==================== neuron_seq_flat
--- config.mk ---
export PLATFORM = sky130hd
export DESIGN_NAME = neuron_seq_flat
export DESIGN_NICKNAME = d
export VERILOG_FILES = /design/src/rtl/neuron_seq_if.sv /design/src/rtl/neuron_seq.sv /design/src/flat_wrapper.sv
export SDC_FILE = /design/constraint.sdc
export NUM_CORES = 1
export LEC_CHECK = 0
export ABC_AREA = 1
export CORE_MARGIN = 2
export CORE_UTILIZATION = 54
export CTS_BUF_LIST = sky130_fd_sc_hd__clkbuf_16
export CTS_CLUSTER_SIZE = 30
export DETAILED_ROUTE_END_ITERATION = 7
export PLACE_DENSITY = 0.86
export SLEW_MARGIN = 20
export SYNTH_ARGS = -nofsm -noshare
export SYNTH_HDL_FRONTEND = slang
export SYNTH_SLANG_ARGS = --single-unit
--- constraint.sdc ---
create_clock -name clk -period 2.3 [get_ports clk]
set_clock_uncertainty 0.15 [all_clocks]
set_input_delay 0.345 -clock clk [delete_from_list [all_inputs] [get_ports clk]]
set_output_delay 0.345 -clock clk [all_outputs]
set_load 0.005 [all_outputs]
--- src/rtl/neuron_seq_if.sv ---
// Handshake and data bundle between neuron_seq, the layer controller and the shared MAC.
// The slave modport is the sequencer's view; master is the surrounding system.
interface neuron_seq_if #(
    parameter int N_NEURONS = 4,
    parameter int N_INPUTS  = 16
) ();
    localparam int NB = $clog2(N_NEURONS);
    localparam int IB = $clog2(N_INPUTS);

    logic                 start_i;
    logic                 abort_i;
    logic                 busy_o;
    logic                 done_o;
    logic [NB-1:0]        neuron_idx_o;
    logic [IB-1:0]        inp_idx_o;
    logic [NB+IB-1:0]     w_addr_o;
    logic                 mac_req_o;
    logic [19:0]          prod_i;
    logic                 prod_valid_i;
    logic [7:0]           bias_i;
    logic [23:0]          res_o;
    logic                 res_valid_o;
    logic [NB-1:0]        res_idx_o;

    modport slave (
        input  start_i, abort_i, prod_i, prod_valid_i, bias_i,
        output busy_o, done_o, neuron_idx_o, inp_idx_o, w_addr_o, mac_req_o,
               res_o, res_valid_o, res_idx_o
    );

    modport master (
        output start_i, abort_i, prod_i, prod_valid_i, bias_i,
        input  busy_o, done_o, neuron_idx_o, inp_idx_o, w_addr_o, mac_req_o,
               res_o, res_valid_o, res_idx_o
    );
endinterface

--- src/rtl/neuron_seq.sv ---
// Layer sequencer: walks every neuron through bias load plus N_INPUTS MAC requests,
// accumulating signed products into a 24-bit wrap-around sum and emitting one result per neuron.
module neuron_seq #(
    parameter int N_NEURONS = 4,
    parameter int N_INPUTS  = 16
) (
    input  logic          clk,
    input  logic          rst,
    neuron_seq_if.slave   bus
);
    localparam int NB = $clog2(N_NEURONS);
    localparam int IB = $clog2(N_INPUTS);

    localparam logic [NB-1:0] LAST_NEURON = NB'(N_NEURONS - 1);
    localparam logic [IB-1:0] LAST_INPUT  = IB'(N_INPUTS - 1);

    typedef enum logic [2:0] {
        S_IDLE,
        S_LOAD,
        S_ISSUE,
        S_WAIT,
        S_STORE,
        S_DONE
    } state_t;

    state_t          state_q, state_d;
    logic [NB-1:0]   neuron_q, neuron_d;
    logic [IB-1:0]   inp_q, inp_d;
    logic [23:0]     acc_q, acc_d;
    logic [23:0]     res_q, res_d;
    logic [NB-1:0]   res_idx_q, res_idx_d;
    logic            mac_req_q, mac_req_d;
    logic            done_q, done_d;
    logic            res_valid_q, res_valid_d;

    logic [23:0]     bias_ext;
    logic [23:0]     prod_ext;

    assign bias_ext = {{16{bus.bias_i[7]}}, bus.bias_i};
    assign prod_ext = {{4{bus.prod_i[19]}}, bus.prod_i};

    always_ff @(posedge clk or posedge rst) begin
        if (rst) begin
            state_q     <= S_IDLE;
            neuron_q    <= '0;
            inp_q       <= '0;
            acc_q       <= '0;
            res_q       <= '0;
            res_idx_q   <= '0;
            mac_req_q   <= 1'b0;
            done_q      <= 1'b0;
            res_valid_q <= 1'b0;
        end else begin
            state_q     <= state_d;
            neuron_q    <= neuron_d;
            inp_q       <= inp_d;
            acc_q       <= acc_d;
            res_q       <= res_d;
            res_idx_q   <= res_idx_d;
            mac_req_q   <= mac_req_d;
            done_q      <= done_d;
            res_valid_q <= res_valid_d;
        end
    end

    // The pulse outputs are decided one cycle ahead, so they are raised on the
    // transition into ISSUE / DONE / the cycle after STORE and come straight from flops.
    always_comb begin
        state_d     = state_q;
        neuron_d    = neuron_q;
        inp_d       = inp_q;
        acc_d       = acc_q;
        res_d       = res_q;
        res_idx_d   = res_idx_q;
        mac_req_d   = 1'b0;
        done_d      = 1'b0;
        res_valid_d = 1'b0;

        if (bus.abort_i) begin
            // Abort beats start and prod_valid; the accumulator is left as-is.
            state_d  = S_IDLE;
            neuron_d = '0;
            inp_d    = '0;
        end else begin
            unique case (state_q)
                S_IDLE: begin
                    if (bus.start_i) begin
                        state_d  = S_LOAD;
                        neuron_d = '0;
                        inp_d    = '0;
                    end
                end
                S_LOAD: begin
                    acc_d     = bias_ext;
                    inp_d     = '0;
                    state_d   = S_ISSUE;
                    mac_req_d = 1'b1;
                end
                S_ISSUE: begin
                    state_d = S_WAIT;
                end
                S_WAIT: begin
                    if (bus.prod_valid_i) begin
                        acc_d = acc_q + prod_ext;
                        if (inp_q == LAST_INPUT) begin
                            state_d = S_STORE;
                        end else begin
                            inp_d     = inp_q + 1'b1;
                            state_d   = S_ISSUE;
                            mac_req_d = 1'b1;
                        end
                    end
                end
                S_STORE: begin
                    res_d       = acc_q;
                    res_idx_d   = neuron_q;
                    res_valid_d = 1'b1;
                    if (neuron_q == LAST_NEURON) begin
                        state_d = S_DONE;
                        done_d  = 1'b1;
                    end else begin
                        neuron_d = neuron_q + 1'b1;
                        state_d  = S_LOAD;
                    end
                end
                S_DONE: begin
                    state_d  = S_IDLE;
                    neuron_d = '0;
                    inp_d    = '0;
                end
                default: begin
                    state_d  = S_IDLE;
                    neuron_d = '0;
                    inp_d    = '0;
                end
            endcase
        end
    end

    assign bus.busy_o       = (state_q != S_IDLE);
    assign bus.done_o       = done_q;
    assign bus.mac_req_o    = mac_req_q;
    assign bus.res_valid_o  = res_valid_q;
    assign bus.res_o        = res_q;
    assign bus.res_idx_o    = res_idx_q;
    assign bus.neuron_idx_o = neuron_q;
    assign bus.inp_idx_o    = inp_q;
    assign bus.w_addr_o     = {neuron_q, inp_q};
endmodule
--- src/flat_wrapper.sv ---
// flat-port wrapper written by rule: the top's interface ports become plain ports
module neuron_seq_flat 
#(
    parameter int N_NEURONS = 4,
    parameter int N_INPUTS  = 16
)
  (clk, rst, bus_start_i, bus_abort_i, bus_prod_i, bus_prod_valid_i, bus_bias_i, bus_busy_o, bus_done_o, bus_neuron_idx_o, bus_inp_idx_o, bus_w_addr_o, bus_mac_req_o, bus_res_o, bus_res_valid_o, bus_res_idx_o);
  neuron_seq_if #(.N_NEURONS(N_NEURONS), .N_INPUTS(N_INPUTS)) bus_i ();
  input  logic clk;
  input  logic rst;
  input wire logic [$bits(bus_i.start_i)-1:0] bus_start_i;
  input wire logic [$bits(bus_i.abort_i)-1:0] bus_abort_i;
  input wire logic [$bits(bus_i.prod_i)-1:0] bus_prod_i;
  input wire logic [$bits(bus_i.prod_valid_i)-1:0] bus_prod_valid_i;
  input wire logic [$bits(bus_i.bias_i)-1:0] bus_bias_i;
  output wire logic [$bits(bus_i.busy_o)-1:0] bus_busy_o;
  output wire logic [$bits(bus_i.done_o)-1:0] bus_done_o;
  output wire logic [$bits(bus_i.neuron_idx_o)-1:0] bus_neuron_idx_o;
  output wire logic [$bits(bus_i.inp_idx_o)-1:0] bus_inp_idx_o;
  output wire logic [$bits(bus_i.w_addr_o)-1:0] bus_w_addr_o;
  output wire logic [$bits(bus_i.mac_req_o)-1:0] bus_mac_req_o;
  output wire logic [$bits(bus_i.res_o)-1:0] bus_res_o;
  output wire logic [$bits(bus_i.res_valid_o)-1:0] bus_res_valid_o;
  output wire logic [$bits(bus_i.res_idx_o)-1:0] bus_res_idx_o;
  assign bus_i.start_i = bus_start_i;
  assign bus_i.abort_i = bus_abort_i;
  assign bus_i.prod_i = bus_prod_i;
  assign bus_i.prod_valid_i = bus_prod_valid_i;
  assign bus_i.bias_i = bus_bias_i;
  assign bus_busy_o = bus_i.busy_o;
  assign bus_done_o = bus_i.done_o;
  assign bus_neuron_idx_o = bus_i.neuron_idx_o;
  assign bus_inp_idx_o = bus_i.inp_idx_o;
  assign bus_w_addr_o = bus_i.w_addr_o;
  assign bus_mac_req_o = bus_i.mac_req_o;
  assign bus_res_o = bus_i.res_o;
  assign bus_res_valid_o = bus_i.res_valid_o;
  assign bus_res_idx_o = bus_i.res_idx_o;
  neuron_seq #(.N_NEURONS(N_NEURONS), .N_INPUTS(N_INPUTS)) u_core (.clk(clk), .rst(rst), .bus(bus_i));
endmodule
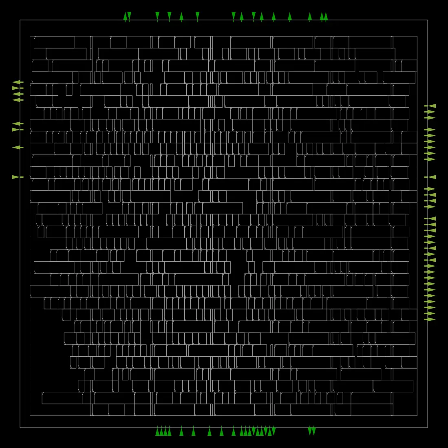
**Above:** neuron_seq_flat (cell placement).
Fillers: 596
row cnt: 32

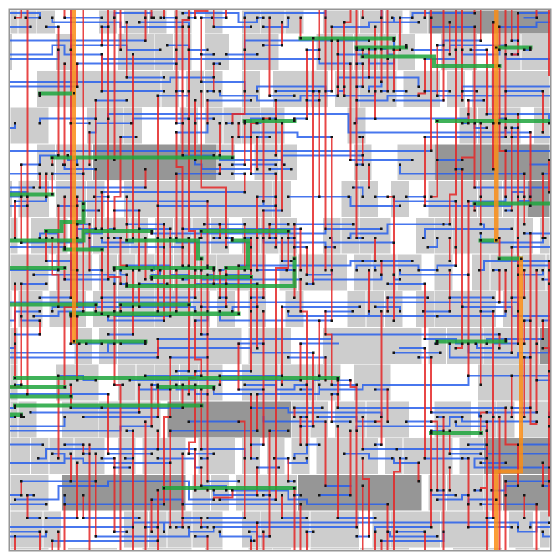
**Above:** neuron_seq_flat (close-up of the layout).
Window x 27 to 67, y 8 to 48 µm. Cells in gray, sequential cells in the stronger gray; small squares are vias.
M1: drawn in blue. M3: drawn in green. M4: drawn in orange. M2: drawn in red.
Most frequent: nand2_1 (54), inv_1 (33), buf_4 (19). Sequential cells in the window: 7. 195 logic cells have their middle in the window. Netlist names of flops here include `u_core.acc_q` (6), `u_core.bus.res_o` (1).

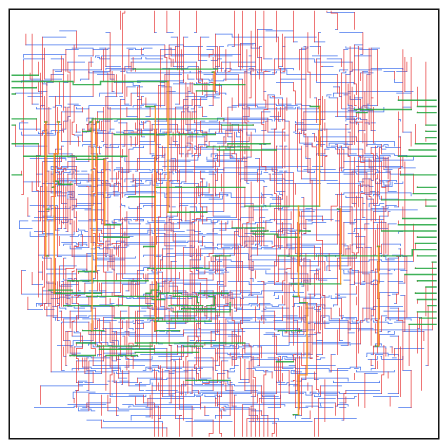
**Above:** neuron_seq_flat (metal layers overlaid).
M3: drawn in green, wire length 822 µm. M4: drawn in orange, wire length 348 µm. M1: drawn in blue, wire length 5,200 µm. M2: drawn in red, wire length 5,810 µm.
final wirelength: 12.2 mm
via count: 4,513

## worst paths after layout
kind                                            from                 endpoint  slack [ns]
worst max-delay path                   bus_prod_i[0]         u_core.acc_q[14]         0.1
worst min-delay path                             rst  u_core.bus.res_idx_o[0]        0.26
worst max register to register       u_core.acc_q[0]         u_core.acc_q[14]        0.14
worst min register to register  u_core.bus.res_o[22]     u_core.bus.res_o[22]        0.33
max in group asynchronous                        rst     u_core.bus.mac_req_o        1.46
min in group clk                u_core.bus.res_o[22]     u_core.bus.res_o[22]        0.33
==> GITHUB_STEP_SUMMARY <==
### Flow metrics

| Metric | Value |
|---|---|
| Status | finished clean |
| Nonclk buf count | 114 |
| Seq/total area | 27.0% |
| Crit-path max cell delay | 0.48 ns |
| Combinational Area | 2320 µm² |
| Startpoint class of the critical path | input pin |
| LEAKAGE | 3.02 nW |
| Post-CTS setup buffer count | 0 |
| Placed insts | 834 |
| Sw frac | 41.5% |
| Final min period | 2.20 ns |
| Synth Net Count | 693 |
| Worst min-delay path category | in2async |
| Tapcells | 102 |
| Ports | 75 |
| FF+latch count, synth | 62 |
| N_diodes | 0 |
| Critical Path RT | 2.40 ns |
| Top Metal Used | met4 |
| Final slew viol count | 0 |
| Routed wire length per instance | 14.3 µm |
| Compound Share, Synth | 9.52% |
| Vias in the first global route | 4,377 |
| Fin util | 74.5% |

==================== fetch_queue_flat
**fetch_queue_flat: clock distribution**

The bar under the picture is 20 µm long.
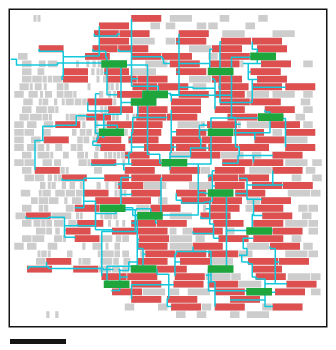
==> src/rtl/fetch_queue_if.sv <==
// Fetch front-end bundle: instruction-memory port, branch redirect and decode dequeue.
// Latency: none; this is wiring only.
// Backpressure: deq_ready stalls the decode side; the memory side has no stall.
interface fetch_queue_if #(
  parameter int ADDR_W  = 16,
  parameter int INSTR_W = 16,
  parameter int DEPTH   = 4
);
  localparam int CNT_W = $clog2(DEPTH + 1);

  logic               imem_req;
  logic [ADDR_W-1:0]  imem_addr;
  logic [INSTR_W-1:0] imem_data;
  logic               redirect_valid;
  logic [ADDR_W-1:0]  redirect_pc;
  logic               deq_valid;
  logic               deq_ready;
  logic [INSTR_W-1:0] deq_instr;
  logic [ADDR_W-1:0]  deq_pc;
  logic [CNT_W-1:0]   count;

  // Fetch unit side
  modport master (
    output imem_req, imem_addr,
    input  imem_data,
    input  redirect_valid, redirect_pc,
    output deq_valid,
    input  deq_ready,
    output deq_instr, deq_pc, count
  );

  // Memory / execute / decode side
  modport slave (
    input  imem_req, imem_addr,
    output imem_data,
    output redirect_valid, redirect_pc,
    input  deq_valid,
    output deq_ready,
    input  deq_instr, deq_pc, count
  );
endinterface

==> src/rtl/fetch_queue.sv <==
// Instruction fetch: PC register, sequential imem requests, DEPTH-entry {instr,pc} FIFO; FETCH_BYPASS_EN adds an empty-queue bypass.
// Latency: request to deq_valid is 2 cycles (1 cycle with FETCH_BYPASS_EN when the queue is empty); redirect to first entry is 3 (2).
// Backpressure: deq_ready=0 holds the head; requests stop once queued plus in-flight entries reach DEPTH.
module fetch_queue #(
  parameter int ADDR_W   = 16,
  parameter int INSTR_W  = 16,
  parameter int DEPTH    = 4,
  parameter int PC_STEP  = 4,
  parameter int RESET_PC = 0
) (
  input logic          clk,
  input logic          reset,
  fetch_queue_if.master fq
);
  localparam int PTR_W = (DEPTH > 1) ? $clog2(DEPTH) : 1;
  localparam int CNT_W = $clog2(DEPTH + 1);
  localparam logic [ADDR_W-1:0] STEP       = ADDR_W'(PC_STEP);
  localparam logic [ADDR_W-1:0] ALIGN_MASK = ~ADDR_W'(PC_STEP - 1);
  localparam logic [ADDR_W-1:0] RST_PC     = ADDR_W'(RESET_PC);

  logic [ADDR_W-1:0]  pc_q, pc_d;
  logic [ADDR_W-1:0]  req_pc_q, req_pc_d;
  logic               inflight_q, inflight_d;
  logic [PTR_W-1:0]   head_q, head_d;
  logic [PTR_W-1:0]   tail_q, tail_d;
  logic [CNT_W-1:0]   count_q, count_d;

  logic [INSTR_W-1:0] instr_mem [DEPTH];
  logic [ADDR_W-1:0]  pc_mem    [DEPTH];

  logic [CNT_W:0]     occupancy;
  logic               req;
  logic               fifo_vld;
  logic               byp_vld;
  logic               pop;
  logic               byp_take;
  logic               push;

  // Request gating, head/bypass selection and handshake decode
  always_comb begin
    occupancy = {1'b0, count_q} + (CNT_W + 1)'(inflight_q);
    // A same-cycle dequeue is deliberately not credited here; the FIFO can therefore never overflow.
    req       = reset && !fq.redirect_valid && (occupancy < (CNT_W + 1)'(DEPTH));
    fifo_vld  = (count_q != '0);
`ifdef FETCH_BYPASS_EN
    byp_vld   = !fifo_vld && inflight_q && !fq.redirect_valid;
`else
    byp_vld   = 1'b0;
`endif
    pop       = fifo_vld && fq.deq_ready;
    byp_take  = byp_vld && fq.deq_ready;
    // A bypassed response that decode accepts is never stored.
    push      = inflight_q && !fq.redirect_valid && !byp_take;

    fq.imem_req  = req;
    fq.imem_addr = pc_q;
    fq.deq_valid = fifo_vld || byp_vld;
    fq.deq_instr = byp_vld ? fq.imem_data : instr_mem[head_q];
    fq.deq_pc    = byp_vld ? req_pc_q     : pc_mem[head_q];
    fq.count     = count_q;
  end

  // Next-state: PC advance, in-flight tracking, pointer/count update, redirect flush
  always_comb begin
    pc_d       = pc_q;
    req_pc_d   = req_pc_q;
    inflight_d = req;
    head_d     = head_q;
    tail_d     = tail_q;
    count_d    = count_q;

    if (fq.redirect_valid) begin
      pc_d       = fq.redirect_pc & ALIGN_MASK;
      inflight_d = 1'b0;
      head_d     = '0;
      tail_d     = '0;
      count_d    = '0;
    end else begin
      if (req) begin
        pc_d     = pc_q + STEP;
        req_pc_d = pc_q;
      end
      if (pop) begin
        head_d = head_q + PTR_W'(1);
      end
      if (push) begin
        tail_d = tail_q + PTR_W'(1);
      end
      case ({push, pop})
        2'b10:   count_d = count_q + CNT_W'(1);
        2'b01:   count_d = count_q - CNT_W'(1);
        default: count_d = count_q;
      endcase
    end
  end

  // Control state registers; reset loses all queued and in-flight data
  always_ff @(posedge clk or negedge reset) begin
    if (!reset) begin
      pc_q       <= RST_PC;
      req_pc_q   <= RST_PC;
      inflight_q <= 1'b0;
      head_q     <= '0;
      tail_q     <= '0;
      count_q    <= '0;
    end else begin
      pc_q       <= pc_d;
      req_pc_q   <= req_pc_d;
      inflight_q <= inflight_d;
      head_q     <= head_d;
      tail_q     <= tail_d;
      count_q    <= count_d;
    end
  end

  // FIFO storage; contents are only meaningful below count, so no reset is needed
  always_ff @(posedge clk) begin
    if (push) begin
      instr_mem[tail_q] <= fq.imem_data;
      pc_mem[tail_q]    <= req_pc_q;
    end
  end

endmodule

==> src/flat_wrapper.sv <==
// flat-port wrapper written by rule: the top's interface ports become plain ports
module fetch_queue_flat 
#(
  parameter int ADDR_W   = 16,
  parameter int INSTR_W  = 16,
  parameter int DEPTH    = 4,
  parameter int PC_STEP  = 4,
  parameter int RESET_PC = 0
)
  (clk, reset, fq_imem_req, fq_imem_addr, fq_imem_data, fq_redirect_valid, fq_redirect_pc, fq_deq_valid, fq_deq_ready, fq_deq_instr, fq_deq_pc, fq_count);
  fetch_queue_if #(.ADDR_W(ADDR_W), .INSTR_W(INSTR_W), .DEPTH(DEPTH)) fq_i ();
  input logic clk;
  input logic reset;
  output wire logic [$bits(fq_i.imem_req)-1:0] fq_imem_req;
  output wire logic [$bits(fq_i.imem_addr)-1:0] fq_imem_addr;
  input wire logic [$bits(fq_i.imem_data)-1:0] fq_imem_data;
  input wire logic [$bits(fq_i.redirect_valid)-1:0] fq_redirect_valid;
  input wire logic [$bits(fq_i.redirect_pc)-1:0] fq_redirect_pc;
  output wire logic [$bits(fq_i.deq_valid)-1:0] fq_deq_valid;
  input wire logic [$bits(fq_i.deq_ready)-1:0] fq_deq_ready;
  output wire logic [$bits(fq_i.deq_instr)-1:0] fq_deq_instr;
  output wire logic [$bits(fq_i.deq_pc)-1:0] fq_deq_pc;
  output wire logic [$bits(fq_i.count)-1:0] fq_count;
  assign fq_imem_req = fq_i.imem_req;
  assign fq_imem_addr = fq_i.imem_addr;
  assign fq_i.imem_data = fq_imem_data;
  assign fq_i.redirect_valid = fq_redirect_valid;
  assign fq_i.redirect_pc = fq_redirect_pc;
  assign fq_deq_valid = fq_i.deq_valid;
  assign fq_i.deq_ready = fq_deq_ready;
  assign fq_deq_instr = fq_i.deq_instr;
  assign fq_deq_pc = fq_i.deq_pc;
  assign fq_count = fq_i.count;
  fetch_queue #(.ADDR_W(ADDR_W), .INSTR_W(INSTR_W), .DEPTH(DEPTH), .PC_STEP(PC_STEP), .RESET_PC(RESET_PC)) u_core (.clk(clk), .reset(reset), .fq(fq_i));
endmodule
==> config.mk <==
export PLATFORM = sky130hd
export DESIGN_NAME = fetch_queue_flat
export DESIGN_NICKNAME = d
export VERILOG_FILES = /design/src/rtl/fetch_queue_if.sv /design/src/rtl/fetch_queue.sv /design/src/flat_wrapper.sv
export SDC_FILE = /design/constraint.sdc
export NUM_CORES = 1
export LEC_CHECK = 0
export CORE_UTILIZATION = 50
export CTS_CLUSTER_DIAMETER = 150
export CTS_CLUSTER_SIZE = 25
export DETAILED_ROUTE_END_ITERATION = 12
export GPL_ROUTABILITY_DRIVEN = 0
export GPL_TIMING_DRIVEN = 1
export PLACE_DENSITY = 0.75
export SLEW_MARGIN = 20
export SYNTH_ARGS = -nofsm -noshare
export SYNTH_HDL_FRONTEND = slang
export SYNTH_SLANG_ARGS = --single-unit
==> constraint.sdc <==
create_clock -name clk -period 4.6 [get_ports clk]
set_input_delay 1.38 -clock clk [delete_from_list [all_inputs] [get_ports clk]]
set_output_delay 1.38 -clock clk [all_outputs]
set_load 0.02 [all_outputs]
==> GITHUB_STEP_SUMMARY <==
### Flow metrics

| Metric | Value |
|---|---|
| Status | finished clean |
| Nets | 494 |
| Syn Std Cell Area | 6180 µm² |
| Hold WS | 0.526 ns |
| Top cells by count, synth | 120 x edfxtp_1, 48 x nand2_1, 36 x dfrtp_1, 30 x mux4_2, 10 x nor2_1 |
| Root buffer cell | clkbuf_16 |
| Met1 usage | 27.4% |
| WL met2 | 5.87 mm |
| Post-Place Worst Slack | 0.357 ns |
| Top-count cell post-synth | edfxtp_1 |
| Inverters, non-clock | 9 |
| Final hold viol count | 0 |
| Final min period | 4.23 ns |
| # setup viols final | 0 |
| Hpwl dp | 6.95 mm |
| Clk sink count | 156 |
| FF-to-FF Start | u_core.fq.count[0] |
| FMAX | 236 MHz |
| Global Route met3 Usage | 5.14% |
| Cells in synth_stat.txt | 356 |
| TritonCTS Buffers | 17 |
| Combinational Area | 1550 µm² |
| Synth Instances | 356 |
| Avg Synthesized Cell Area | 17.4 µm² |
| Top Metal Used | met4 |
| Fillers | 852 |
| CP Class | in2out |
| Warnings from Yosys | 0 |
| GR peak layer | met2 |
| ClkCell Share | 7.39% |
| Area after DPL | 7190 µm² |
| Resize count post-CTS | 0 |
| Critical Path RT | 3.22 ns |
| Post-CTS setup buffer count | 0 |
| # H-tree levels | 4 |
| Top-area cell share | 58.3% |
| Routed length on met3 | 684 µm |
| Initial antenna violation count | 0 |
| Commonest Layout Cell | edfxtp_1 |
| Fa+ha+maj area frac | 1.34% |
| Net switching power figure | 0.00114 W |
## Picture notes: 'clock distribution' of fetch_queue_flat
flip-flops: drawn in red, count 156. clock-net drivers: drawn in green, count 17. clock wires: drawn in cyan, length 1,600 µm.
There are 18 routed clock nets.

## how the worst max path moves through the flow
stage	start	endpoint	slack, ns
after floorplan	fq_redirect_valid	fq_imem_req	1.06
after global placement	fq_redirect_valid	fq_imem_req	0.36
after detailed placement	fq_redirect_valid	fq_imem_req	0.36
after CTS	fq_redirect_valid	fq_imem_req	0.35
after global routing	fq_redirect_valid	fq_imem_req	0.30
final	reset	fq_imem_req	0.37
## worst max-delay path, stage by stage
cell,delay [ns]
clkdlybuf4s50_1,0.48
nor3b_2,0.27
nand2_4,0.08
inv_2,0.06
clkdlybuf4s50_1,0.59

==================== uart_rx
**uart_rx: sequential cells grouped by signal name**

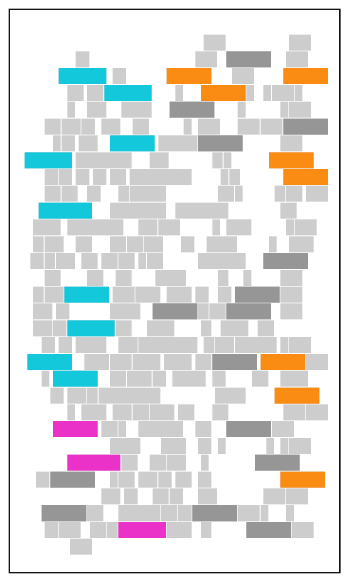
**uart_rx: cell placement**

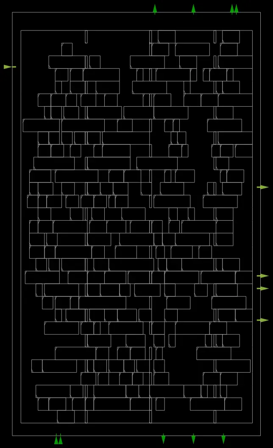
**uart_rx: metal layers overlaid**

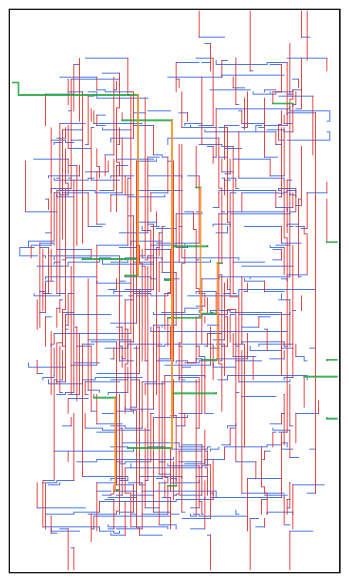
[src/rtl/uart_pkg.sv]
// Shared UART definitions for the receiver and the transmitter.
//   uart_state_t        : receiver state encoding
//   clks_per_bit()      : system clocks per serial bit (integer divide)
//   half_bit()          : clocks from start edge to mid start bit
//   DATA_BITS           : payload width of an 8N1 frame
package uart_pkg;

    localparam int DATA_BITS = 8;

    typedef enum logic [2:0] {
        ST_IDLE      = 3'd0,
        ST_START     = 3'd1,
        ST_DATA      = 3'd2,
        ST_STOP      = 3'd3,
        ST_WAIT_IDLE = 3'd4
    } uart_state_t;

    function automatic int clks_per_bit(input int clk_hz, input int baud);
        return clk_hz / baud;
    endfunction

    function automatic int half_bit(input int clk_hz, input int baud);
        return clks_per_bit(clk_hz, baud) / 2;
    endfunction

endpackage

[src/rtl/sync_2ff.sv]
// Two-flop synchronizer for a single asynchronous bit.
//   clk : system clock
//   rst : synchronous active-high reset, loads RST_VAL into both flops
//   d   : asynchronous input
//   q   : synchronized output, two clocks behind d
module sync_2ff #(
    parameter logic RST_VAL = 1'b1
) (
    input  logic clk,
    input  logic rst,
    input  logic d,
    output logic q
);

    logic ff1_reg;
    logic ff2_reg;

    always_ff @(posedge clk) begin
        if (rst) begin
            ff1_reg <= RST_VAL;
            ff2_reg <= RST_VAL;
        end else begin
            ff1_reg <= d;
            ff2_reg <= ff1_reg;
        end
    end

    assign q = ff2_reg;

endmodule

[src/rtl/uart_rx.sv]
// 8N1 UART receiver, LSB first, idle-high line.
//   clk       : system clock
//   rst       : synchronous active-high reset
//   rx_in     : asynchronous serial input
//   data_out  : last correctly framed byte, held until the next good frame
//   valid     : one-clock pulse when data_out has just been updated
//   frame_err : one-clock pulse when the stop bit was sampled low
//   busy      : high whenever the receiver is not idle
module uart_rx
    import uart_pkg::*;
#(
    parameter int CLK_HZ = 50_000_000,
    parameter int BAUD   = 115200
) (
    input  logic       clk,
    input  logic       rst,
    input  logic       rx_in,
    output logic [7:0] data_out,
    output logic       valid,
    output logic       frame_err,
    output logic       busy
);

    localparam int CLKS_PER_BIT = clks_per_bit(CLK_HZ, BAUD);
    localparam int HALF_BIT     = half_bit(CLK_HZ, BAUD);
    localparam int CNT_W        = (CLKS_PER_BIT > 1) ? $clog2(CLKS_PER_BIT) : 1;

    localparam logic [CNT_W-1:0] CNT_BIT_END  = CNT_W'(CLKS_PER_BIT - 1);
    localparam logic [CNT_W-1:0] CNT_HALF_END = CNT_W'(HALF_BIT - 1);

    logic rx_s;

    sync_2ff #(
        .RST_VAL(1'b1)
    ) u_sync (
        .clk(clk),
        .rst(rst),
        .d  (rx_in),
        .q  (rx_s)
    );

    uart_state_t    state_reg,     state_next;
    logic [CNT_W-1:0] cnt_reg,     cnt_next;
    logic [2:0]     bit_idx_reg,   bit_idx_next;
    logic [7:0]     shift_reg,     shift_next;
    logic [7:0]     data_reg,      data_next;
    logic           valid_reg,     valid_next;
    logic           frame_err_reg, frame_err_next;

    always_ff @(posedge clk) begin
        if (rst) begin
            state_reg     <= ST_IDLE;
            cnt_reg       <= '0;
            bit_idx_reg   <= '0;
            shift_reg     <= '0;
            data_reg      <= '0;
            valid_reg     <= 1'b0;
            frame_err_reg <= 1'b0;
        end else begin
            state_reg     <= state_next;
            cnt_reg       <= cnt_next;
            bit_idx_reg   <= bit_idx_next;
            shift_reg     <= shift_next;
            data_reg      <= data_next;
            valid_reg     <= valid_next;
            frame_err_reg <= frame_err_next;
        end
    end

    always_comb begin
        state_next     = state_reg;
        cnt_next       = cnt_reg + 1'b1;
        bit_idx_next   = bit_idx_reg;
        shift_next     = shift_reg;
        data_next      = data_reg;
        valid_next     = 1'b0;
        frame_err_next = 1'b0;

        case (state_reg)
            ST_IDLE: begin
                cnt_next = '0;
                if (!rx_s) begin
                    state_next = ST_START;
                end
            end

            // Re-check the line at mid start bit; a high level means the
            // falling edge was only a glitch.
            ST_START: begin
                if (cnt_reg == CNT_HALF_END) begin
                    if (!rx_s) begin
                        state_next   = ST_DATA;
                        bit_idx_next = '0;
                    end else begin
                        state_next = ST_IDLE;
                    end
                end
            end

            // Sampling one full bit after the mid-start point lands in the
            // middle of each data bit.
            ST_DATA: begin
                if (cnt_reg == CNT_BIT_END) begin
                    cnt_next                = '0;
                    shift_next[bit_idx_reg] = rx_s;
                    if (bit_idx_reg == 3'd7) begin
                        state_next = ST_STOP;
                    end else begin
                        bit_idx_next = bit_idx_reg + 3'd1;
                    end
                end
            end

            ST_STOP: begin
                if (cnt_reg == CNT_BIT_END) begin
                    if (rx_s) begin
                        data_next  = shift_reg;
                        valid_next = 1'b1;
                        state_next = ST_IDLE;
                    end else begin
                        frame_err_next = 1'b1;
                        state_next     = ST_WAIT_IDLE;
                    end
                end
            end

            // A line stuck low must not be mistaken for new start bits.
            ST_WAIT_IDLE: begin
                cnt_next = '0;
                if (rx_s) begin
                    state_next = ST_IDLE;
                end
            end

            default: begin
                state_next = ST_IDLE;
            end
        endcase

        if (state_next != state_reg) begin
            cnt_next = '0;
        end
    end

    assign data_out  = data_reg;
    assign valid     = valid_reg;
    assign frame_err = frame_err_reg;
    assign busy      = (state_reg != ST_IDLE);

endmodule

[config.mk]
export PLATFORM = sky130hd
export DESIGN_NAME = uart_rx
export DESIGN_NICKNAME = d
export VERILOG_FILES = /design/src/rtl/uart_pkg.sv /design/src/rtl/sync_2ff.sv /design/src/rtl/uart_rx.sv
export SDC_FILE = /design/constraint.sdc
export NUM_CORES = 1
export LEC_CHECK = 0
export CAP_MARGIN = 40
export CELL_PAD_IN_SITES_DETAIL_PLACEMENT = 0
export CELL_PAD_IN_SITES_GLOBAL_PLACEMENT = 1
export CORE_ASPECT_RATIO = 1.75
export CORE_MARGIN = 1.5
export CORE_UTILIZATION = 40
export DETAILED_ROUTE_END_ITERATION = 8
export GPL_TIMING_DRIVEN = 1
export PLACE_DENSITY_LB_ADDON = 0.1
export SYNTH_ARGS = -nofsm -noshare
export SYNTH_HDL_FRONTEND = slang
export SYNTH_HIERARCHICAL = 1
export SYNTH_SLANG_ARGS = --single-unit
[constraint.sdc]
create_clock -name clk -period 1.64 [get_ports clk]
set_clock_uncertainty 0.1 [all_clocks]
set_input_delay 0.164 -clock clk [delete_from_list [all_inputs] [get_ports clk]]
set_output_delay 0.164 -clock clk [all_outputs]
set_load 0.01 [all_outputs]
==> GITHUB_STEP_SUMMARY <==
### Flow metrics

| Metric | Value |
|---|---|
| Status | complete, but fails checks |
| Failing checks | negative setup slack |
| Log Warnings | 31 |
| Combinational gates | 135 |
| Top power group | sequential cells |
| Main synth FF type | dfxtp_1 |
| Multi-input combinational area share | 46.3% |
| Hold WS | 0.323 ns |
| Final setup margin | -0.160 ns |
| Crit path DAT | 1.89 ns |
| TritonCTS Buffers | 5 |
| # setup viols final | 19 |
| Sw frac | 22.6% |
| Routed length on met3 | 92 µm |
| Gate power share | 6.0% |
| Post-CTS setup buffer count | 5 |
| Final wirelength | 4.42 mm |
Notes on 'sequential cells grouped by signal name' of uart_rx above:
`state_reg`: drawn in magenta, flops 3. `cnt_reg`: drawn in cyan, flops 9. `data_out`: drawn in orange, flops 8.
Another 15 sequential cells are not colored.
fin util: 59.6%
sequential power: 0.000857 W
Storage cell area: 714 µm²

Notes on 'cell placement' of uart_rx above:
Flops: 35
row cnt: 31
Finished Layout Cells: 281
core footprint: 4190 µm²

Notes on 'metal layers overlaid' of uart_rx above:
M2: drawn in red, wire length 2,550 µm. M4: drawn in orange, wire length 134 µm. M3: drawn in green, wire length 92.2 µm. M1: drawn in blue, wire length 1,640 µm.

## kinds of logic (layout without fill, tap and decap cells)
family                     after synthesis  in the layout  synth area share [%]
DFF                                     35             35                  39.6
buffers and inverters                   14             62                  4.18
and+or+nand+nor                         93             93                  33.1
adders and majority gates                5              5                  3.54
muxes                                   15             15                  8.49
AOI/OAI and AO/OA                       15             15                  7.57
xor gates and xnor gates                 7              7                  3.47
## critical path, stage by stage (launching register included)
cell	delay [ns]
dfxtp_4	0.37
buf_6	0.09
or4b_4	0.47
and3b_2	0.29
a2111oi_4	0.05
buf_4	0.18
and2_4	0.15

==================== inst_fetch
**inst_fetch: metal 3**

The bar under the picture is 50 µm long.
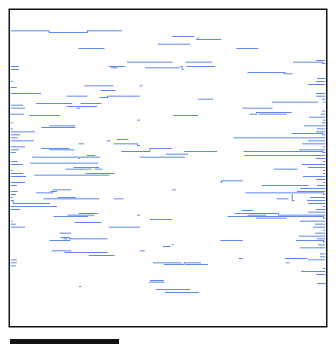
**inst_fetch: close-up of the layout**

Window x 52 to 92, y 23 to 63 µm. Cells in gray, sequential cells in the stronger gray; small squares are vias.
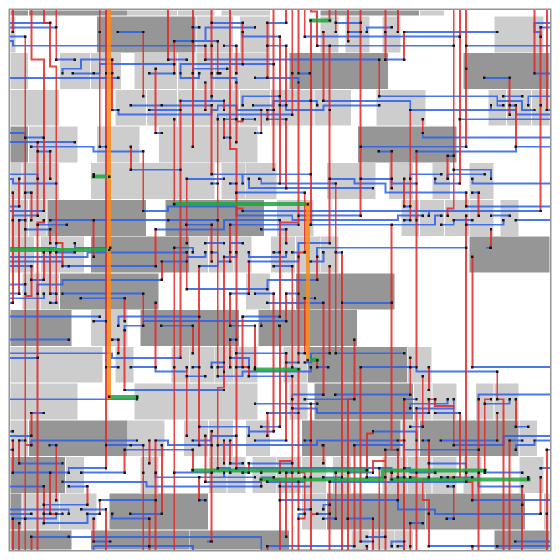
==> src/rtl/inst_fetch.sv <==
// Instruction fetch front end.
//
// Issues word addresses to a registered instruction ROM. Returned
// instructions go into a 2-entry output FIFO as {pc, inst} pairs. Fetch
// stalls while the FIFO plus the in-flight response would fill it. A redirect
// flushes the FIFO and the in-flight response, then restarts fetch at the
// target address.
//
// Ports:
//   clk            rising-edge clock
//   rst            synchronous, active-high reset
//   imem_addr      word address presented to the ROM this cycle
//   imem_inst      ROM data for the address presented in the previous cycle
//   redirect       branch/jump restart request (one-cycle pulse)
//   redirect_addr  restart target word address, valid with redirect
//   out_valid      head entry holds a fetched instruction
//   out_ready      consumer takes the head entry this cycle
//   out_inst       head instruction
//   out_pc         head byte address {word_addr, 2'b00}
module inst_fetch #(
  parameter logic [29:0] RESET_PC = 30'h00000000
) (
  input  logic        clk,
  input  logic        rst,
  output logic [29:0] imem_addr,
  input  logic [31:0] imem_inst,
  input  logic        redirect,
  input  logic [29:0] redirect_addr,
  output logic        out_valid,
  input  logic        out_ready,
  output logic [31:0] out_inst,
  output logic [31:0] out_pc
);

  logic [29:0] fetch_pc_q, fetch_pc_d;
  logic        rsp_valid_q, rsp_valid_d;
  logic [29:0] rsp_pc_q, rsp_pc_d;
  logic [1:0]  cnt_q, cnt_d;
  logic [29:0] e0_pc_q, e0_pc_d, e1_pc_q, e1_pc_d;
  logic [31:0] e0_inst_q, e0_inst_d, e1_inst_q, e1_inst_d;

  logic        pop;
  logic [2:0]  occ;
  logic [1:0]  cnt_after_pop;
  logic        issue;

  // Entry 0 is always the head. A pop shifts entry 1 down, so the outputs
  // come straight from registers.
  assign out_valid = (cnt_q != 2'd0);
  assign out_pc    = {e0_pc_q, 2'b00};
  assign out_inst  = e0_inst_q;

  assign imem_addr = rst      ? RESET_PC      :
                     redirect ? redirect_addr : fetch_pc_q;

  always_comb begin
    pop           = out_valid && out_ready;
    occ           = {1'b0, cnt_q} + {2'b00, rsp_valid_q} - {2'b00, pop};
    cnt_after_pop = cnt_q - {1'b0, pop};
    issue         = !redirect && (occ < 3'd2);

    fetch_pc_d  = fetch_pc_q;
    rsp_valid_d = 1'b0;
    rsp_pc_d    = rsp_pc_q;
    cnt_d       = cnt_q;
    e0_pc_d     = e0_pc_q;
    e0_inst_d   = e0_inst_q;
    e1_pc_d     = e1_pc_q;
    e1_inst_d   = e1_inst_q;

    if (redirect) begin
      // Flush wins over pop and over the in-flight write.
      cnt_d       = '0;
      rsp_valid_d = 1'b1;
      rsp_pc_d    = redirect_addr;
      fetch_pc_d  = redirect_addr + 30'd1;
    end else begin
      if (pop) begin
        e0_pc_d   = e1_pc_q;
        e0_inst_d = e1_inst_q;
      end
      if (rsp_valid_q) begin
        if (cnt_after_pop == 2'd0) begin
          e0_pc_d   = rsp_pc_q;
          e0_inst_d = imem_inst;
        end else begin
          e1_pc_d   = rsp_pc_q;
          e1_inst_d = imem_inst;
        end
      end
      cnt_d = occ[1:0];
      if (issue) begin
        rsp_valid_d = 1'b1;
        rsp_pc_d    = fetch_pc_q;
        fetch_pc_d  = fetch_pc_q + 30'd1;
      end
    end
  end

  always_ff @(posedge clk) begin
    if (rst) begin
      fetch_pc_q  <= RESET_PC;
      rsp_valid_q <= 1'b0;
      rsp_pc_q    <= '0;
      cnt_q       <= '0;
      e0_pc_q     <= '0;
      e0_inst_q   <= '0;
      e1_pc_q     <= '0;
      e1_inst_q   <= '0;
    end else begin
      fetch_pc_q  <= fetch_pc_d;
      rsp_valid_q <= rsp_valid_d;
      rsp_pc_q    <= rsp_pc_d;
      cnt_q       <= cnt_d;
      e0_pc_q     <= e0_pc_d;
      e0_inst_q   <= e0_inst_d;
      e1_pc_q     <= e1_pc_d;
      e1_inst_q   <= e1_inst_d;
    end
  end

endmodule

==> config.mk <==
export PLATFORM = sky130hd
export DESIGN_NAME = inst_fetch
export DESIGN_NICKNAME = d
export VERILOG_FILES = /design/src/rtl/inst_fetch.sv
export SDC_FILE = /design/constraint.sdc
export NUM_CORES = 1
export LEC_CHECK = 0
export CAP_MARGIN = 15
export CORE_MARGIN = 2
export CORE_UTILIZATION = 46
export CTS_CLUSTER_DIAMETER = 40
export DETAILED_ROUTE_END_ITERATION = 10
export GPL_ROUTABILITY_DRIVEN = 1
export PLACE_DENSITY_LB_ADDON = 0.3
export SYNTH_ARGS = -nofsm -noshare
export SYNTH_HDL_FRONTEND = slang
export SYNTH_SLANG_ARGS = --single-unit
==> constraint.sdc <==
create_clock -name clk -period 3.3 [get_ports clk]
set_input_delay 0.33 -clock clk [delete_from_list [all_inputs] [get_ports clk]]
set_output_delay 0.33 -clock clk [all_outputs]
set_load 0.02 [all_outputs]
==> GITHUB_STEP_SUMMARY <==
### Flow metrics

| Metric | Value |
|---|---|
| Post-CTS setup buffer count | 0 |
| Status | finished clean |
| Yosys Chip Area | 9080 µm² |
| Initial drt markers | 540 |
| M1 wire length | 11.2 mm |
| Compound Share, Synth | 25.6% |
| WL met2 | 11.0 mm |
| Slowest CP cell | fa_1 |
| Number of clock-tree buffers in the layout | 18 |
| EDFF count, synth | 0 |
| Clk latency late pin | 0.42 ns |
| GR peak layer | met2 |
| HP Start | redirect |
| Peak VDD IR | 0.000385 V |
| Die width | 144 µm |
| Drt pass-1 iters | 5 |
## Picture notes: 'metal 3' of inst_fetch
The layer holds 7.4% of the routed length. The wires run mostly horizontal. 164 nets have wire on it. The longest straight run is 43.7 µm.
final wirelength: 24.3 mm
via count: 8,687

## Picture notes: 'close-up of the layout' of inst_fetch
M4: drawn in orange. M1: drawn in blue. M2: drawn in red. M3: drawn in green.
120 logic cells have their middle in the window. Sequential cells in the window: 26. Netlist names of flops here include `e1_pc_q` (8), `rsp_pc_q` (8), `e0_pc_q` (7). Most frequent: nand2_1 (26), dfxtp_1 (26), o21ai_0 (16).

## power breakdown
part	internal [W]	leakage [nW]	total [W]	switching [W]
logic	0.000519	2.21	0.00126	0.000744
registers	0.00243	1.53	0.00256	0.000134
clock network	0.00127	0.305	0.00216	0.000882
total	0.00422	4.05	0.00598	0.00176
## flip-flops by register name (all words and copies together) (netlist names)
name,cells
e1_inst_q,32
out_inst,32
e0_pc_q,30
e1_pc_q,30
fetch_pc_q,30
rsp_pc_q,30
cnt_q,2
rsp_valid_q,1

==================== alu_seq_flat
[src/rtl/alu_seq_pkg.sv]
// rtl/alu_seq_pkg.sv - ALU operation/flag types, sequencer states and wait-state constants
package types;

  typedef enum logic [3:0] {
    ALU_OP_ADD  = 4'd0,
    ALU_OP_SUB  = 4'd1,
    ALU_OP_AND  = 4'd2,
    ALU_OP_OR   = 4'd3,
    ALU_OP_XOR  = 4'd4,
    ALU_OP_ROL  = 4'd5,
    ALU_OP_ROR  = 4'd6,
    ALU_OP_MUL  = 4'd7,
    ALU_OP_MULU = 4'd8
  } alu_operation_e;

  typedef struct packed {
    logic cy;
    logic ac;
    logic v;
    logic z;
    logic s;
  } flags_t;

  typedef enum logic [1:0] {
    ALU_SEQ_IDLE = 2'd0,
    ALU_SEQ_EXEC = 2'd1,
    ALU_SEQ_WAIT = 2'd2,
    ALU_SEQ_RESP = 2'd3
  } alu_seq_state_e;

  localparam logic [5:0] MUL_EXTRA_W = 6'd3;
  localparam logic [5:0] MUL_EXTRA_B = 6'd2;

  // Fixed multiplier penalty on top of whatever the datapath reports.
  function automatic logic [5:0] alu_base_extra(alu_operation_e op, bit wide);
    if (op == ALU_OP_MUL || op == ALU_OP_MULU) begin
      return wide ? MUL_EXTRA_W : MUL_EXTRA_B;
    end
    return 6'd0;
  endfunction

endpackage

[src/rtl/alu_seq_if.sv]
// rtl/alu_seq_if.sv - request/response channel between the microsequencer and alu_seq
interface alu_seq_if;
  import types::*;

  logic           req_valid;
  logic           req_ready;
  alu_operation_e req_op;
  logic [15:0]    req_ta;
  logic [15:0]    req_tb;
  logic           req_wide;
  flags_t         req_flags;
  logic           abort;
  logic           rsp_valid;
  logic           rsp_ready;
  logic [31:0]    rsp_result;
  flags_t         rsp_flags;
  logic           busy;

  modport master (
    output req_valid, req_op, req_ta, req_tb, req_wide, req_flags, abort, rsp_ready,
    input  req_ready, rsp_valid, rsp_result, rsp_flags, busy
  );

  modport slave (
    input  req_valid, req_op, req_ta, req_tb, req_wide, req_flags, abort, rsp_ready,
    output req_ready, rsp_valid, rsp_result, rsp_flags, busy
  );

endinterface

[src/rtl/alu_seq.sv]
// rtl/alu_seq.sv - registers operands onto the alu, inserts wait states, returns result/flags
// ALU_SEQ_CYCLE_ACCURATE_EN enables the wait-state counter; undefined, every op answers right after EXEC.
module alu_seq
  import types::*;
#(
  parameter int CNT_W = 6
) (
  input  logic           clk,
  input  logic           reset_n,
  alu_seq_if.slave       bus,
  output alu_operation_e alu_operation,
  output logic [15:0]    alu_ta,
  output logic [15:0]    alu_tb,
  output logic           alu_wide,
  output flags_t         alu_flags_in,
  input  logic [31:0]    alu_result,
  input  logic [5:0]     alu_cycles,
  input  flags_t         alu_flags
);

  alu_seq_state_e   state_q, state_d;
  alu_operation_e   op_q, op_d;
  logic [15:0]      ta_q, ta_d;
  logic [15:0]      tb_q, tb_d;
  logic             wide_q, wide_d;
  flags_t           flags_in_q, flags_in_d;
  logic [31:0]      rsp_result_q, rsp_result_d;
  flags_t           rsp_flags_q, rsp_flags_d;
  logic [CNT_W-1:0] wait_w;
  logic             cnt_done;

`ifdef ALU_SEQ_CYCLE_ACCURATE_EN
  logic [CNT_W-1:0] cnt_q, cnt_d;

  // Zero-extended sum that simply wraps at CNT_W bits; alu_cycles only matters in EXEC.
  assign wait_w   = CNT_W'(alu_base_extra(op_q, wide_q)) + CNT_W'(alu_cycles);
  assign cnt_done = (cnt_q == CNT_W'(1));

  always_comb begin
    cnt_d = cnt_q;
    case (state_q)
      ALU_SEQ_EXEC: cnt_d = wait_w;
      ALU_SEQ_WAIT: cnt_d = cnt_q - CNT_W'(1);
      default:      cnt_d = cnt_q;
    endcase
    if (bus.abort && (state_q != ALU_SEQ_IDLE)) begin
      cnt_d = '0;
    end
  end

  always_ff @(posedge clk) begin
    if (!reset_n) begin
      cnt_q <= '0;
    end else begin
      cnt_q <= cnt_d;
    end
  end
`else
  logic unused_alu_cycles;

  assign wait_w            = '0;
  assign cnt_done          = 1'b1;
  assign unused_alu_cycles = ^alu_cycles;
`endif

  always_comb begin
    state_d      = state_q;
    op_d         = op_q;
    ta_d         = ta_q;
    tb_d         = tb_q;
    wide_d       = wide_q;
    flags_in_d   = flags_in_q;
    rsp_result_d = rsp_result_q;
    rsp_flags_d  = rsp_flags_q;
    case (state_q)
      ALU_SEQ_IDLE: begin
        if (bus.req_valid) begin
          op_d       = bus.req_op;
          ta_d       = bus.req_ta;
          tb_d       = bus.req_tb;
          wide_d     = bus.req_wide;
          flags_in_d = bus.req_flags;
          state_d    = ALU_SEQ_EXEC;
        end
      end
      ALU_SEQ_EXEC: begin
        rsp_result_d = alu_result;
        rsp_flags_d  = alu_flags;
        state_d      = (wait_w == '0) ? ALU_SEQ_RESP : ALU_SEQ_WAIT;
      end
      ALU_SEQ_WAIT: begin
        if (cnt_done) begin
          state_d = ALU_SEQ_RESP;
        end
      end
      ALU_SEQ_RESP: begin
        if (bus.rsp_ready) begin
          state_d = ALU_SEQ_IDLE;
        end
      end
      default: state_d = ALU_SEQ_IDLE;
    endcase
    // Abort drops the in-flight op; in IDLE it must not block a new request.
    if (bus.abort && (state_q != ALU_SEQ_IDLE)) begin
      state_d = ALU_SEQ_IDLE;
    end
  end

  always_ff @(posedge clk) begin
    if (!reset_n) begin
      state_q      <= ALU_SEQ_IDLE;
      op_q         <= ALU_OP_ADD;
      ta_q         <= '0;
      tb_q         <= '0;
      wide_q       <= 1'b0;
      flags_in_q   <= '0;
      rsp_result_q <= '0;
      rsp_flags_q  <= '0;
    end else begin
      state_q      <= state_d;
      op_q         <= op_d;
      ta_q         <= ta_d;
      tb_q         <= tb_d;
      wide_q       <= wide_d;
      flags_in_q   <= flags_in_d;
      rsp_result_q <= rsp_result_d;
      rsp_flags_q  <= rsp_flags_d;
    end
  end

  assign alu_operation  = op_q;
  assign alu_ta         = ta_q;
  assign alu_tb         = tb_q;
  assign alu_wide       = wide_q;
  assign alu_flags_in   = flags_in_q;

  assign bus.req_ready  = (state_q == ALU_SEQ_IDLE);
  assign bus.busy       = (state_q != ALU_SEQ_IDLE);
  assign bus.rsp_valid  = (state_q == ALU_SEQ_RESP);
  assign bus.rsp_result = rsp_result_q;
  assign bus.rsp_flags  = rsp_flags_q;

endmodule

[src/flat_wrapper.sv]
// flat-port wrapper written by rule: the top's interface ports become plain ports
module alu_seq_flat import types::*;
#(
  parameter int CNT_W = 6
)
  (clk, reset_n, alu_operation, alu_ta, alu_tb, alu_wide, alu_flags_in, alu_result, alu_cycles, alu_flags, bus_req_valid, bus_req_op, bus_req_ta, bus_req_tb, bus_req_wide, bus_req_flags, bus_abort, bus_rsp_ready, bus_req_ready, bus_rsp_valid, bus_rsp_result, bus_rsp_flags, bus_busy);
  alu_seq_if bus_i ();
  input  logic clk;
  input  logic reset_n;
  output alu_operation_e alu_operation;
  output logic [15:0] alu_ta;
  output logic [15:0] alu_tb;
  output logic alu_wide;
  output flags_t alu_flags_in;
  input  logic [31:0] alu_result;
  input  logic [5:0] alu_cycles;
  input  flags_t alu_flags;
  input wire logic [$bits(bus_i.req_valid)-1:0] bus_req_valid;
  input wire logic [$bits(bus_i.req_op)-1:0] bus_req_op;
  input wire logic [$bits(bus_i.req_ta)-1:0] bus_req_ta;
  input wire logic [$bits(bus_i.req_tb)-1:0] bus_req_tb;
  input wire logic [$bits(bus_i.req_wide)-1:0] bus_req_wide;
  input wire logic [$bits(bus_i.req_flags)-1:0] bus_req_flags;
  input wire logic [$bits(bus_i.abort)-1:0] bus_abort;
  input wire logic [$bits(bus_i.rsp_ready)-1:0] bus_rsp_ready;
  output wire logic [$bits(bus_i.req_ready)-1:0] bus_req_ready;
  output wire logic [$bits(bus_i.rsp_valid)-1:0] bus_rsp_valid;
  output wire logic [$bits(bus_i.rsp_result)-1:0] bus_rsp_result;
  output wire logic [$bits(bus_i.rsp_flags)-1:0] bus_rsp_flags;
  output wire logic [$bits(bus_i.busy)-1:0] bus_busy;
  assign bus_i.req_valid = bus_req_valid;
  assign bus_i.req_op = bus_req_op;
  assign bus_i.req_ta = bus_req_ta;
  assign bus_i.req_tb = bus_req_tb;
  assign bus_i.req_wide = bus_req_wide;
  assign bus_i.req_flags = bus_req_flags;
  assign bus_i.abort = bus_abort;
  assign bus_i.rsp_ready = bus_rsp_ready;
  assign bus_req_ready = bus_i.req_ready;
  assign bus_rsp_valid = bus_i.rsp_valid;
  assign bus_rsp_result = bus_i.rsp_result;
  assign bus_rsp_flags = bus_i.rsp_flags;
  assign bus_busy = bus_i.busy;
  alu_seq #(.CNT_W(CNT_W)) u_core (.clk(clk), .reset_n(reset_n), .bus(bus_i), .alu_operation(alu_operation), .alu_ta(alu_ta), .alu_tb(alu_tb), .alu_wide(alu_wide), .alu_flags_in(alu_flags_in), .alu_result(alu_result), .alu_cycles(alu_cycles), .alu_flags(alu_flags));
endmodule
[config.mk]
export PLATFORM = sky130hd
export DESIGN_NAME = alu_seq_flat
export DESIGN_NICKNAME = d
export VERILOG_FILES = /design/src/rtl/alu_seq_pkg.sv /design/src/rtl/alu_seq_if.sv /design/src/rtl/alu_seq.sv /design/src/flat_wrapper.sv
export SDC_FILE = /design/constraint.sdc
export NUM_CORES = 1
export LEC_CHECK = 0
export CAP_MARGIN = 40
export CORE_MARGIN = 1.5
export CORE_UTILIZATION = 42
export CTS_CLUSTER_DIAMETER = 60
export DETAILED_ROUTE_END_ITERATION = 8
export PLACE_DENSITY = 0.86
export SLEW_MARGIN = 20
export SYNTH_ARGS = -nofsm -noshare
export SYNTH_HDL_FRONTEND = slang
export SYNTH_SLANG_ARGS = --single-unit
[constraint.sdc]
create_clock -name clk -period 2.7 [get_ports clk]
set_input_delay 0.675 -clock clk [delete_from_list [all_inputs] [get_ports clk]]
set_output_delay 0.675 -clock clk [all_outputs]
set_load 0.005 [all_outputs]
==> GITHUB_STEP_SUMMARY <==
### Flow metrics

| Metric | Value |
|---|---|
| Critical Path RT | 2.03 ns |
| Grt ovf | 0 |
| Comb area leader | simple AND/OR/NAND/NOR gates |
| Cells in synth_stat.txt | 322 |
| Root buffer cell | clkbuf_8 |
| Synth Area in XOR/XNOR | 0% |
| Peak VDD IR | 0.000400 V |
| Final hold viol count | 0 |
| Commonest Layout Cell | clkdlybuf4s50_1 |
| Main synth FF type | dfxtp_1 |
| Resize count post-CTS | 0 |
| Hold buffer count at cts | 0 |
| Residual DRC count | 0 |
| Status | finished clean |
| Top power group | sequential cells |
| Clock Path Buffers | 2 |
| N_diodes | 0 |
| Most instantiated logic cells after routing | 164 x clkdlybuf4s50_1, 85 x nand2_1, 81 x dfxtp_1 |
| TritonCTS Buffers | 9 |
| Top cells by count, synth | 85 x nand2_1, 81 x dfxtp_1, 40 x a21boi_1, 37 x mux2i_1, 37 x nor2b_1 |
| Comb group | 0.000882 W |
| Design Area, Final | 5030 µm² |
| Flip-flop count of the largest register after layout | 32 |
| Placed insts | 571 |
| Reg2reg path depth | 4 |
| Crit path max fanout | 5 |
| Final period util | 86.1% |
| Layout cell share with drive strength beyond 1 | 4.71% |
| Max-cap check violation count | 0 |
| Synth Net Count | 417 |
| Sw frac | 26.5% |
| Gate power share | 27.7% |
| Final min period | 2.33 ns |
| DR vias/cell | 4.57 |
| Compound Share, Synth | 11.0% |
| EDFF count, synth | 0 |
| Synth Instances | 322 |
| Async SR Flop Fraction | 0% |
| Worst slew pin tran | 0.632 ns |
| Via count | 2,681 |
==> final cells by class <==
| class | instances | area (µm²) |
|---|---|---|
| clock buffer | 12 | 155 |
| tap | 99 | 124 |
| multi-input combinational | 216 | 1360 |
| inverter | 4 | 15.0 |
| fill | 565 | 2220 |
| timing repair buffer | 171 | 1700 |
| sequential | 81 | 1620 |
| clock inverter | 4 | 51.3 |
==> worst max-delay path, cell delays in order, from the launching register on <==
cell,delay (ns)
dfxtp_1,0.43
inv_1,0.09
ha_1,0.24
inv_1,0.07
clkdlybuf4s50_1,0.49
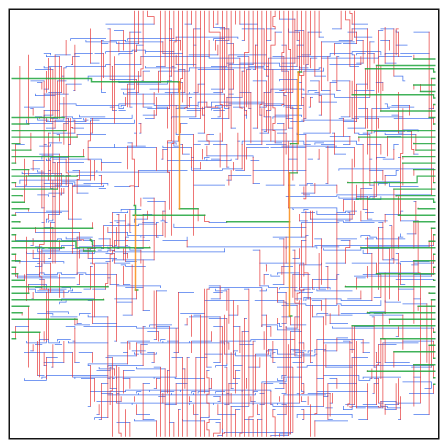
**Above:** alu_seq_flat (metal layers overlaid).
M3: drawn in green, wire length 643 µm. M2: drawn in red, wire length 4,040 µm. M4: drawn in orange, wire length 87.0 µm. M1: drawn in blue, wire length 3,280 µm.
final wirelength: 8.05 mm
routed wire length per instance: 13.7 µm

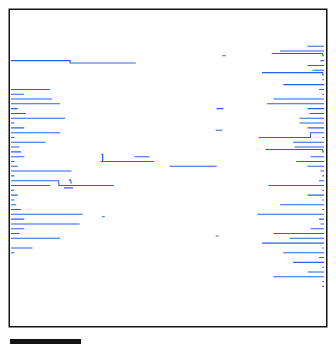
**Above:** alu_seq_flat (metal 3).
The bar under the picture is 20 µm long.
90 nets have wire on it. The longest straight run is 20.0 µm.


==================== gpu_command_scheduler
===== src/rtl/gpu_pkg.sv =====
// Shared definitions for the GPU command scheduler: instruction field layout,
// opcodes and execution FSM states.
package gpu_pkg;

   localparam int unsigned OPC_HI  = 31;
   localparam int unsigned OPC_LO  = 28;
   localparam int unsigned COUNT_W = 16;

   localparam logic [3:0] OP_NOP         = 4'd0;
   localparam logic [3:0] OP_SET_COLOR   = 4'd1;
   localparam logic [3:0] OP_SET_ADDR    = 4'd2;
   localparam logic [3:0] OP_WRITE_PIXEL = 4'd3;
   localparam logic [3:0] OP_FILL        = 4'd4;

   typedef enum logic [1:0] {
      ST_IDLE  = 2'd0,
      ST_WRITE = 2'd1,
      ST_FILL  = 2'd2
   } state_e;

endpackage


===== src/rtl/gpu_cmd_fifo.sv =====
// Synchronous instruction FIFO with first-word fall-through read; a push
// into a full FIFO is still accepted when a pop happens in the same cycle.
module gpu_cmd_fifo #(
   parameter int unsigned DEPTH = 8,
   parameter int unsigned WIDTH = 32
) (
   input  logic             i_clk,
   input  logic             i_reset,
   input  logic             i_push,
   input  logic [WIDTH-1:0] i_data,
   input  logic             i_pop,
   output logic [WIDTH-1:0] o_data,
   output logic             o_full,
   output logic             o_empty,
   output logic             o_drop
);

   localparam int unsigned    PTR_W   = (DEPTH > 1) ? $clog2(DEPTH) : 1;
   localparam logic [PTR_W:0] DEPTH_C = (PTR_W + 1)'(DEPTH);

   logic [WIDTH-1:0] mem_q [DEPTH];
   logic [PTR_W-1:0] wr_ptr_q, wr_ptr_d;
   logic [PTR_W-1:0] rd_ptr_q, rd_ptr_d;
   logic [PTR_W:0]   count_q, count_d;
   logic             push_ok;
   logic             pop_ok;

   assign o_full  = (count_q == DEPTH_C);
   assign o_empty = (count_q == '0);
   assign o_data  = mem_q[rd_ptr_q];
   assign pop_ok  = i_pop && !o_empty;
   assign push_ok = i_push && (!o_full || pop_ok);
   assign o_drop  = i_push && !push_ok;

   always_comb begin
      wr_ptr_d = wr_ptr_q;
      rd_ptr_d = rd_ptr_q;
      count_d  = count_q;
      if (push_ok) wr_ptr_d = wr_ptr_q + 1'b1;
      if (pop_ok)  rd_ptr_d = rd_ptr_q + 1'b1;
      if (push_ok && !pop_ok)      count_d = count_q + 1'b1;
      else if (pop_ok && !push_ok) count_d = count_q - 1'b1;
   end

   always_ff @(posedge i_clk) begin
      if (i_reset) begin
         wr_ptr_q <= '0;
         rd_ptr_q <= '0;
         count_q  <= '0;
      end else begin
         wr_ptr_q <= wr_ptr_d;
         rd_ptr_q <= rd_ptr_d;
         count_q  <= count_d;
      end
   end

   // Storage needs no reset: entries are only read once count marks them valid.
   always_ff @(posedge i_clk) begin
      if (push_ok) mem_q[wr_ptr_q] <= i_data;
   end

endmodule


===== src/rtl/gpu_command_scheduler.sv =====
// Buffers GPU instructions and executes them as framebuffer writes, sharing
// the single-port RAM with display reads that always win arbitration.
module gpu_command_scheduler
   import gpu_pkg::*;
#(
   parameter int unsigned FIFO_DEPTH = 8,
   parameter int unsigned FB_ADDR_W  = 15,
   parameter int unsigned COLOR_W    = 12
) (
   input  logic                 i_clk,
   input  logic                 i_reset,
   input  logic [31:0]          i_instruction,
   input  logic                 i_instruction_ready,
   output logic                 o_fifo_full,
   output logic                 o_busy,
   output logic                 o_overflow,
   output logic                 o_illegal,
   input  logic                 i_disp_req,
   input  logic [FB_ADDR_W-1:0] i_disp_addr,
   output logic [COLOR_W-1:0]   o_color,
   output logic                 o_color_valid,
   output logic [FB_ADDR_W-1:0] o_mem_addr,
   output logic                 o_mem_we,
   output logic [COLOR_W-1:0]   o_mem_wdata,
   input  logic [COLOR_W-1:0]   i_mem_rdata
);

   logic [31:0]          fifo_data;
   logic                 fifo_empty;
   logic                 fifo_drop;
   logic                 pop;
   logic [3:0]           opcode;
   logic                 unused_bits;

   state_e               state_q, state_d;
   logic [COLOR_W-1:0]   cur_color_q, cur_color_d;
   logic [FB_ADDR_W-1:0] cur_addr_q, cur_addr_d;
   logic [COUNT_W-1:0]   remaining_q, remaining_d;
   logic                 overflow_q, overflow_d;
   logic                 illegal_q, illegal_d;
   logic                 disp_req_q, disp_req_d;
   logic [COLOR_W-1:0]   color_q, color_d;
   logic                 color_valid_q, color_valid_d;

   gpu_cmd_fifo #(
      .DEPTH (FIFO_DEPTH),
      .WIDTH (32)
   ) u_fifo (
      .i_clk   (i_clk),
      .i_reset (i_reset),
      .i_push  (i_instruction_ready),
      .i_data  (i_instruction),
      .i_pop   (pop),
      .o_data  (fifo_data),
      .o_full  (o_fifo_full),
      .o_empty (fifo_empty),
      .o_drop  (fifo_drop)
   );

   assign opcode      = fifo_data[OPC_HI:OPC_LO];
   assign unused_bits = ^fifo_data[OPC_LO-1:COUNT_W];

   always_comb begin
      state_d       = state_q;
      cur_color_d   = cur_color_q;
      cur_addr_d    = cur_addr_q;
      remaining_d   = remaining_q;
      illegal_d     = illegal_q;
      pop           = 1'b0;
      overflow_d    = overflow_q | fifo_drop;
      disp_req_d    = i_disp_req;
      color_valid_d = disp_req_q;
      color_d       = disp_req_q ? i_mem_rdata : color_q;

      case (state_q)
         ST_IDLE: begin
            if (!fifo_empty) begin
               pop = 1'b1;
               case (opcode)
                  OP_NOP:         ;
                  OP_SET_COLOR:   cur_color_d = fifo_data[COLOR_W-1:0];
                  OP_SET_ADDR:    cur_addr_d  = fifo_data[FB_ADDR_W-1:0];
                  OP_WRITE_PIXEL: state_d     = ST_WRITE;
                  OP_FILL: begin
                     if (fifo_data[COUNT_W-1:0] != '0) begin
                        state_d     = ST_FILL;
                        remaining_d = fifo_data[COUNT_W-1:0];
                     end
                  end
                  default:        illegal_d   = 1'b1;
               endcase
            end
         end
         ST_WRITE: begin
            if (!i_disp_req) begin
               cur_addr_d = cur_addr_q + 1'b1;
               state_d    = ST_IDLE;
            end
         end
         ST_FILL: begin
            // A display request only delays the pending write; nothing advances.
            if (!i_disp_req) begin
               cur_addr_d  = cur_addr_q + 1'b1;
               remaining_d = remaining_q - 1'b1;
               if (remaining_q == COUNT_W'(1)) state_d = ST_IDLE;
            end
         end
         default: state_d = ST_IDLE;
      endcase
   end

   always_ff @(posedge i_clk) begin
      if (i_reset) begin
         state_q       <= ST_IDLE;
         cur_color_q   <= '0;
         cur_addr_q    <= '0;
         remaining_q   <= '0;
         overflow_q    <= 1'b0;
         illegal_q     <= 1'b0;
         disp_req_q    <= 1'b0;
         color_q       <= '0;
         color_valid_q <= 1'b0;
      end else begin
         state_q       <= state_d;
         cur_color_q   <= cur_color_d;
         cur_addr_q    <= cur_addr_d;
         remaining_q   <= remaining_d;
         overflow_q    <= overflow_d;
         illegal_q     <= illegal_d;
         disp_req_q    <= disp_req_d;
         color_q       <= color_d;
         color_valid_q <= color_valid_d;
      end
   end

   always_comb begin
      o_mem_addr  = cur_addr_q;
      o_mem_we    = 1'b0;
      o_mem_wdata = cur_color_q;
      if (i_disp_req) begin
         o_mem_addr = i_disp_addr;
      end else if (state_q == ST_WRITE || state_q == ST_FILL) begin
         o_mem_we = 1'b1;
      end
   end

   assign o_busy        = !fifo_empty || (state_q != ST_IDLE);
   assign o_overflow    = overflow_q;
   assign o_illegal     = illegal_q;
   assign o_color       = color_q;
   assign o_color_valid = color_valid_q;

endmodule


===== config.mk =====
export PLATFORM = sky130hd
export DESIGN_NAME = gpu_command_scheduler
export DESIGN_NICKNAME = d
export VERILOG_FILES = /design/src/rtl/gpu_pkg.sv /design/src/rtl/gpu_cmd_fifo.sv /design/src/rtl/gpu_command_scheduler.sv
export SDC_FILE = /design/constraint.sdc
export NUM_CORES = 1
export LEC_CHECK = 0
export CAP_MARGIN = 10
export CORE_MARGIN = 10
export CORE_UTILIZATION = 40
export CTS_BUF_LIST = sky130_fd_sc_hd__clkbuf_4 sky130_fd_sc_hd__clkbuf_8 sky130_fd_sc_hd__clkbuf_16
export DETAILED_ROUTE_END_ITERATION = 10
export SLEW_MARGIN = 40
export SYNTH_ARGS = -nofsm -noshare
export SYNTH_HDL_FRONTEND = slang
export SYNTH_SLANG_ARGS = --single-unit

===== constraint.sdc =====
create_clock -name i_clk -period 4.6 [get_ports i_clk]
set_clock_uncertainty 0.05 [all_clocks]
set_input_delay 0.92 -clock i_clk [delete_from_list [all_inputs] [get_ports i_clk]]
set_output_delay 0.92 -clock i_clk [all_outputs]
set_load 0.02 [all_outputs]

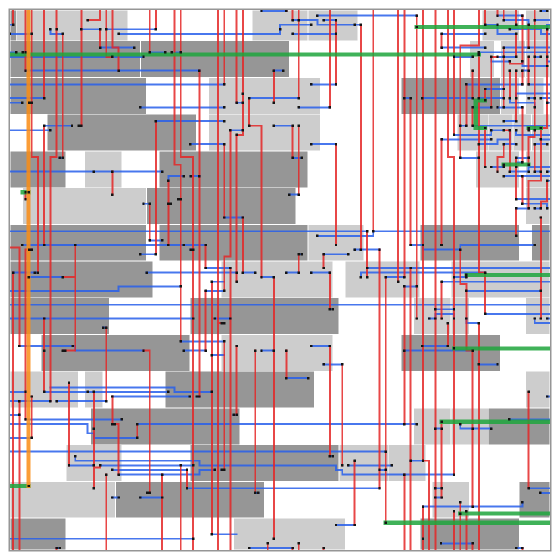
**Above:** gpu_command_scheduler (close-up of the layout).
Window x 69 to 109, y 33 to 73 µm. Cells in gray, sequential cells in the stronger gray; small squares are vias.
M2: drawn in red. M1: drawn in blue. M3: drawn in green. M4: drawn in orange.
Most frequent: edfxtp_1 (16), mux4_2 (7), dfxtp_1 (5). Sequential cells in the window: 21. Netlist names of flops here include `u_fifo.mem_q` (16), `o_mem_wdata` (2), `remaining_q` (2). 61 logic cells have their middle in the window.

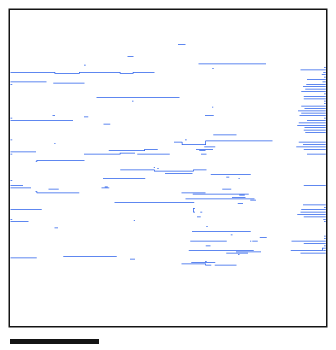
**Above:** gpu_command_scheduler (metal 3).
The bar under the picture is 50 µm long.
The wires run mostly horizontal. The layer carries 1,510 µm of wire.
via count: 6,307
final wirelength: 23.0 mm
Global Route met3 Usage: 3.17%

-- per-stage QoR --
step | area, µm² | instances
6_report | 12200 | 1167
3_3_place_gp | 11300 | 1121
3_5_place_dp | 11400 | 1121
5_1_grt | 12200 | 1167
2_1_floorplan | 10000 | 720
4_1_cts | 12200 | 1167
-- where the power goes --
group          internal (W)  switching (W)
clock               0.00119       0.000782
sequential          0.00245       0.000199
combinational      0.000966        0.00125
-- critical path: stages, from the launching register on --
cell and delay (ns):
dfxtp_1 0.65, mux4_2 0.57, mux2i_1 0.40, nand2_1 0.16, o31ai_1 0.41, and3_1 0.77
a21oi_1 0.13, a211oi_1 0.30
==> GITHUB_STEP_SUMMARY <==
### Flow metrics

| Metric | Value |
|---|---|
| Residual DRC count | 0 |
| Yosys Chip Area | 10,000 µm² |
| Reg2reg path depth | 7 |
| Die width | 178 µm |
| M1 wire length | 9.63 mm |
| Met2 GRT Util | 24.6% |
| Post-CTS setup buffer count | 0 |
| HP Start | remaining_q[6] |
| First-pass GRT wire length | 35.9 mm |
| Fin util | 49.8% |
| Routed wire length per instance | 19.7 µm |
| Top cells by count, synth | 160 x edfxtp_1, 74 x dfxtp_1, 65 x nor2_1, 40 x mux4_2, 39 x a21oi_1 |
| Flip-flop count of the largest register after layout | 160 |
| Placer Congestion | 0.795 |
| Fillers | 2,078 |
| Clk slew on worst S/H paths | 0.06 ns |
| Core utilization at floorplan | 41.0% |
| Core footprint | 24,500 µm² |
| Status | finished clean |
| Hold WS | 0.424 ns |
| Register share after synthesis | 62.7% |
| Worst R2R Setup Slack | 1.04 ns |
| Final setup margin | 1.04 ns |
| Final slew viol count | 0 |
| Drt pass-1 iters | 5 |
| Pin count of the biggest net entering global routing | 56 |
| Final min period | 3.56 ns |
| Synth unique cells | 56 |
| Cells in synth_stat.txt | 720 |
| LEAKAGE | 4.05 nW |
| CP Class | reg2reg |
| RSZ-0062 raised after global routing | no |
| Nonclk buf count | 118 |
| Combinational gates | 430 |
| Largest Register | u_fifo.mem_q |
| Multi-input combinational area share | 28.5% |
| Vias in the first global route | 6,456 |
| Final hold viol count | 0 |
| Setup Total Neg Slack | 0 ns |
| Area delta synth->final | 21.5% |
| Top-count cell post-synth | edfxtp_1 |
| Commonest Layout Cell | edfxtp_1 |
| Chip area | 31,800 µm² |

==================== tlb_xlate_arbiter
### src/rtl/tlb_xlate_arbiter.sv
// Purpose : round-robin share of the single TLB translation port between NUM_REQ requesters.
// Latency : accept at T, TRANS_RQST at T+1, RSP_VALID one cycle after the DONE_TRANS rising edge (min 2).
// Backpr. : one translation in flight; REQ_READY only in IDLE, requesters hold REQ_VALID until accepted.
//
// Ports:
//   clk, rst_n                        clock (rising edge), asynchronous active-low reset
//   REQ_VALID/REQ_SPEC/REQ_VADDR      per-requester request, spec flag, flattened vaddr (i*VA_W +: VA_W)
//   REQ_READY                         one-hot combinational accept (IDLE only)
//   RSP_VALID                         one-hot single-cycle response pulse
//   RSP_PADDR/RSP_TLB_HIT/RSP_SPEC_HIT captured TLB result, held between responses
//   RSP_ERR                           watchdog expiry flag, qualified by RSP_VALID
//   BUSY                              high whenever not IDLE
//   TRANS_RQST/SPEC_TLB_RQST/VIRT_ADDR_LOOKUP  request side of the TLB port
//   DONE_TRANS/PHY_ADDR_TRANS/TLB_HIT/SPEC_HIT completion side of the TLB port
//
// Optional feature: define TLB_ARB_TIMEOUT_EN to enable the WAIT-state watchdog
// (TIMEOUT_CYCLES WAIT cycles without completion -> error response).

module tlb_xlate_arbiter #(
    parameter int NUM_REQ        = 2,
    parameter int VA_W           = 9,
    parameter int TIMEOUT_CYCLES = 64
) (
    input  logic                    clk,
    input  logic                    rst_n,
    input  logic [NUM_REQ-1:0]      REQ_VALID,
    input  logic [NUM_REQ-1:0]      REQ_SPEC,
    input  logic [NUM_REQ*VA_W-1:0] REQ_VADDR,
    output logic [NUM_REQ-1:0]      REQ_READY,
    output logic [NUM_REQ-1:0]      RSP_VALID,
    output logic [VA_W-1:0]         RSP_PADDR,
    output logic                    RSP_TLB_HIT,
    output logic                    RSP_SPEC_HIT,
    output logic                    RSP_ERR,
    output logic                    BUSY,
    output logic                    TRANS_RQST,
    output logic                    SPEC_TLB_RQST,
    output logic [VA_W-1:0]         VIRT_ADDR_LOOKUP,
    input  logic                    DONE_TRANS,
    input  logic [VA_W-1:0]         PHY_ADDR_TRANS,
    input  logic                    TLB_HIT,
    input  logic                    SPEC_HIT
);

    localparam int IW = (NUM_REQ > 1) ? $clog2(NUM_REQ) : 1;

    // Elaboration-time sanity check of the configuration.
    if (NUM_REQ < 2 || NUM_REQ > 8 || TIMEOUT_CYCLES < 1) begin : g_bad_param
        $error("tlb_xlate_arbiter: NUM_REQ must be 2..8 and TIMEOUT_CYCLES >= 1");
    end

    typedef enum logic [1:0] {
        S_IDLE  = 2'd0,
        S_ISSUE = 2'd1,
        S_WAIT  = 2'd2,
        S_RESP  = 2'd3
    } state_t;

    state_t            state_q, state_d;
    logic [IW-1:0]     ptr_q, ptr_d;
    logic [IW-1:0]     id_q, id_d;
    logic [VA_W-1:0]   vaddr_q, vaddr_d;
    logic              spec_q, spec_d;
    logic              done_q;
    logic [VA_W-1:0]   paddr_q, paddr_d;
    logic              tlb_hit_q, tlb_hit_d;
    logic              spec_hit_q, spec_hit_d;

    // Only a fresh rising edge completes a transaction; a level left over
    // from the previous translation must not retire the next one.
    logic done_rise;
    assign done_rise = DONE_TRANS & ~done_q;

    // Round-robin winner: first valid requester after the pointer, wrapping.
    logic          win_vld;
    logic [IW-1:0] win_id;
    logic [IW:0]   cand;

    always_comb begin
        win_vld = 1'b0;
        win_id  = '0;
        cand    = '0;
        for (int i = 1; i <= NUM_REQ; i++) begin
            cand = {1'b0, ptr_q} + (IW+1)'(i);
            if (cand >= (IW+1)'(NUM_REQ)) begin
                cand = cand - (IW+1)'(NUM_REQ);
            end
            if (!win_vld && REQ_VALID[cand[IW-1:0]]) begin
                win_vld = 1'b1;
                win_id  = cand[IW-1:0];
            end
        end
    end

`ifdef TLB_ARB_TIMEOUT_EN
    localparam int CW = $clog2(TIMEOUT_CYCLES + 1);
    logic [CW-1:0] cnt_q, cnt_d;
    logic          err_q, err_d;
`endif

    // Next-state and result capture.
    always_comb begin
        state_d    = state_q;
        ptr_d      = ptr_q;
        id_d       = id_q;
        vaddr_d    = vaddr_q;
        spec_d     = spec_q;
        paddr_d    = paddr_q;
        tlb_hit_d  = tlb_hit_q;
        spec_hit_d = spec_hit_q;
`ifdef TLB_ARB_TIMEOUT_EN
        cnt_d      = cnt_q;
        err_d      = err_q;
`endif
        case (state_q)
            S_IDLE: begin
                if (win_vld) begin
                    id_d    = win_id;
                    vaddr_d = REQ_VADDR[int'(win_id)*VA_W +: VA_W];
                    spec_d  = REQ_SPEC[win_id];
                    state_d = S_ISSUE;
                end
            end
            S_ISSUE: begin
`ifdef TLB_ARB_TIMEOUT_EN
                cnt_d = '0;
`endif
                // A TLB that answers in the issue cycle skips WAIT entirely.
                if (done_rise) begin
                    paddr_d    = PHY_ADDR_TRANS;
                    tlb_hit_d  = TLB_HIT;
                    spec_hit_d = SPEC_HIT;
`ifdef TLB_ARB_TIMEOUT_EN
                    err_d      = 1'b0;
`endif
                    state_d    = S_RESP;
                end else begin
                    state_d    = S_WAIT;
                end
            end
            S_WAIT: begin
                // done_rise takes priority over a watchdog expiry in the same cycle.
                if (done_rise) begin
                    paddr_d    = PHY_ADDR_TRANS;
                    tlb_hit_d  = TLB_HIT;
                    spec_hit_d = SPEC_HIT;
`ifdef TLB_ARB_TIMEOUT_EN
                    err_d      = 1'b0;
`endif
                    state_d    = S_RESP;
                end
`ifdef TLB_ARB_TIMEOUT_EN
                else if (cnt_q == CW'(TIMEOUT_CYCLES - 1)) begin
                    paddr_d    = '0;
                    tlb_hit_d  = 1'b0;
                    spec_hit_d = 1'b0;
                    err_d      = 1'b1;
                    state_d    = S_RESP;
                end else begin
                    cnt_d      = cnt_q + 1'b1;
                end
`endif
            end
            S_RESP: begin
                ptr_d   = id_q;
                state_d = S_IDLE;
            end
            default: state_d = S_IDLE;
        endcase
    end

    always_ff @(posedge clk or negedge rst_n) begin
        if (!rst_n) begin
            state_q    <= S_IDLE;
            ptr_q      <= IW'(NUM_REQ - 1);
            id_q       <= '0;
            vaddr_q    <= '0;
            spec_q     <= 1'b0;
            done_q     <= 1'b0;
            paddr_q    <= '0;
            tlb_hit_q  <= 1'b0;
            spec_hit_q <= 1'b0;
        end else begin
            state_q    <= state_d;
            ptr_q      <= ptr_d;
            id_q       <= id_d;
            vaddr_q    <= vaddr_d;
            spec_q     <= spec_d;
            done_q     <= DONE_TRANS;
            paddr_q    <= paddr_d;
            tlb_hit_q  <= tlb_hit_d;
            spec_hit_q <= spec_hit_d;
        end
    end

`ifdef TLB_ARB_TIMEOUT_EN
    always_ff @(posedge clk or negedge rst_n) begin
        if (!rst_n) begin
            cnt_q <= '0;
            err_q <= 1'b0;
        end else begin
            cnt_q <= cnt_d;
            err_q <= err_d;
        end
    end
    assign RSP_ERR = err_q;
`else
    assign RSP_ERR = 1'b0;
`endif

    // Outputs decoded from state; all of them fall to zero as soon as reset asserts.
    always_comb begin
        REQ_READY = '0;
        RSP_VALID = '0;
        if (rst_n && state_q == S_IDLE && win_vld) begin
            REQ_READY[win_id] = 1'b1;
        end
        if (state_q == S_RESP) begin
            RSP_VALID[id_q] = 1'b1;
        end
    end

    assign BUSY             = (state_q != S_IDLE);
    assign TRANS_RQST       = (state_q == S_ISSUE);
    assign SPEC_TLB_RQST    = (state_q == S_ISSUE) & spec_q;
    assign VIRT_ADDR_LOOKUP = (state_q == S_ISSUE || state_q == S_WAIT) ? vaddr_q : '0;
    assign RSP_PADDR        = paddr_q;
    assign RSP_TLB_HIT      = tlb_hit_q;
    assign RSP_SPEC_HIT     = spec_hit_q;

endmodule
### config.mk
export PLATFORM = sky130hd
export DESIGN_NAME = tlb_xlate_arbiter
export DESIGN_NICKNAME = d
export VERILOG_FILES = /design/src/rtl/tlb_xlate_arbiter.sv
export SDC_FILE = /design/constraint.sdc
export NUM_CORES = 1
export LEC_CHECK = 0
export CAP_MARGIN = 15
export CELL_PAD_IN_SITES_DETAIL_PLACEMENT = 2
export CELL_PAD_IN_SITES_GLOBAL_PLACEMENT = 2
export CORE_MARGIN = 2
export CORE_UTILIZATION = 24
export DETAILED_ROUTE_END_ITERATION = 10
export PLACE_DENSITY = 0.79
export REMOVE_ABC_BUFFERS = 1
export SYNTH_ARGS = -nofsm -noshare
export SYNTH_HDL_FRONTEND = slang
export SYNTH_SLANG_ARGS = --single-unit
### constraint.sdc
create_clock -name clk -period 1.9 [get_ports clk]
set_input_delay 0.38 -clock clk [delete_from_list [all_inputs] [get_ports clk]]
set_output_delay 0.38 -clock clk [all_outputs]
set_load 0.01 [all_outputs]
==> GITHUB_STEP_SUMMARY <==
### Flow metrics

| Metric | Value |
|---|---|
| Crit-path max cell delay | 0.41 ns |
| Top class by area | buffers |
| Comb area leader | AND-OR/OR-AND gates |
| Core utilization at floorplan | 24.5% |
| Final min period | 1.83 ns |
| Hold WS | 0.508 ns |
| Final setup margin | 0.0664 ns |
| PortBufs | 62 |
| FF+latch count, synth | 26 |
| R2R Path End | RSP_PADDR[7] |
| Area after DPL | 2090 µm² |
| Syn Std Cell Area | 1340 µm² |
| ClkCell Share | 3.32% |
| Net switching power figure | 0.00132 W |
| Status | finished clean |
| Inverters, non-clock | 4 |
| Fa+ha+maj area frac | 5.62% |
| Core footprint | 5440 µm² |
| Overall fraction of global-route tracks in use | 15.8% |
| Clock Path Buffers | 2 |
| FMAX | 545 MHz |
| # setup viols final | 0 |
| Top-count cell post-synth | dfrtp_1 |
| Tapcells | 72 |
| Async SR Flop Fraction | 100% |
| Comb group | 0.00223 W |
| Reg power frac | 27.3% |
| LEAKAGE | 1.00 nW |
| Yosys Chip Area | 1340 µm² |
| Setup Total Neg Slack | 0 ns |
| Ports | 64 |
| Multi-input combinational area share | 30.1% |
| Nets | 232 |
| Main synth FF type | dfrtp_1 |
| Chip area | 6180 µm² |
| Pin count of the biggest net entering global routing | 19 |
| Layout cell share with drive strength beyond 1 | 29.6% |
| Post-CTS setup buffer count | 3 |
| Crit-path cells | buf_4 -> buf_4 -> ha_2 -> and2_1 -> buf_2 |
| CP Class | reg2out |
| Total power | 0.00371 W |
| Peak VDD IR | 0.000748 V |
| CP bufs+invs | 3 |
| Internal power | 0.00238 W |
| Residual DRC count | 0 |
cell usage in the layout, fill, tap and decap left out, drive strengths merged:
master          n
clkdlybuf4s50  44
dfrtp          25
buf            18
clkbuf         14
mux2           13
nand2          12
and2           11
a2bb2oi        11
a21oi          10
ha              6
dlygate4sd2     4
inv             4
and3            2
nor2            2
o21ai           2
nor2b           2
a21bo           1
a21boi          1
nand2b          1
a221oi          1
a211oi          1
a22oi           1
conb            1
bufinv          1
dfstp           1
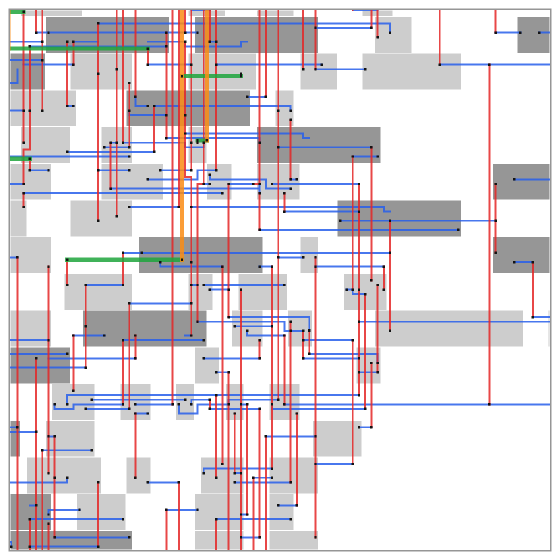
**Above:** tlb_xlate_arbiter (close-up of the layout).
Window x 19 to 59, y 4 to 44 µm. Cells in gray, sequential cells in the stronger gray; small squares are vias.
M2: drawn in red. M3: drawn in green. M1: drawn in blue. M4: drawn in orange.
Most frequent: clkdlybuf4s50_1 (12), dfrtp_1 (8). 51 logic cells have their middle in the window. Netlist names of flops here include `vaddr_q` (3), `RSP_PADDR` (2), `state_q` (2). Sequential cells in the window: 8.

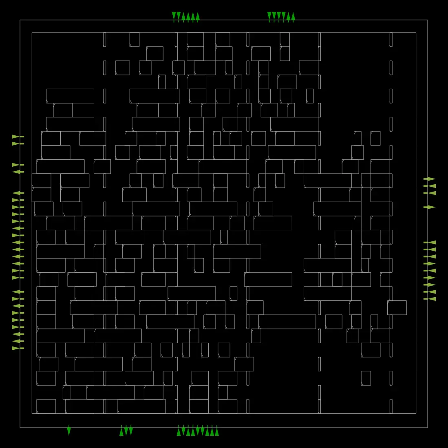
**Above:** tlb_xlate_arbiter (cell placement).
row cnt: 27
Fillers: 565
Flops: 26
Seq/total area: 30.3%

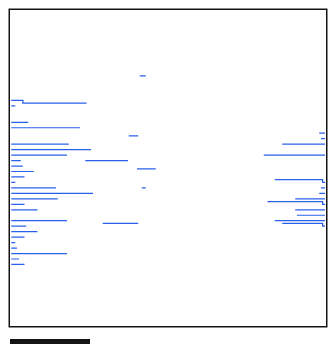
**Above:** tlb_xlate_arbiter (metal 3).
The bar under the picture is 20 µm long.
The wires run mostly horizontal. The longest straight run is 20.0 µm. 41 nets have wire on it. The layer holds 7.1% of the routed length.
Global Route met3 Usage: 4.60%
final wirelength: 4.60 mm
via count: 1,183


==================== mult_arb_seq_flat
**mult_arb_seq_flat: metal layers overlaid**

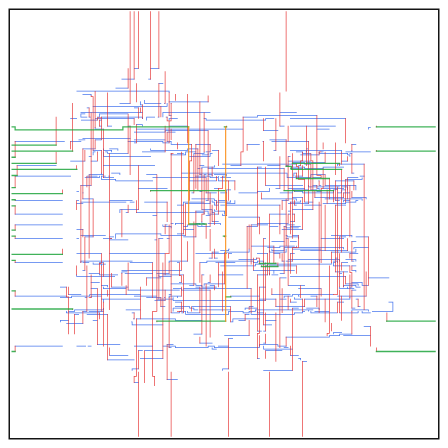
**mult_arb_seq_flat: metal 3**

The bar under the picture is 20 µm long.
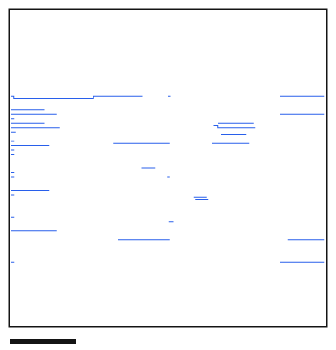
**mult_arb_seq_flat: clock distribution**

The bar under the picture is 20 µm long.
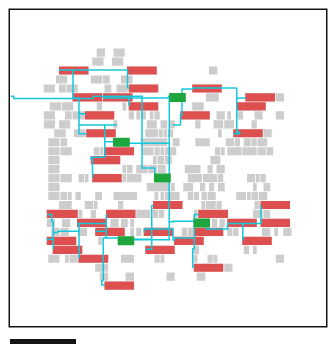
$ cat config.mk
export PLATFORM = sky130hd
export DESIGN_NAME = mult_arb_seq_flat
export DESIGN_NICKNAME = d
export VERILOG_FILES = /design/src/rtl/mult_arb_seq_if.sv /design/src/rtl/mult_arb_seq.sv /design/src/flat_wrapper.sv
export SDC_FILE = /design/constraint.sdc
export NUM_CORES = 1
export LEC_CHECK = 0
export CELL_PAD_IN_SITES_DETAIL_PLACEMENT = 0
export CELL_PAD_IN_SITES_GLOBAL_PLACEMENT = 2
export CORE_MARGIN = 10
export CORE_UTILIZATION = 33
export DETAILED_ROUTE_END_ITERATION = 8
export GPL_TIMING_DRIVEN = 1
export PLACE_DENSITY = 0.85
export SYNTH_ARGS = -nofsm -noshare
export SYNTH_HDL_FRONTEND = slang
export SYNTH_SLANG_ARGS = --single-unit
$ cat constraint.sdc
create_clock -name clk -period 3.3 [get_ports clk]
set_input_delay 0.825 -clock clk [delete_from_list [all_inputs] [get_ports clk]]
set_output_delay 0.825 -clock clk [all_outputs]
set_load 0.1 [all_outputs]
$ cat src/rtl/mult_arb_seq_if.sv
// rtl/mult_arb_seq_if.sv - request/operand and result bundle for the shared multiplier
interface mult_arb_seq_if;
  logic [1:0] req;
  logic [3:0] a0;
  logic [3:0] b0;
  logic [3:0] a1;
  logic [3:0] b1;
  logic [1:0] gnt;
  logic       busy;
  logic       done;
  logic       done_id;
  logic [7:0] out;

  modport master (
    output req, a0, b0, a1, b1,
    input  gnt, busy, done, done_id, out
  );

  modport slave (
    input  req, a0, b0, a1, b1,
    output gnt, busy, done, done_id, out
  );
endinterface

$ cat src/rtl/mult_arb_seq.sv
// rtl/mult_arb_seq.sv - two-requester round-robin arbiter sharing one 4x4 shift-add multiplier
module mult_arb_seq (
  input  logic          clk,
  input  logic          reset,
  mult_arb_seq_if.slave bus
);

  typedef enum logic [1:0] {IDLE, CALC, DONE} state_t;

  state_t     state;
  logic [3:0] a_reg;
  logic [3:0] b_reg;
  logic [7:0] acc;
  logic [1:0] step;
  logic       last;
  logic       winner;
  logic       win;
  logic [1:0] gnt_q;
  logic       busy_q;
  logic       done_q;
  logic       done_id_q;
  logic [7:0] out_q;
  logic [7:0] addend;
  logic [7:0] acc_nxt;

  // Tie goes to whoever was not served last; pointer resets to 1 so requester 0 wins first.
  always_comb begin
    win = 1'b0;
    case (bus.req)
      2'b10:   win = 1'b1;
      2'b11:   win = ~last;
      default: win = 1'b0;
    endcase
  end

  assign addend  = b_reg[step] ? ({4'b0000, a_reg} << step) : 8'h00;
  assign acc_nxt = acc + addend;

  always_ff @(posedge clk or posedge reset) begin
    if (reset) begin
      state     <= IDLE;
      a_reg     <= 4'h0;
      b_reg     <= 4'h0;
      acc       <= 8'h00;
      step      <= 2'd0;
      last      <= 1'b1;
      winner    <= 1'b0;
      gnt_q     <= 2'b00;
      busy_q    <= 1'b0;
      done_q    <= 1'b0;
      done_id_q <= 1'b0;
      out_q     <= 8'h00;
    end else begin
      gnt_q  <= 2'b00;
      done_q <= 1'b0;
      case (state)
        IDLE: begin
          if (bus.req != 2'b00) begin
            a_reg  <= win ? bus.a1 : bus.a0;
            b_reg  <= win ? bus.b1 : bus.b0;
            acc    <= 8'h00;
            step   <= 2'd0;
            winner <= win;
            last   <= win;
            gnt_q  <= win ? 2'b10 : 2'b01;
            busy_q <= 1'b1;
            state  <= CALC;
          end
        end
        CALC: begin
          acc  <= acc_nxt;
          step <= step + 2'd1;
          // The last partial product goes straight to out so done lines up with DONE.
          if (step == 2'd3) begin
            out_q     <= acc_nxt;
            done_q    <= 1'b1;
            done_id_q <= winner;
            state     <= DONE;
          end
        end
        DONE: begin
          busy_q <= 1'b0;
          state  <= IDLE;
        end
        default: state <= IDLE;
      endcase
    end
  end

  assign bus.gnt     = gnt_q;
  assign bus.busy    = busy_q;
  assign bus.done    = done_q;
  assign bus.done_id = done_id_q;
  assign bus.out     = out_q;

endmodule

$ cat src/flat_wrapper.sv
// flat-port wrapper written by rule: the top's interface ports become plain ports
module mult_arb_seq_flat 
  (clk, reset, bus_req, bus_a0, bus_b0, bus_a1, bus_b1, bus_gnt, bus_busy, bus_done, bus_done_id, bus_out);
  mult_arb_seq_if bus_i ();
  input  logic clk;
  input  logic reset;
  input wire logic [$bits(bus_i.req)-1:0] bus_req;
  input wire logic [$bits(bus_i.a0)-1:0] bus_a0;
  input wire logic [$bits(bus_i.b0)-1:0] bus_b0;
  input wire logic [$bits(bus_i.a1)-1:0] bus_a1;
  input wire logic [$bits(bus_i.b1)-1:0] bus_b1;
  output wire logic [$bits(bus_i.gnt)-1:0] bus_gnt;
  output wire logic [$bits(bus_i.busy)-1:0] bus_busy;
  output wire logic [$bits(bus_i.done)-1:0] bus_done;
  output wire logic [$bits(bus_i.done_id)-1:0] bus_done_id;
  output wire logic [$bits(bus_i.out)-1:0] bus_out;
  assign bus_i.req = bus_req;
  assign bus_i.a0 = bus_a0;
  assign bus_i.b0 = bus_b0;
  assign bus_i.a1 = bus_a1;
  assign bus_i.b1 = bus_b1;
  assign bus_gnt = bus_i.gnt;
  assign bus_busy = bus_i.busy;
  assign bus_done = bus_i.done;
  assign bus_done_id = bus_i.done_id;
  assign bus_out = bus_i.out;
  mult_arb_seq u_core (.clk(clk), .reset(reset), .bus(bus_i));
endmodule
==> GITHUB_STEP_SUMMARY <==
### Flow metrics

| Metric | Value |
|---|---|
| Async SR Flop Fraction | 100% |
| Slew headroom | 51.3% |
| Chip Height | 95.9 µm |
| Avg Synthesized Cell Area | 10.1 µm² |
| Crit path to | u_core.bus.out[6] |
| Met1 usage | 12.2% |
| FMAX | 360 MHz |
| CP endpoint kind | register |
| Area delta synth->final | 23.4% |
| Synth Net Count | 218 |
| Residual DRC count | 0 |
| RSZ-0062 raised after global routing | no |
| Met2 GRT Util | 15.4% |
| Overall fraction of global-route tracks in use | 10.0% |
| Finished Layout Cells | 295 |
| Clock skew | 0.00491 ns |
| M1 wire length | 1.97 mm |
| Synth Instances | 189 |
| Most instantiated logic cells after routing | 34 x dfrtp_1, 22 x nand2_1, 19 x clkdlybuf4s50_1 |
| Final period util | 84.2% |
| N_diodes | 0 |
| Core utilization at floorplan | 34.3% |
| Post-CTS setup buffer count | 0 |
| Worst Hold Path EP | u_core.bus.out[7] |
| Fillers | 566 |
| Clk slew on worst S/H paths | 0.07 ns |
| Core footprint | 5540 µm² |
| Power per cell area | 1110 nW/µm² |
| Status | finished clean |
## Picture notes: 'metal layers overlaid' of mult_arb_seq_flat
M2: drawn in red, wire length 1,940 µm. M4: drawn in orange, wire length 65.3 µm. M3: drawn in green, wire length 270 µm. M1: drawn in blue, wire length 1,970 µm.
via count: 1,501
final wirelength: 4.25 mm

## Picture notes: 'metal 3' of mult_arb_seq_flat
29 nets have wire on it. The longest straight run is 24.1 µm. The layer carries 270 µm of wire.
Global Route met3 Usage: 4.05%

## Picture notes: 'clock distribution' of mult_arb_seq_flat
flip-flops: drawn in red, count 35. clock wires: drawn in cyan, length 494 µm. clock-net drivers: drawn in green, count 5.
There are 6 routed clock nets.

==> layout make-up <==
cell class	instances	share of cell area (%)
Sequential cell	35	37.4
Timing Repair Buffer	34	12.9
Clock inverter	1	0.213
Multi-Input combinational cell	138	41.1
Clock buffer	7	3.26
Tap cell	72	3.84
Inverter	8	1.28
==> cell families after synthesis <==
group / Yosys count / share of synthesized area, %
xor+xnor: 3 / 1.38
flops: 35 / 46.1
fa+ha+maj: 9 / 6.32
mux: 9 / 5.66
simple gates: 69 / 20.1
buf+inv: 16 / 3.16
compound gates: 48 / 17.2

==================== traffic_request_generator_flat
**src/rtl/traffic_request_generator_if.sv**
```systemverilog
// Request/handshake bundle between board I/O, the request generator and the traffic controller.
`default_nettype none

interface traffic_request_generator_if #(
  parameter int NUM_PED = 4,
  parameter int LANES   = 8
);
  logic [NUM_PED-1:0] pedButton;
  logic [LANES-1:0]   emgDetect;
  logic               tick;
  logic               pedAck;
  logic               emgClear;
  logic               timeSignal;
  logic               pedSignal;
  logic               emgSignal;
  logic [LANES-1:0]   emgLane;

  modport master (
    output pedButton, emgDetect, tick, pedAck, emgClear,
    input  timeSignal, pedSignal, emgSignal, emgLane
  );

  modport slave (
    input  pedButton, emgDetect, tick, pedAck, emgClear,
    output timeSignal, pedSignal, emgSignal, emgLane
  );
endinterface

`default_nettype wire

```
**src/rtl/traffic_request_generator.sv**
```systemverilog
// +----------------------------------------------------------------------------+
// | traffic_request_generator: debounced ped/emergency requests, round-robin   |
// | emergency grant, day/night schedule. Option macro: TRG_EMG_TIMEOUT_EN.     |
// | Revision: 1.0                                                              |
// +----------------------------------------------------------------------------+
`default_nettype none

module traffic_request_generator #(
  parameter int NUM_PED     = 4,
  parameter int LANES       = 8,
  parameter int DEB_CYCLES  = 4,
  parameter int DAY_TICKS   = 12,
  parameter int NIGHT_TICKS = 6,
  parameter int EMG_TIMEOUT = 10
) (
  input  wire logic                  clk,
  input  wire logic                  rst,
  traffic_request_generator_if.slave bus
);
  localparam int NIN  = NUM_PED + LANES;
  localparam int CW   = $clog2(DEB_CYCLES + 1);
  localparam int RRW  = (LANES > 1) ? $clog2(LANES) : 1;
  localparam int MAXT = (DAY_TICKS > NIGHT_TICKS) ? DAY_TICKS : NIGHT_TICKS;
  localparam int SW   = $clog2(MAXT + 1);

  typedef enum logic [0:0] {
    NIGHT = 1'b0,
    DAY   = 1'b1
  } sched_e;

  logic [NIN-1:0]     raw;
  logic [NIN-1:0]     db;
  logic [NIN-1:0]     evt;
  logic [NUM_PED-1:0] evt_ped;
  logic [LANES-1:0]   evt_emg;

  assign raw     = {bus.emgDetect, bus.pedButton};
  assign evt_ped = evt[NUM_PED-1:0];
  assign evt_emg = evt[NIN-1:NUM_PED];

  // Per input: 2-flop synchronizer, saturating run counter, rising-edge detect on db.
  for (genvar g = 0; g < NIN; g++) begin : g_cond
    logic          s1_q, s1_d, s2_q, s2_d, dbp_q, dbp_d;
    logic [CW-1:0] cnt_q, cnt_d;

    always_comb begin
      s1_d  = raw[g];
      s2_d  = s1_q;
      dbp_d = db[g];
      cnt_d = '0;
      if (s2_q) begin
        cnt_d = (cnt_q == CW'(DEB_CYCLES)) ? cnt_q : cnt_q + 1'b1;
      end
    end

    always_ff @(posedge clk) begin
      if (rst) begin
        s1_q  <= 1'b0;
        s2_q  <= 1'b0;
        dbp_q <= 1'b0;
        cnt_q <= '0;
      end else begin
        s1_q  <= s1_d;
        s2_q  <= s2_d;
        dbp_q <= dbp_d;
        cnt_q <= cnt_d;
      end
    end

    assign db[g]  = (cnt_q == CW'(DEB_CYCLES));
    assign evt[g] = db[g] & ~dbp_q;
  end

  sched_e           sched_q, sched_d;
  logic [SW-1:0]    sc_q, sc_d;
  logic             ped_q, ped_d;
  logic             emg_q, emg_d;
  logic [LANES-1:0] lane_q, lane_d;
  logic [LANES-1:0] req_q, req_d;
  logic [RRW-1:0]   rr_q, rr_d;
  logic             found;
  logic [RRW-1:0]   sel;
  logic             grant;
  logic             release_now;
  logic             timeout_hit;

  // Round-robin scan starting at rr_q, wrapping past LANES-1.
  always_comb begin
    found = 1'b0;
    sel   = '0;
    for (int k = 0; k < LANES; k++) begin
      if (!found && req_q[(int'(rr_q) + k) % LANES]) begin
        found = 1'b1;
        sel   = RRW'((int'(rr_q) + k) % LANES);
      end
    end
  end

  assign grant       = !emg_q && found;
  assign release_now = emg_q && (bus.emgClear || timeout_hit);

`ifdef TRG_EMG_TIMEOUT_EN
  localparam int AW = $clog2(EMG_TIMEOUT + 1);
  logic [AW-1:0] age_q, age_d;

  always_comb begin
    age_d = age_q;
    if (grant) begin
      age_d = '0;
    end else if (emg_q && bus.tick) begin
      age_d = age_q + 1'b1;
    end
  end

  always_ff @(posedge clk) begin
    if (rst) begin
      age_q <= '0;
    end else begin
      age_q <= age_d;
    end
  end

  assign timeout_hit = emg_q && bus.tick && (age_q == AW'(EMG_TIMEOUT - 1));
`else
  assign timeout_hit = 1'b0;
`endif

  always_comb begin
    sched_d = sched_q;
    sc_d    = sc_q;
    if (bus.tick) begin
      if (sched_q == DAY && sc_q == SW'(DAY_TICKS - 1)) begin
        sched_d = NIGHT;
        sc_d    = '0;
      end else if (sched_q == NIGHT && sc_q == SW'(NIGHT_TICKS - 1)) begin
        sched_d = DAY;
        sc_d    = '0;
      end else begin
        sc_d = sc_q + 1'b1;
      end
    end

    // A fresh event outranks a same-cycle acknowledge.
    ped_d = (|evt_ped) ? 1'b1 : (bus.pedAck ? 1'b0 : ped_q);

    emg_d  = emg_q;
    lane_d = lane_q;
    rr_d   = rr_q;
    req_d  = req_q;
    if (release_now) begin
      req_d  = req_q & ~lane_q;
      emg_d  = 1'b0;
      lane_d = '0;
    end else if (grant) begin
      emg_d  = 1'b1;
      lane_d = {{(LANES-1){1'b0}}, 1'b1} << sel;
      rr_d   = (sel == RRW'(LANES - 1)) ? '0 : sel + 1'b1;
    end
    // Applied after the clear so a same-cycle event on the granted lane re-arms it.
    req_d = req_d | evt_emg;
  end

  always_ff @(posedge clk) begin
    if (rst) begin
      sched_q <= DAY;
      sc_q    <= '0;
      ped_q   <= 1'b0;
      emg_q   <= 1'b0;
      lane_q  <= '0;
      req_q   <= '0;
      rr_q    <= '0;
    end else begin
      sched_q <= sched_d;
      sc_q    <= sc_d;
      ped_q   <= ped_d;
      emg_q   <= emg_d;
      lane_q  <= lane_d;
      req_q   <= req_d;
      rr_q    <= rr_d;
    end
  end

  assign bus.timeSignal = (sched_q == DAY);
  assign bus.pedSignal  = ped_q;
  assign bus.emgSignal  = emg_q;
  assign bus.emgLane    = lane_q;

endmodule

`default_nettype wire

```
**src/flat_wrapper.sv**
```systemverilog
// flat-port wrapper written by rule: the top's interface ports become plain ports
module traffic_request_generator_flat 
#(
  parameter int NUM_PED     = 4,
  parameter int LANES       = 8,
  parameter int DEB_CYCLES  = 4,
  parameter int DAY_TICKS   = 12,
  parameter int NIGHT_TICKS = 6,
  parameter int EMG_TIMEOUT = 10
)
  (clk, rst, bus_pedButton, bus_emgDetect, bus_tick, bus_pedAck, bus_emgClear, bus_timeSignal, bus_pedSignal, bus_emgSignal, bus_emgLane);
  traffic_request_generator_if #(.NUM_PED(NUM_PED), .LANES(LANES)) bus_i ();
  input  wire logic clk;
  input  wire logic rst;
  input wire logic [$bits(bus_i.pedButton)-1:0] bus_pedButton;
  input wire logic [$bits(bus_i.emgDetect)-1:0] bus_emgDetect;
  input wire logic [$bits(bus_i.tick)-1:0] bus_tick;
  input wire logic [$bits(bus_i.pedAck)-1:0] bus_pedAck;
  input wire logic [$bits(bus_i.emgClear)-1:0] bus_emgClear;
  output wire logic [$bits(bus_i.timeSignal)-1:0] bus_timeSignal;
  output wire logic [$bits(bus_i.pedSignal)-1:0] bus_pedSignal;
  output wire logic [$bits(bus_i.emgSignal)-1:0] bus_emgSignal;
  output wire logic [$bits(bus_i.emgLane)-1:0] bus_emgLane;
  assign bus_i.pedButton = bus_pedButton;
  assign bus_i.emgDetect = bus_emgDetect;
  assign bus_i.tick = bus_tick;
  assign bus_i.pedAck = bus_pedAck;
  assign bus_i.emgClear = bus_emgClear;
  assign bus_timeSignal = bus_i.timeSignal;
  assign bus_pedSignal = bus_i.pedSignal;
  assign bus_emgSignal = bus_i.emgSignal;
  assign bus_emgLane = bus_i.emgLane;
  traffic_request_generator #(.NUM_PED(NUM_PED), .LANES(LANES), .DEB_CYCLES(DEB_CYCLES), .DAY_TICKS(DAY_TICKS), .NIGHT_TICKS(NIGHT_TICKS), .EMG_TIMEOUT(EMG_TIMEOUT)) u_core (.clk(clk), .rst(rst), .bus(bus_i));
endmodule
```
**config.mk**
```make
export PLATFORM = sky130hd
export DESIGN_NAME = traffic_request_generator_flat
export DESIGN_NICKNAME = d
export VERILOG_FILES = /design/src/rtl/traffic_request_generator_if.sv /design/src/rtl/traffic_request_generator.sv /design/src/flat_wrapper.sv
export SDC_FILE = /design/constraint.sdc
export NUM_CORES = 1
export LEC_CHECK = 0
export ABC_CLOCK_PERIOD_IN_PS = 6400
export CORE_UTILIZATION = 34
export DETAILED_ROUTE_END_ITERATION = 10
export PLACE_DENSITY = 0.5
export SYNTH_ARGS = -nofsm -noshare
export SYNTH_HDL_FRONTEND = slang
export SYNTH_SLANG_ARGS = --single-unit
export TNS_END_PERCENT = 10
```
**constraint.sdc**
```tcl
create_clock -name clk -period 6.4 [get_ports clk]
set_clock_uncertainty 0.1 [all_clocks]
set_input_delay 0.96 -clock clk [delete_from_list [all_inputs] [get_ports clk]]
set_output_delay 0.96 -clock clk [all_outputs]
set_load 0.01 [all_outputs]
```
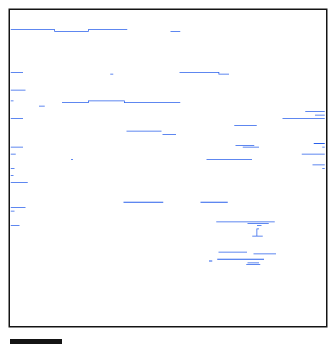
**Above:** traffic_request_generator_flat (metal 3).
The bar under the picture is 20 µm long.
The wires run mostly horizontal. The layer holds 4.0% of the routed length.

==> GITHUB_STEP_SUMMARY <==
### Flow metrics

| Metric | Value |
|---|---|
| Status | finished clean |
| Crit path max fanout | 16 |
| Nets | 617 |
| Startpoint class of the critical path | register |
| Chip Height | 121 µm |
| Worst min-delay path category | reg2reg |
| Drt pass-1 iters | 4 |
| Multi-input combinational area share | 47.0% |
| Post-CTS setup buffer count | 0 |
| Resize count post-CTS | 0 |
| PortBufs | 27 |
| Top class by area | combinational gates |
| Worst slew pin tran | 0.916 ns |
| Core utilization at floorplan | 34.6% |
| Net switching power figure | 0.000548 W |
| Number of clock-tree buffers in the layout | 9 |
| Clk pwr | 0.000597 W |
| GR peak layer | met2 |
| # H-tree levels | 3 |
| Sequential power | 0.000697 W |
| Fin util | 40.0% |
| Fa+ha+maj area frac | 8.62% |
| FMAX | 220 MHz |
| EDFF count, synth | 0 |
| Flops | 98 |
[path summary, 6_finish.rpt]
| check | start | endpoint | depth (start not counted) |
|---|---|---|---|
| worst max register to register | u_core.rr_q[1] | u_core.rr_q[2] | 12 |
| worst max-delay path | u_core.rr_q[1] | u_core.rr_q[2] | 12 |
| worst min register to register | u_core.g_cond[11].s1_q | u_core.g_cond[11].s2_q | 1 |
| worst min-delay path | u_core.g_cond[11].s1_q | u_core.g_cond[11].s2_q | 1 |

==================== vga_scaler
==> config.mk <==
export PLATFORM = sky130hd
export DESIGN_NAME = vga_scaler
export DESIGN_NICKNAME = d
export VERILOG_FILES = /design/src/rtl/vga_pkg.sv /design/src/rtl/nes_palette.sv /design/src/rtl/vga_scaler.sv
export SDC_FILE = /design/constraint.sdc
export NUM_CORES = 1
export LEC_CHECK = 0
export CAP_MARGIN = 25
export CORE_ASPECT_RATIO = 1.1
export CORE_MARGIN = 1.5
export CORE_UTILIZATION = 53
export DETAILED_ROUTE_END_ITERATION = 12
export PLACE_DENSITY = 0.78
export SYNTH_ARGS = -nofsm -noshare
export SYNTH_HDL_FRONTEND = slang
export SYNTH_SLANG_ARGS = --single-unit
==> constraint.sdc <==
create_clock -name I_CLK -period 2.2 [get_ports I_CLK]
set_input_delay 0.33 -clock I_CLK [delete_from_list [all_inputs] [get_ports I_CLK]]
set_output_delay 0.33 -clock I_CLK [all_outputs]
set_load 0.005 [all_outputs]
==> src/rtl/vga_pkg.sv <==
// Shared types, default 640x480@60 timing, geometry helpers and the NES palette
// used by the scaled VGA output path.
package vga_pkg;

  typedef logic [23:0] rgb_t;

  // Per-pixel control flags carried down the pipeline beside the pixel data
  typedef struct packed {
    logic act;
    logic win;
    logic hsync;
    logic vsync;
    logic frame;
  } ctl_t;

  localparam int VGA_H_ACTIVE = 640;
  localparam int VGA_H_FP     = 16;
  localparam int VGA_H_SYNC   = 96;
  localparam int VGA_H_BP     = 48;
  localparam int VGA_V_ACTIVE = 480;
  localparam int VGA_V_FP     = 10;
  localparam int VGA_V_SYNC   = 2;
  localparam int VGA_V_BP     = 33;

  function automatic int line_total(input int act, input int fp, input int sync, input int bp);
    return act + fp + sync + bp;
  endfunction

  function automatic int win_origin(input int act, input int src, input int scale);
    return (act - src * scale) / 2;
  endfunction

  localparam rgb_t NES_PAL [0:63] = '{
    24'h7C7C7C, 24'h0000FC, 24'h0000BC, 24'h4428BC, 24'h940084, 24'hA80020, 24'hA81000, 24'h881400,
    24'h503000, 24'h007800, 24'h006800, 24'h005800, 24'h004058, 24'h000000, 24'h000000, 24'h000000,
    24'hBCBCBC, 24'h0078F8, 24'h0058F8, 24'h6844FC, 24'hD800CC, 24'hE40058, 24'hF83800, 24'hE45C10,
    24'hAC7C00, 24'h00B800, 24'h00A800, 24'h00A844, 24'h008888, 24'h000000, 24'h000000, 24'h000000,
    24'hF8F8F8, 24'h3CBCFC, 24'h6888FC, 24'h9878F8, 24'hF878F8, 24'hF85898, 24'hF87858, 24'hFCA044,
    24'hF8B800, 24'hB8F818, 24'h58D854, 24'h58F898, 24'h00E8D8, 24'h787878, 24'h000000, 24'h000000,
    24'hFCFCFC, 24'hA4E4FC, 24'hB8B8F8, 24'hD8B8F8, 24'hF8B8F8, 24'hF8A4C0, 24'hF0D0B0, 24'hFCE0A8,
    24'hF8D878, 24'hD8F878, 24'hB8F8B8, 24'hB8F8D8, 24'h00FCFC, 24'hF8D8F8, 24'h000000, 24'h000000
  };

endpackage

==> src/rtl/nes_palette.sv <==
// Registered 64-entry NES palette ROM: 6-bit index in, RGB888 out one CE tick later.
module nes_palette
  import vga_pkg::*;
(
  input  logic       I_CLK,
  input  logic       I_RESET,
  input  logic       I_CE,
  input  logic [5:0] I_IDX,
  output rgb_t       O_RGB
);

  rgb_t r_rgb;

  always_ff @(posedge I_CLK or posedge I_RESET) begin
    if (I_RESET)   r_rgb <= '0;
    else if (I_CE) r_rgb <= NES_PAL[I_IDX];
  end

  assign O_RGB = r_rgb;

endmodule

==> src/rtl/vga_scaler.sv <==
// Parametrised VGA timing with a centred SCALE x SCALE source window, incremental
// framebuffer addressing and NES palette output, 3 CE ticks counter-to-pixel.
// Define VGA_SCALER_SCANLINE_EN to halve RGB on the last replicated line of each source row.
module vga_scaler
  import vga_pkg::*;
#(
  parameter int   H_ACTIVE = VGA_H_ACTIVE,
  parameter int   H_FP     = VGA_H_FP,
  parameter int   H_SYNC   = VGA_H_SYNC,
  parameter int   H_BP     = VGA_H_BP,
  parameter int   V_ACTIVE = VGA_V_ACTIVE,
  parameter int   V_FP     = VGA_V_FP,
  parameter int   V_SYNC   = VGA_V_SYNC,
  parameter int   V_BP     = VGA_V_BP,
  parameter logic SYNC_POL = 1'b0,
  parameter int   SRC_W    = 256,
  parameter int   SRC_H    = 240,
  parameter int   SCALE    = 2,
  parameter rgb_t BORDER   = 24'h000000,
  parameter int   AW       = 16
) (
  input  logic          I_CLK,
  input  logic          I_RESET,
  input  logic          I_CE,
  input  logic [5:0]    I_PIXEL,
  output logic [AW-1:0] O_ADDR,
  output logic          O_HSYNC,
  output logic          O_VSYNC,
  output logic          O_BLANK,
  output logic [7:0]    O_RED,
  output logic [7:0]    O_GREEN,
  output logic [7:0]    O_BLUE,
  output logic          O_FRAME
);

  localparam int H_TOTAL = line_total(H_ACTIVE, H_FP, H_SYNC, H_BP);
  localparam int V_TOTAL = line_total(V_ACTIVE, V_FP, V_SYNC, V_BP);
  localparam int X0      = win_origin(H_ACTIVE, SRC_W, SCALE);
  localparam int Y0      = win_origin(V_ACTIVE, SRC_H, SCALE);
  localparam int HCW     = $clog2(H_TOTAL + 1);
  localparam int VCW     = $clog2(V_TOTAL + 1);

  localparam logic [HCW-1:0] H_LAST  = HCW'(H_TOTAL - 1);
  localparam logic [HCW-1:0] H_ACT   = HCW'(H_ACTIVE);
  localparam logic [HCW-1:0] H_SB    = HCW'(H_ACTIVE + H_FP);
  localparam logic [HCW-1:0] H_SW    = HCW'(H_SYNC);
  localparam logic [HCW-1:0] WX0     = HCW'(X0);
  localparam logic [HCW-1:0] WXL     = HCW'(X0 + SRC_W * SCALE - 1);
  localparam logic [HCW-1:0] W_SPAN  = HCW'(SRC_W * SCALE);
  localparam logic [VCW-1:0] V_LAST  = VCW'(V_TOTAL - 1);
  localparam logic [VCW-1:0] V_ACT   = VCW'(V_ACTIVE);
  localparam logic [VCW-1:0] V_SB    = VCW'(V_ACTIVE + V_FP);
  localparam logic [VCW-1:0] V_SW    = VCW'(V_SYNC);
  localparam logic [VCW-1:0] WY0     = VCW'(Y0);
  localparam logic [VCW-1:0] H_SPAN  = VCW'(SRC_H * SCALE);
  localparam logic [1:0]     SC_LAST = 2'(SCALE - 1);
  localparam logic [AW-1:0]  LSTEP   = AW'(SRC_W);

  if (SRC_W * SCALE > H_ACTIVE) begin : g_err_w
    $error("vga_scaler: scaled source width exceeds H_ACTIVE");
  end
  if (SRC_H * SCALE > V_ACTIVE) begin : g_err_h
    $error("vga_scaler: scaled source height exceeds V_ACTIVE");
  end
  if (SCALE < 1 || SCALE > 4) begin : g_err_s
    $error("vga_scaler: SCALE must be 1..4");
  end
  if ((longint'(SRC_W) * longint'(SRC_H)) > (longint'(1) << AW)) begin : g_err_a
    $error("vga_scaler: source does not fit in AW address bits");
  end

  logic [HCW-1:0] r_hcnt;
  logic [VCW-1:0] r_vcnt;
  logic [1:0]     r_hs, r_vs;
  logic [AW-1:0]  r_line_base, r_addr;
  ctl_t           r_ctl [1:3];

  logic w_hwin, w_vwin, w_win;
  ctl_t w_ctl;
  rgb_t w_pal_rgb, w_rgb;

  // Unsigned wrap turns "lo <= x < lo+n" into a single compare
  assign w_hwin = (r_hcnt - WX0) < W_SPAN;
  assign w_vwin = (r_vcnt - WY0) < H_SPAN;
  assign w_win  = w_hwin && w_vwin;

  always_comb begin
    w_ctl       = '0;
    w_ctl.act   = (r_hcnt < H_ACT) && (r_vcnt < V_ACT);
    w_ctl.win   = w_win;
    w_ctl.hsync = (r_hcnt - H_SB) < H_SW;
    w_ctl.vsync = (r_vcnt - V_SB) < V_SW;
    w_ctl.frame = (r_hcnt == '0) && (r_vcnt == '0);
  end

  always_ff @(posedge I_CLK or posedge I_RESET) begin
    if (I_RESET) begin
      r_hcnt <= '0;
      r_vcnt <= '0;
    end else if (I_CE) begin
      r_hcnt <= (r_hcnt == H_LAST) ? '0 : r_hcnt + 1'b1;
      if (r_hcnt == H_LAST)
        r_vcnt <= (r_vcnt == V_LAST) ? '0 : r_vcnt + 1'b1;
    end
  end

  // Address walks by SCALE-pixel steps; line_base steps one source row every SCALE lines
  always_ff @(posedge I_CLK or posedge I_RESET) begin
    if (I_RESET) begin
      r_hs        <= '0;
      r_vs        <= '0;
      r_line_base <= '0;
      r_addr      <= '0;
    end else if (I_CE) begin
      if (w_win) begin
        if (r_hcnt == WX0) begin
          r_addr <= r_line_base;
          r_hs   <= '0;
        end else if (r_hs == SC_LAST) begin
          r_addr <= r_addr + 1'b1;
          r_hs   <= '0;
        end else begin
          r_hs <= r_hs + 1'b1;
        end
        if (r_hcnt == WXL) begin
          if (r_vs == SC_LAST) begin
            r_vs        <= '0;
            r_line_base <= r_line_base + LSTEP;
          end else begin
            r_vs <= r_vs + 1'b1;
          end
        end
      end
      if (!w_vwin) begin
        r_vs        <= '0;
        r_line_base <= '0;
      end
    end
  end

  always_ff @(posedge I_CLK or posedge I_RESET) begin
    if (I_RESET) begin
      r_ctl[1] <= '0;
      r_ctl[2] <= '0;
      r_ctl[3] <= '0;
    end else if (I_CE) begin
      r_ctl[1] <= w_ctl;
      r_ctl[2] <= r_ctl[1];
      r_ctl[3] <= r_ctl[2];
    end
  end

  nes_palette u_pal (
    .I_CLK   (I_CLK),
    .I_RESET (I_RESET),
    .I_CE    (I_CE),
    .I_IDX   (I_PIXEL),
    .O_RGB   (w_pal_rgb)
  );

`ifdef VGA_SCALER_SCANLINE_EN
  localparam logic DIM_OK = (SCALE >= 2);
  logic r_dim [1:3];

  always_ff @(posedge I_CLK or posedge I_RESET) begin
    if (I_RESET) begin
      r_dim[1] <= 1'b0;
      r_dim[2] <= 1'b0;
      r_dim[3] <= 1'b0;
    end else if (I_CE) begin
      r_dim[1] <= DIM_OK && w_win && (r_vs == SC_LAST);
      r_dim[2] <= r_dim[1];
      r_dim[3] <= r_dim[2];
    end
  end

  always_comb begin
    w_rgb = '0;
    if (r_ctl[3].act) w_rgb = r_ctl[3].win ? w_pal_rgb : BORDER;
    if (r_ctl[3].act && r_ctl[3].win && r_dim[3])
      w_rgb = {1'b0, w_pal_rgb[23:17], 1'b0, w_pal_rgb[15:9], 1'b0, w_pal_rgb[7:1]};
  end
`else
  always_comb begin
    w_rgb = '0;
    if (r_ctl[3].act) w_rgb = r_ctl[3].win ? w_pal_rgb : BORDER;
  end
`endif

  assign O_ADDR  = r_addr;
  assign O_HSYNC = r_ctl[3].hsync ? SYNC_POL : ~SYNC_POL;
  assign O_VSYNC = r_ctl[3].vsync ? SYNC_POL : ~SYNC_POL;
  assign O_BLANK = ~r_ctl[3].act;
  assign O_FRAME = r_ctl[3].frame;
  assign O_RED   = w_rgb[23:16];
  assign O_GREEN = w_rgb[15:8];
  assign O_BLUE  = w_rgb[7:0];

endmodule

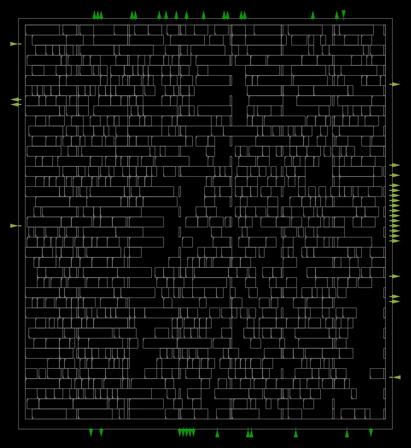
**Above:** vga_scaler (cell placement).
row cnt: 39
Tapcells: 143
Flops: 81
Seq/total area: 28.9%
fin util: 68.1%

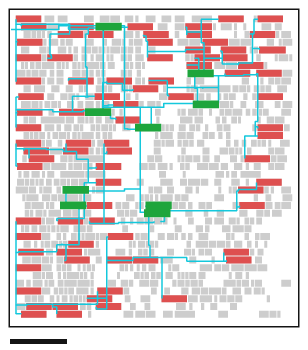
**Above:** vga_scaler (clock distribution).
The bar under the picture is 20 µm long.
clock-net drivers: drawn in green, count 9. clock wires: drawn in cyan, length 1,100 µm. flip-flops: drawn in red, count 81.
There are 10 routed clock nets.

==> GITHUB_STEP_SUMMARY <==
### Flow metrics

| Metric | Value |
|---|---|
| Status | finished clean |
| EDFF count, synth | 0 |
| Net switching power figure | 0.00156 W |
| Root buffer cell | clkbuf_16 |
| Design Area, Final | 7010 µm² |
| CP Class | reg2reg |
| TritonCTS Buffers | 9 |
| Top class by area | combinational gates |
| Critical Path RT | 2.42 ns |
| Overall fraction of global-route tracks in use | 33.6% |
| R2R Path End | r_vcnt[7] |
| Hold WS | 0.288 ns |
| Hold buffer count at cts | 0 |
| Pin count of the biggest net entering global routing | 58 |
| Log Warnings | 42 |
| Fa+ha+maj area frac | 5.61% |
| Top power group | sequential cells |
| Antenna Nets Post-Route | 0 |
| Leading area contributor after synthesis | dfrtp_1 |
| Initial drt markers | 394 |
| Clock skew | 0.00565 ns |
| Ports | 53 |
| Internal power | 0.00336 W |
| Fillers | 810 |
| Biggest area cells | dfrtp_1 36%, ha_1 5.6%, nand2_1 4.8% |
| Compound Share, Synth | 23.0% |
| Placer Congestion | 0.986 |
| Mux area share | 3.46% |
| Top-count cell post-synth | dfrtp_1 |
| Power per cell area | 702 nW/µm² |
| Async SR Flop Fraction | 100% |
| Peak VDD IR | 0.000661 V |
| Final period util | 95.8% |
[through the flow]
stage	setup WS [ns]	cells	TNS (ns)
after floorplan	0.132	682	0
after global placement	-0.0998	899	-0.573
after detailed placement	-0.140	899	-0.892
after CTS	0.00584	915	0
after global routing	-0.0116	915	-0.0191
final	0.0922	915	0
[routing by layer]
metal,share of wire [%],GRT usage [%]
met2,49,54.6
met4,4.4,14.8
met1,41,44.1
met5,0,0
met3,6.1,5.00


## Gallery

Metal 3.
The bar under the picture is 20 µm long.
panel A
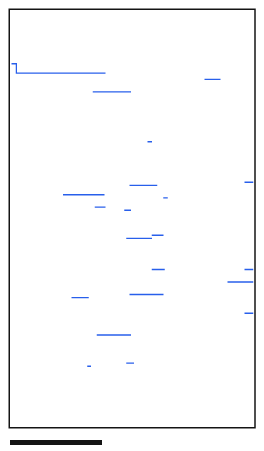
panel B
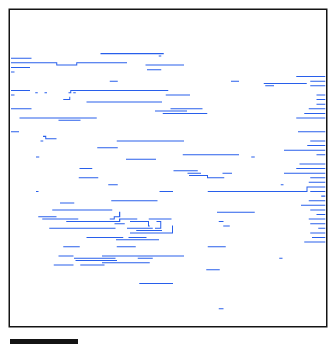
panel C
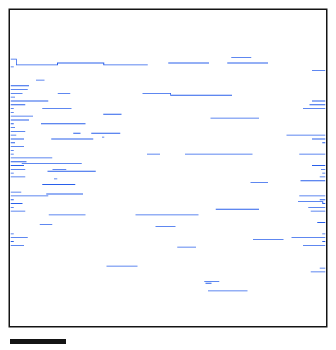
panel D
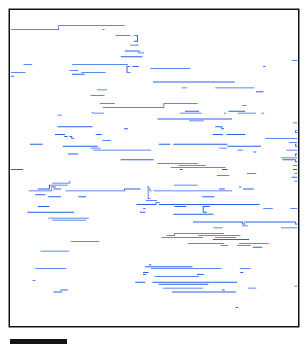
- smallest die: panel A
| picture | from |
|---|---|
| panel B | neuron_seq_flat |
| panel C | fetch_queue_flat |
| panel A | uart_rx |
| panel D | vga_scaler |


==> notes/layouts.md <==
Pictures saved along the way, in no particular order.

Close-up of the layout.
Plate I
Window x 40 to 80, y 16 to 56 µm. Cells in gray, sequential cells in the stronger gray; small squares are vias.
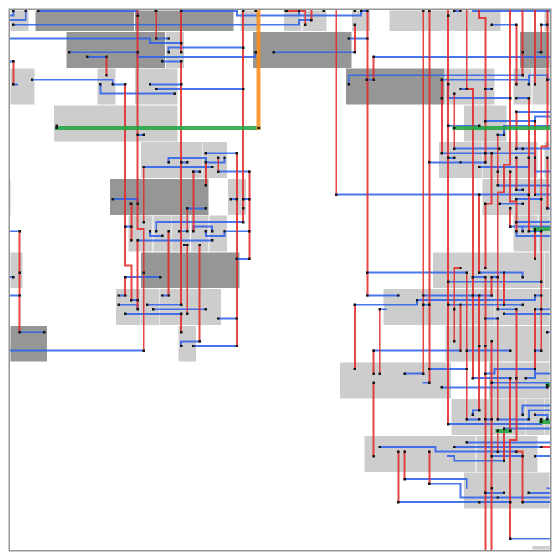
Plate II
Window x 30 to 70, y 13 to 53 µm. Cells in gray, sequential cells in the stronger gray; small squares are vias.
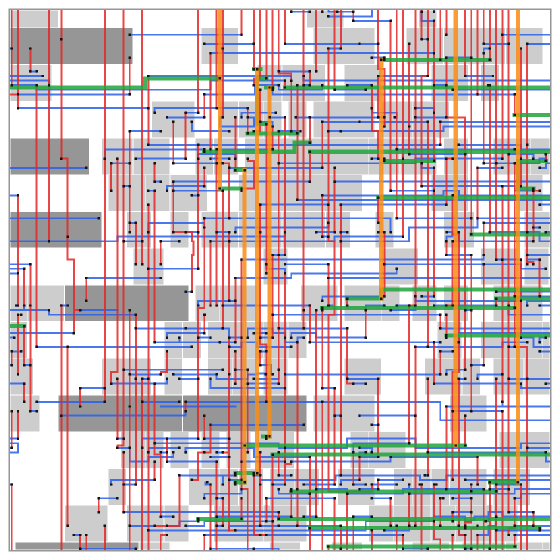
Plate III
Window x 37 to 77, y 14 to 54 µm. Cells in gray, sequential cells in the stronger gray; small squares are vias.
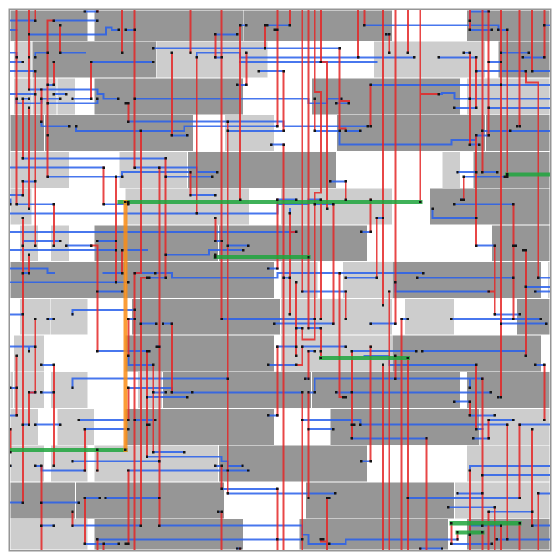
Plate IV
Window x 25 to 65, y 7 to 47 µm. Cells in gray, sequential cells in the stronger gray; small squares are vias.
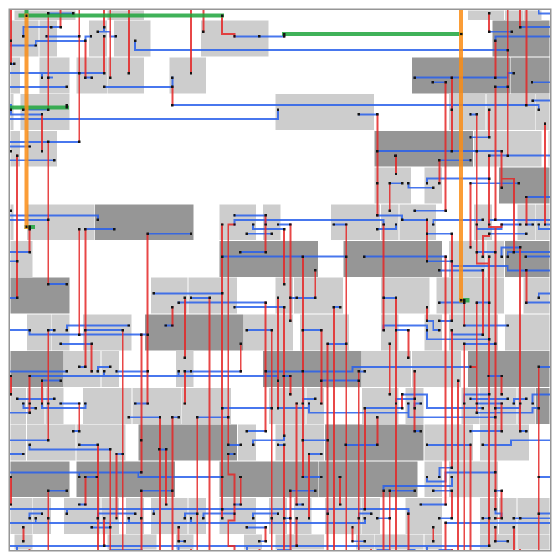
Plate V
Window x 28 to 68, y 9 to 49 µm. Cells in gray, sequential cells in the stronger gray; small squares are vias.
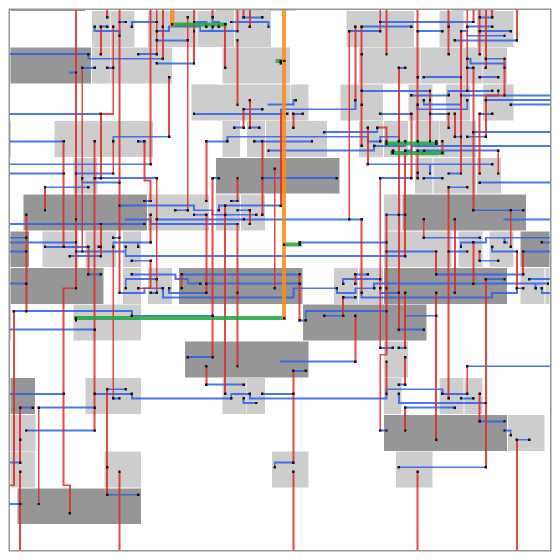
- Plate II = vga_scaler
- Plate I = traffic_request_generator_flat
- Plate III = fetch_queue_flat
- Plate IV = alu_seq_flat
- Plate V = mult_arb_seq_flat

Power figures rest on the tool's default switching activity, not on a simulated workload.
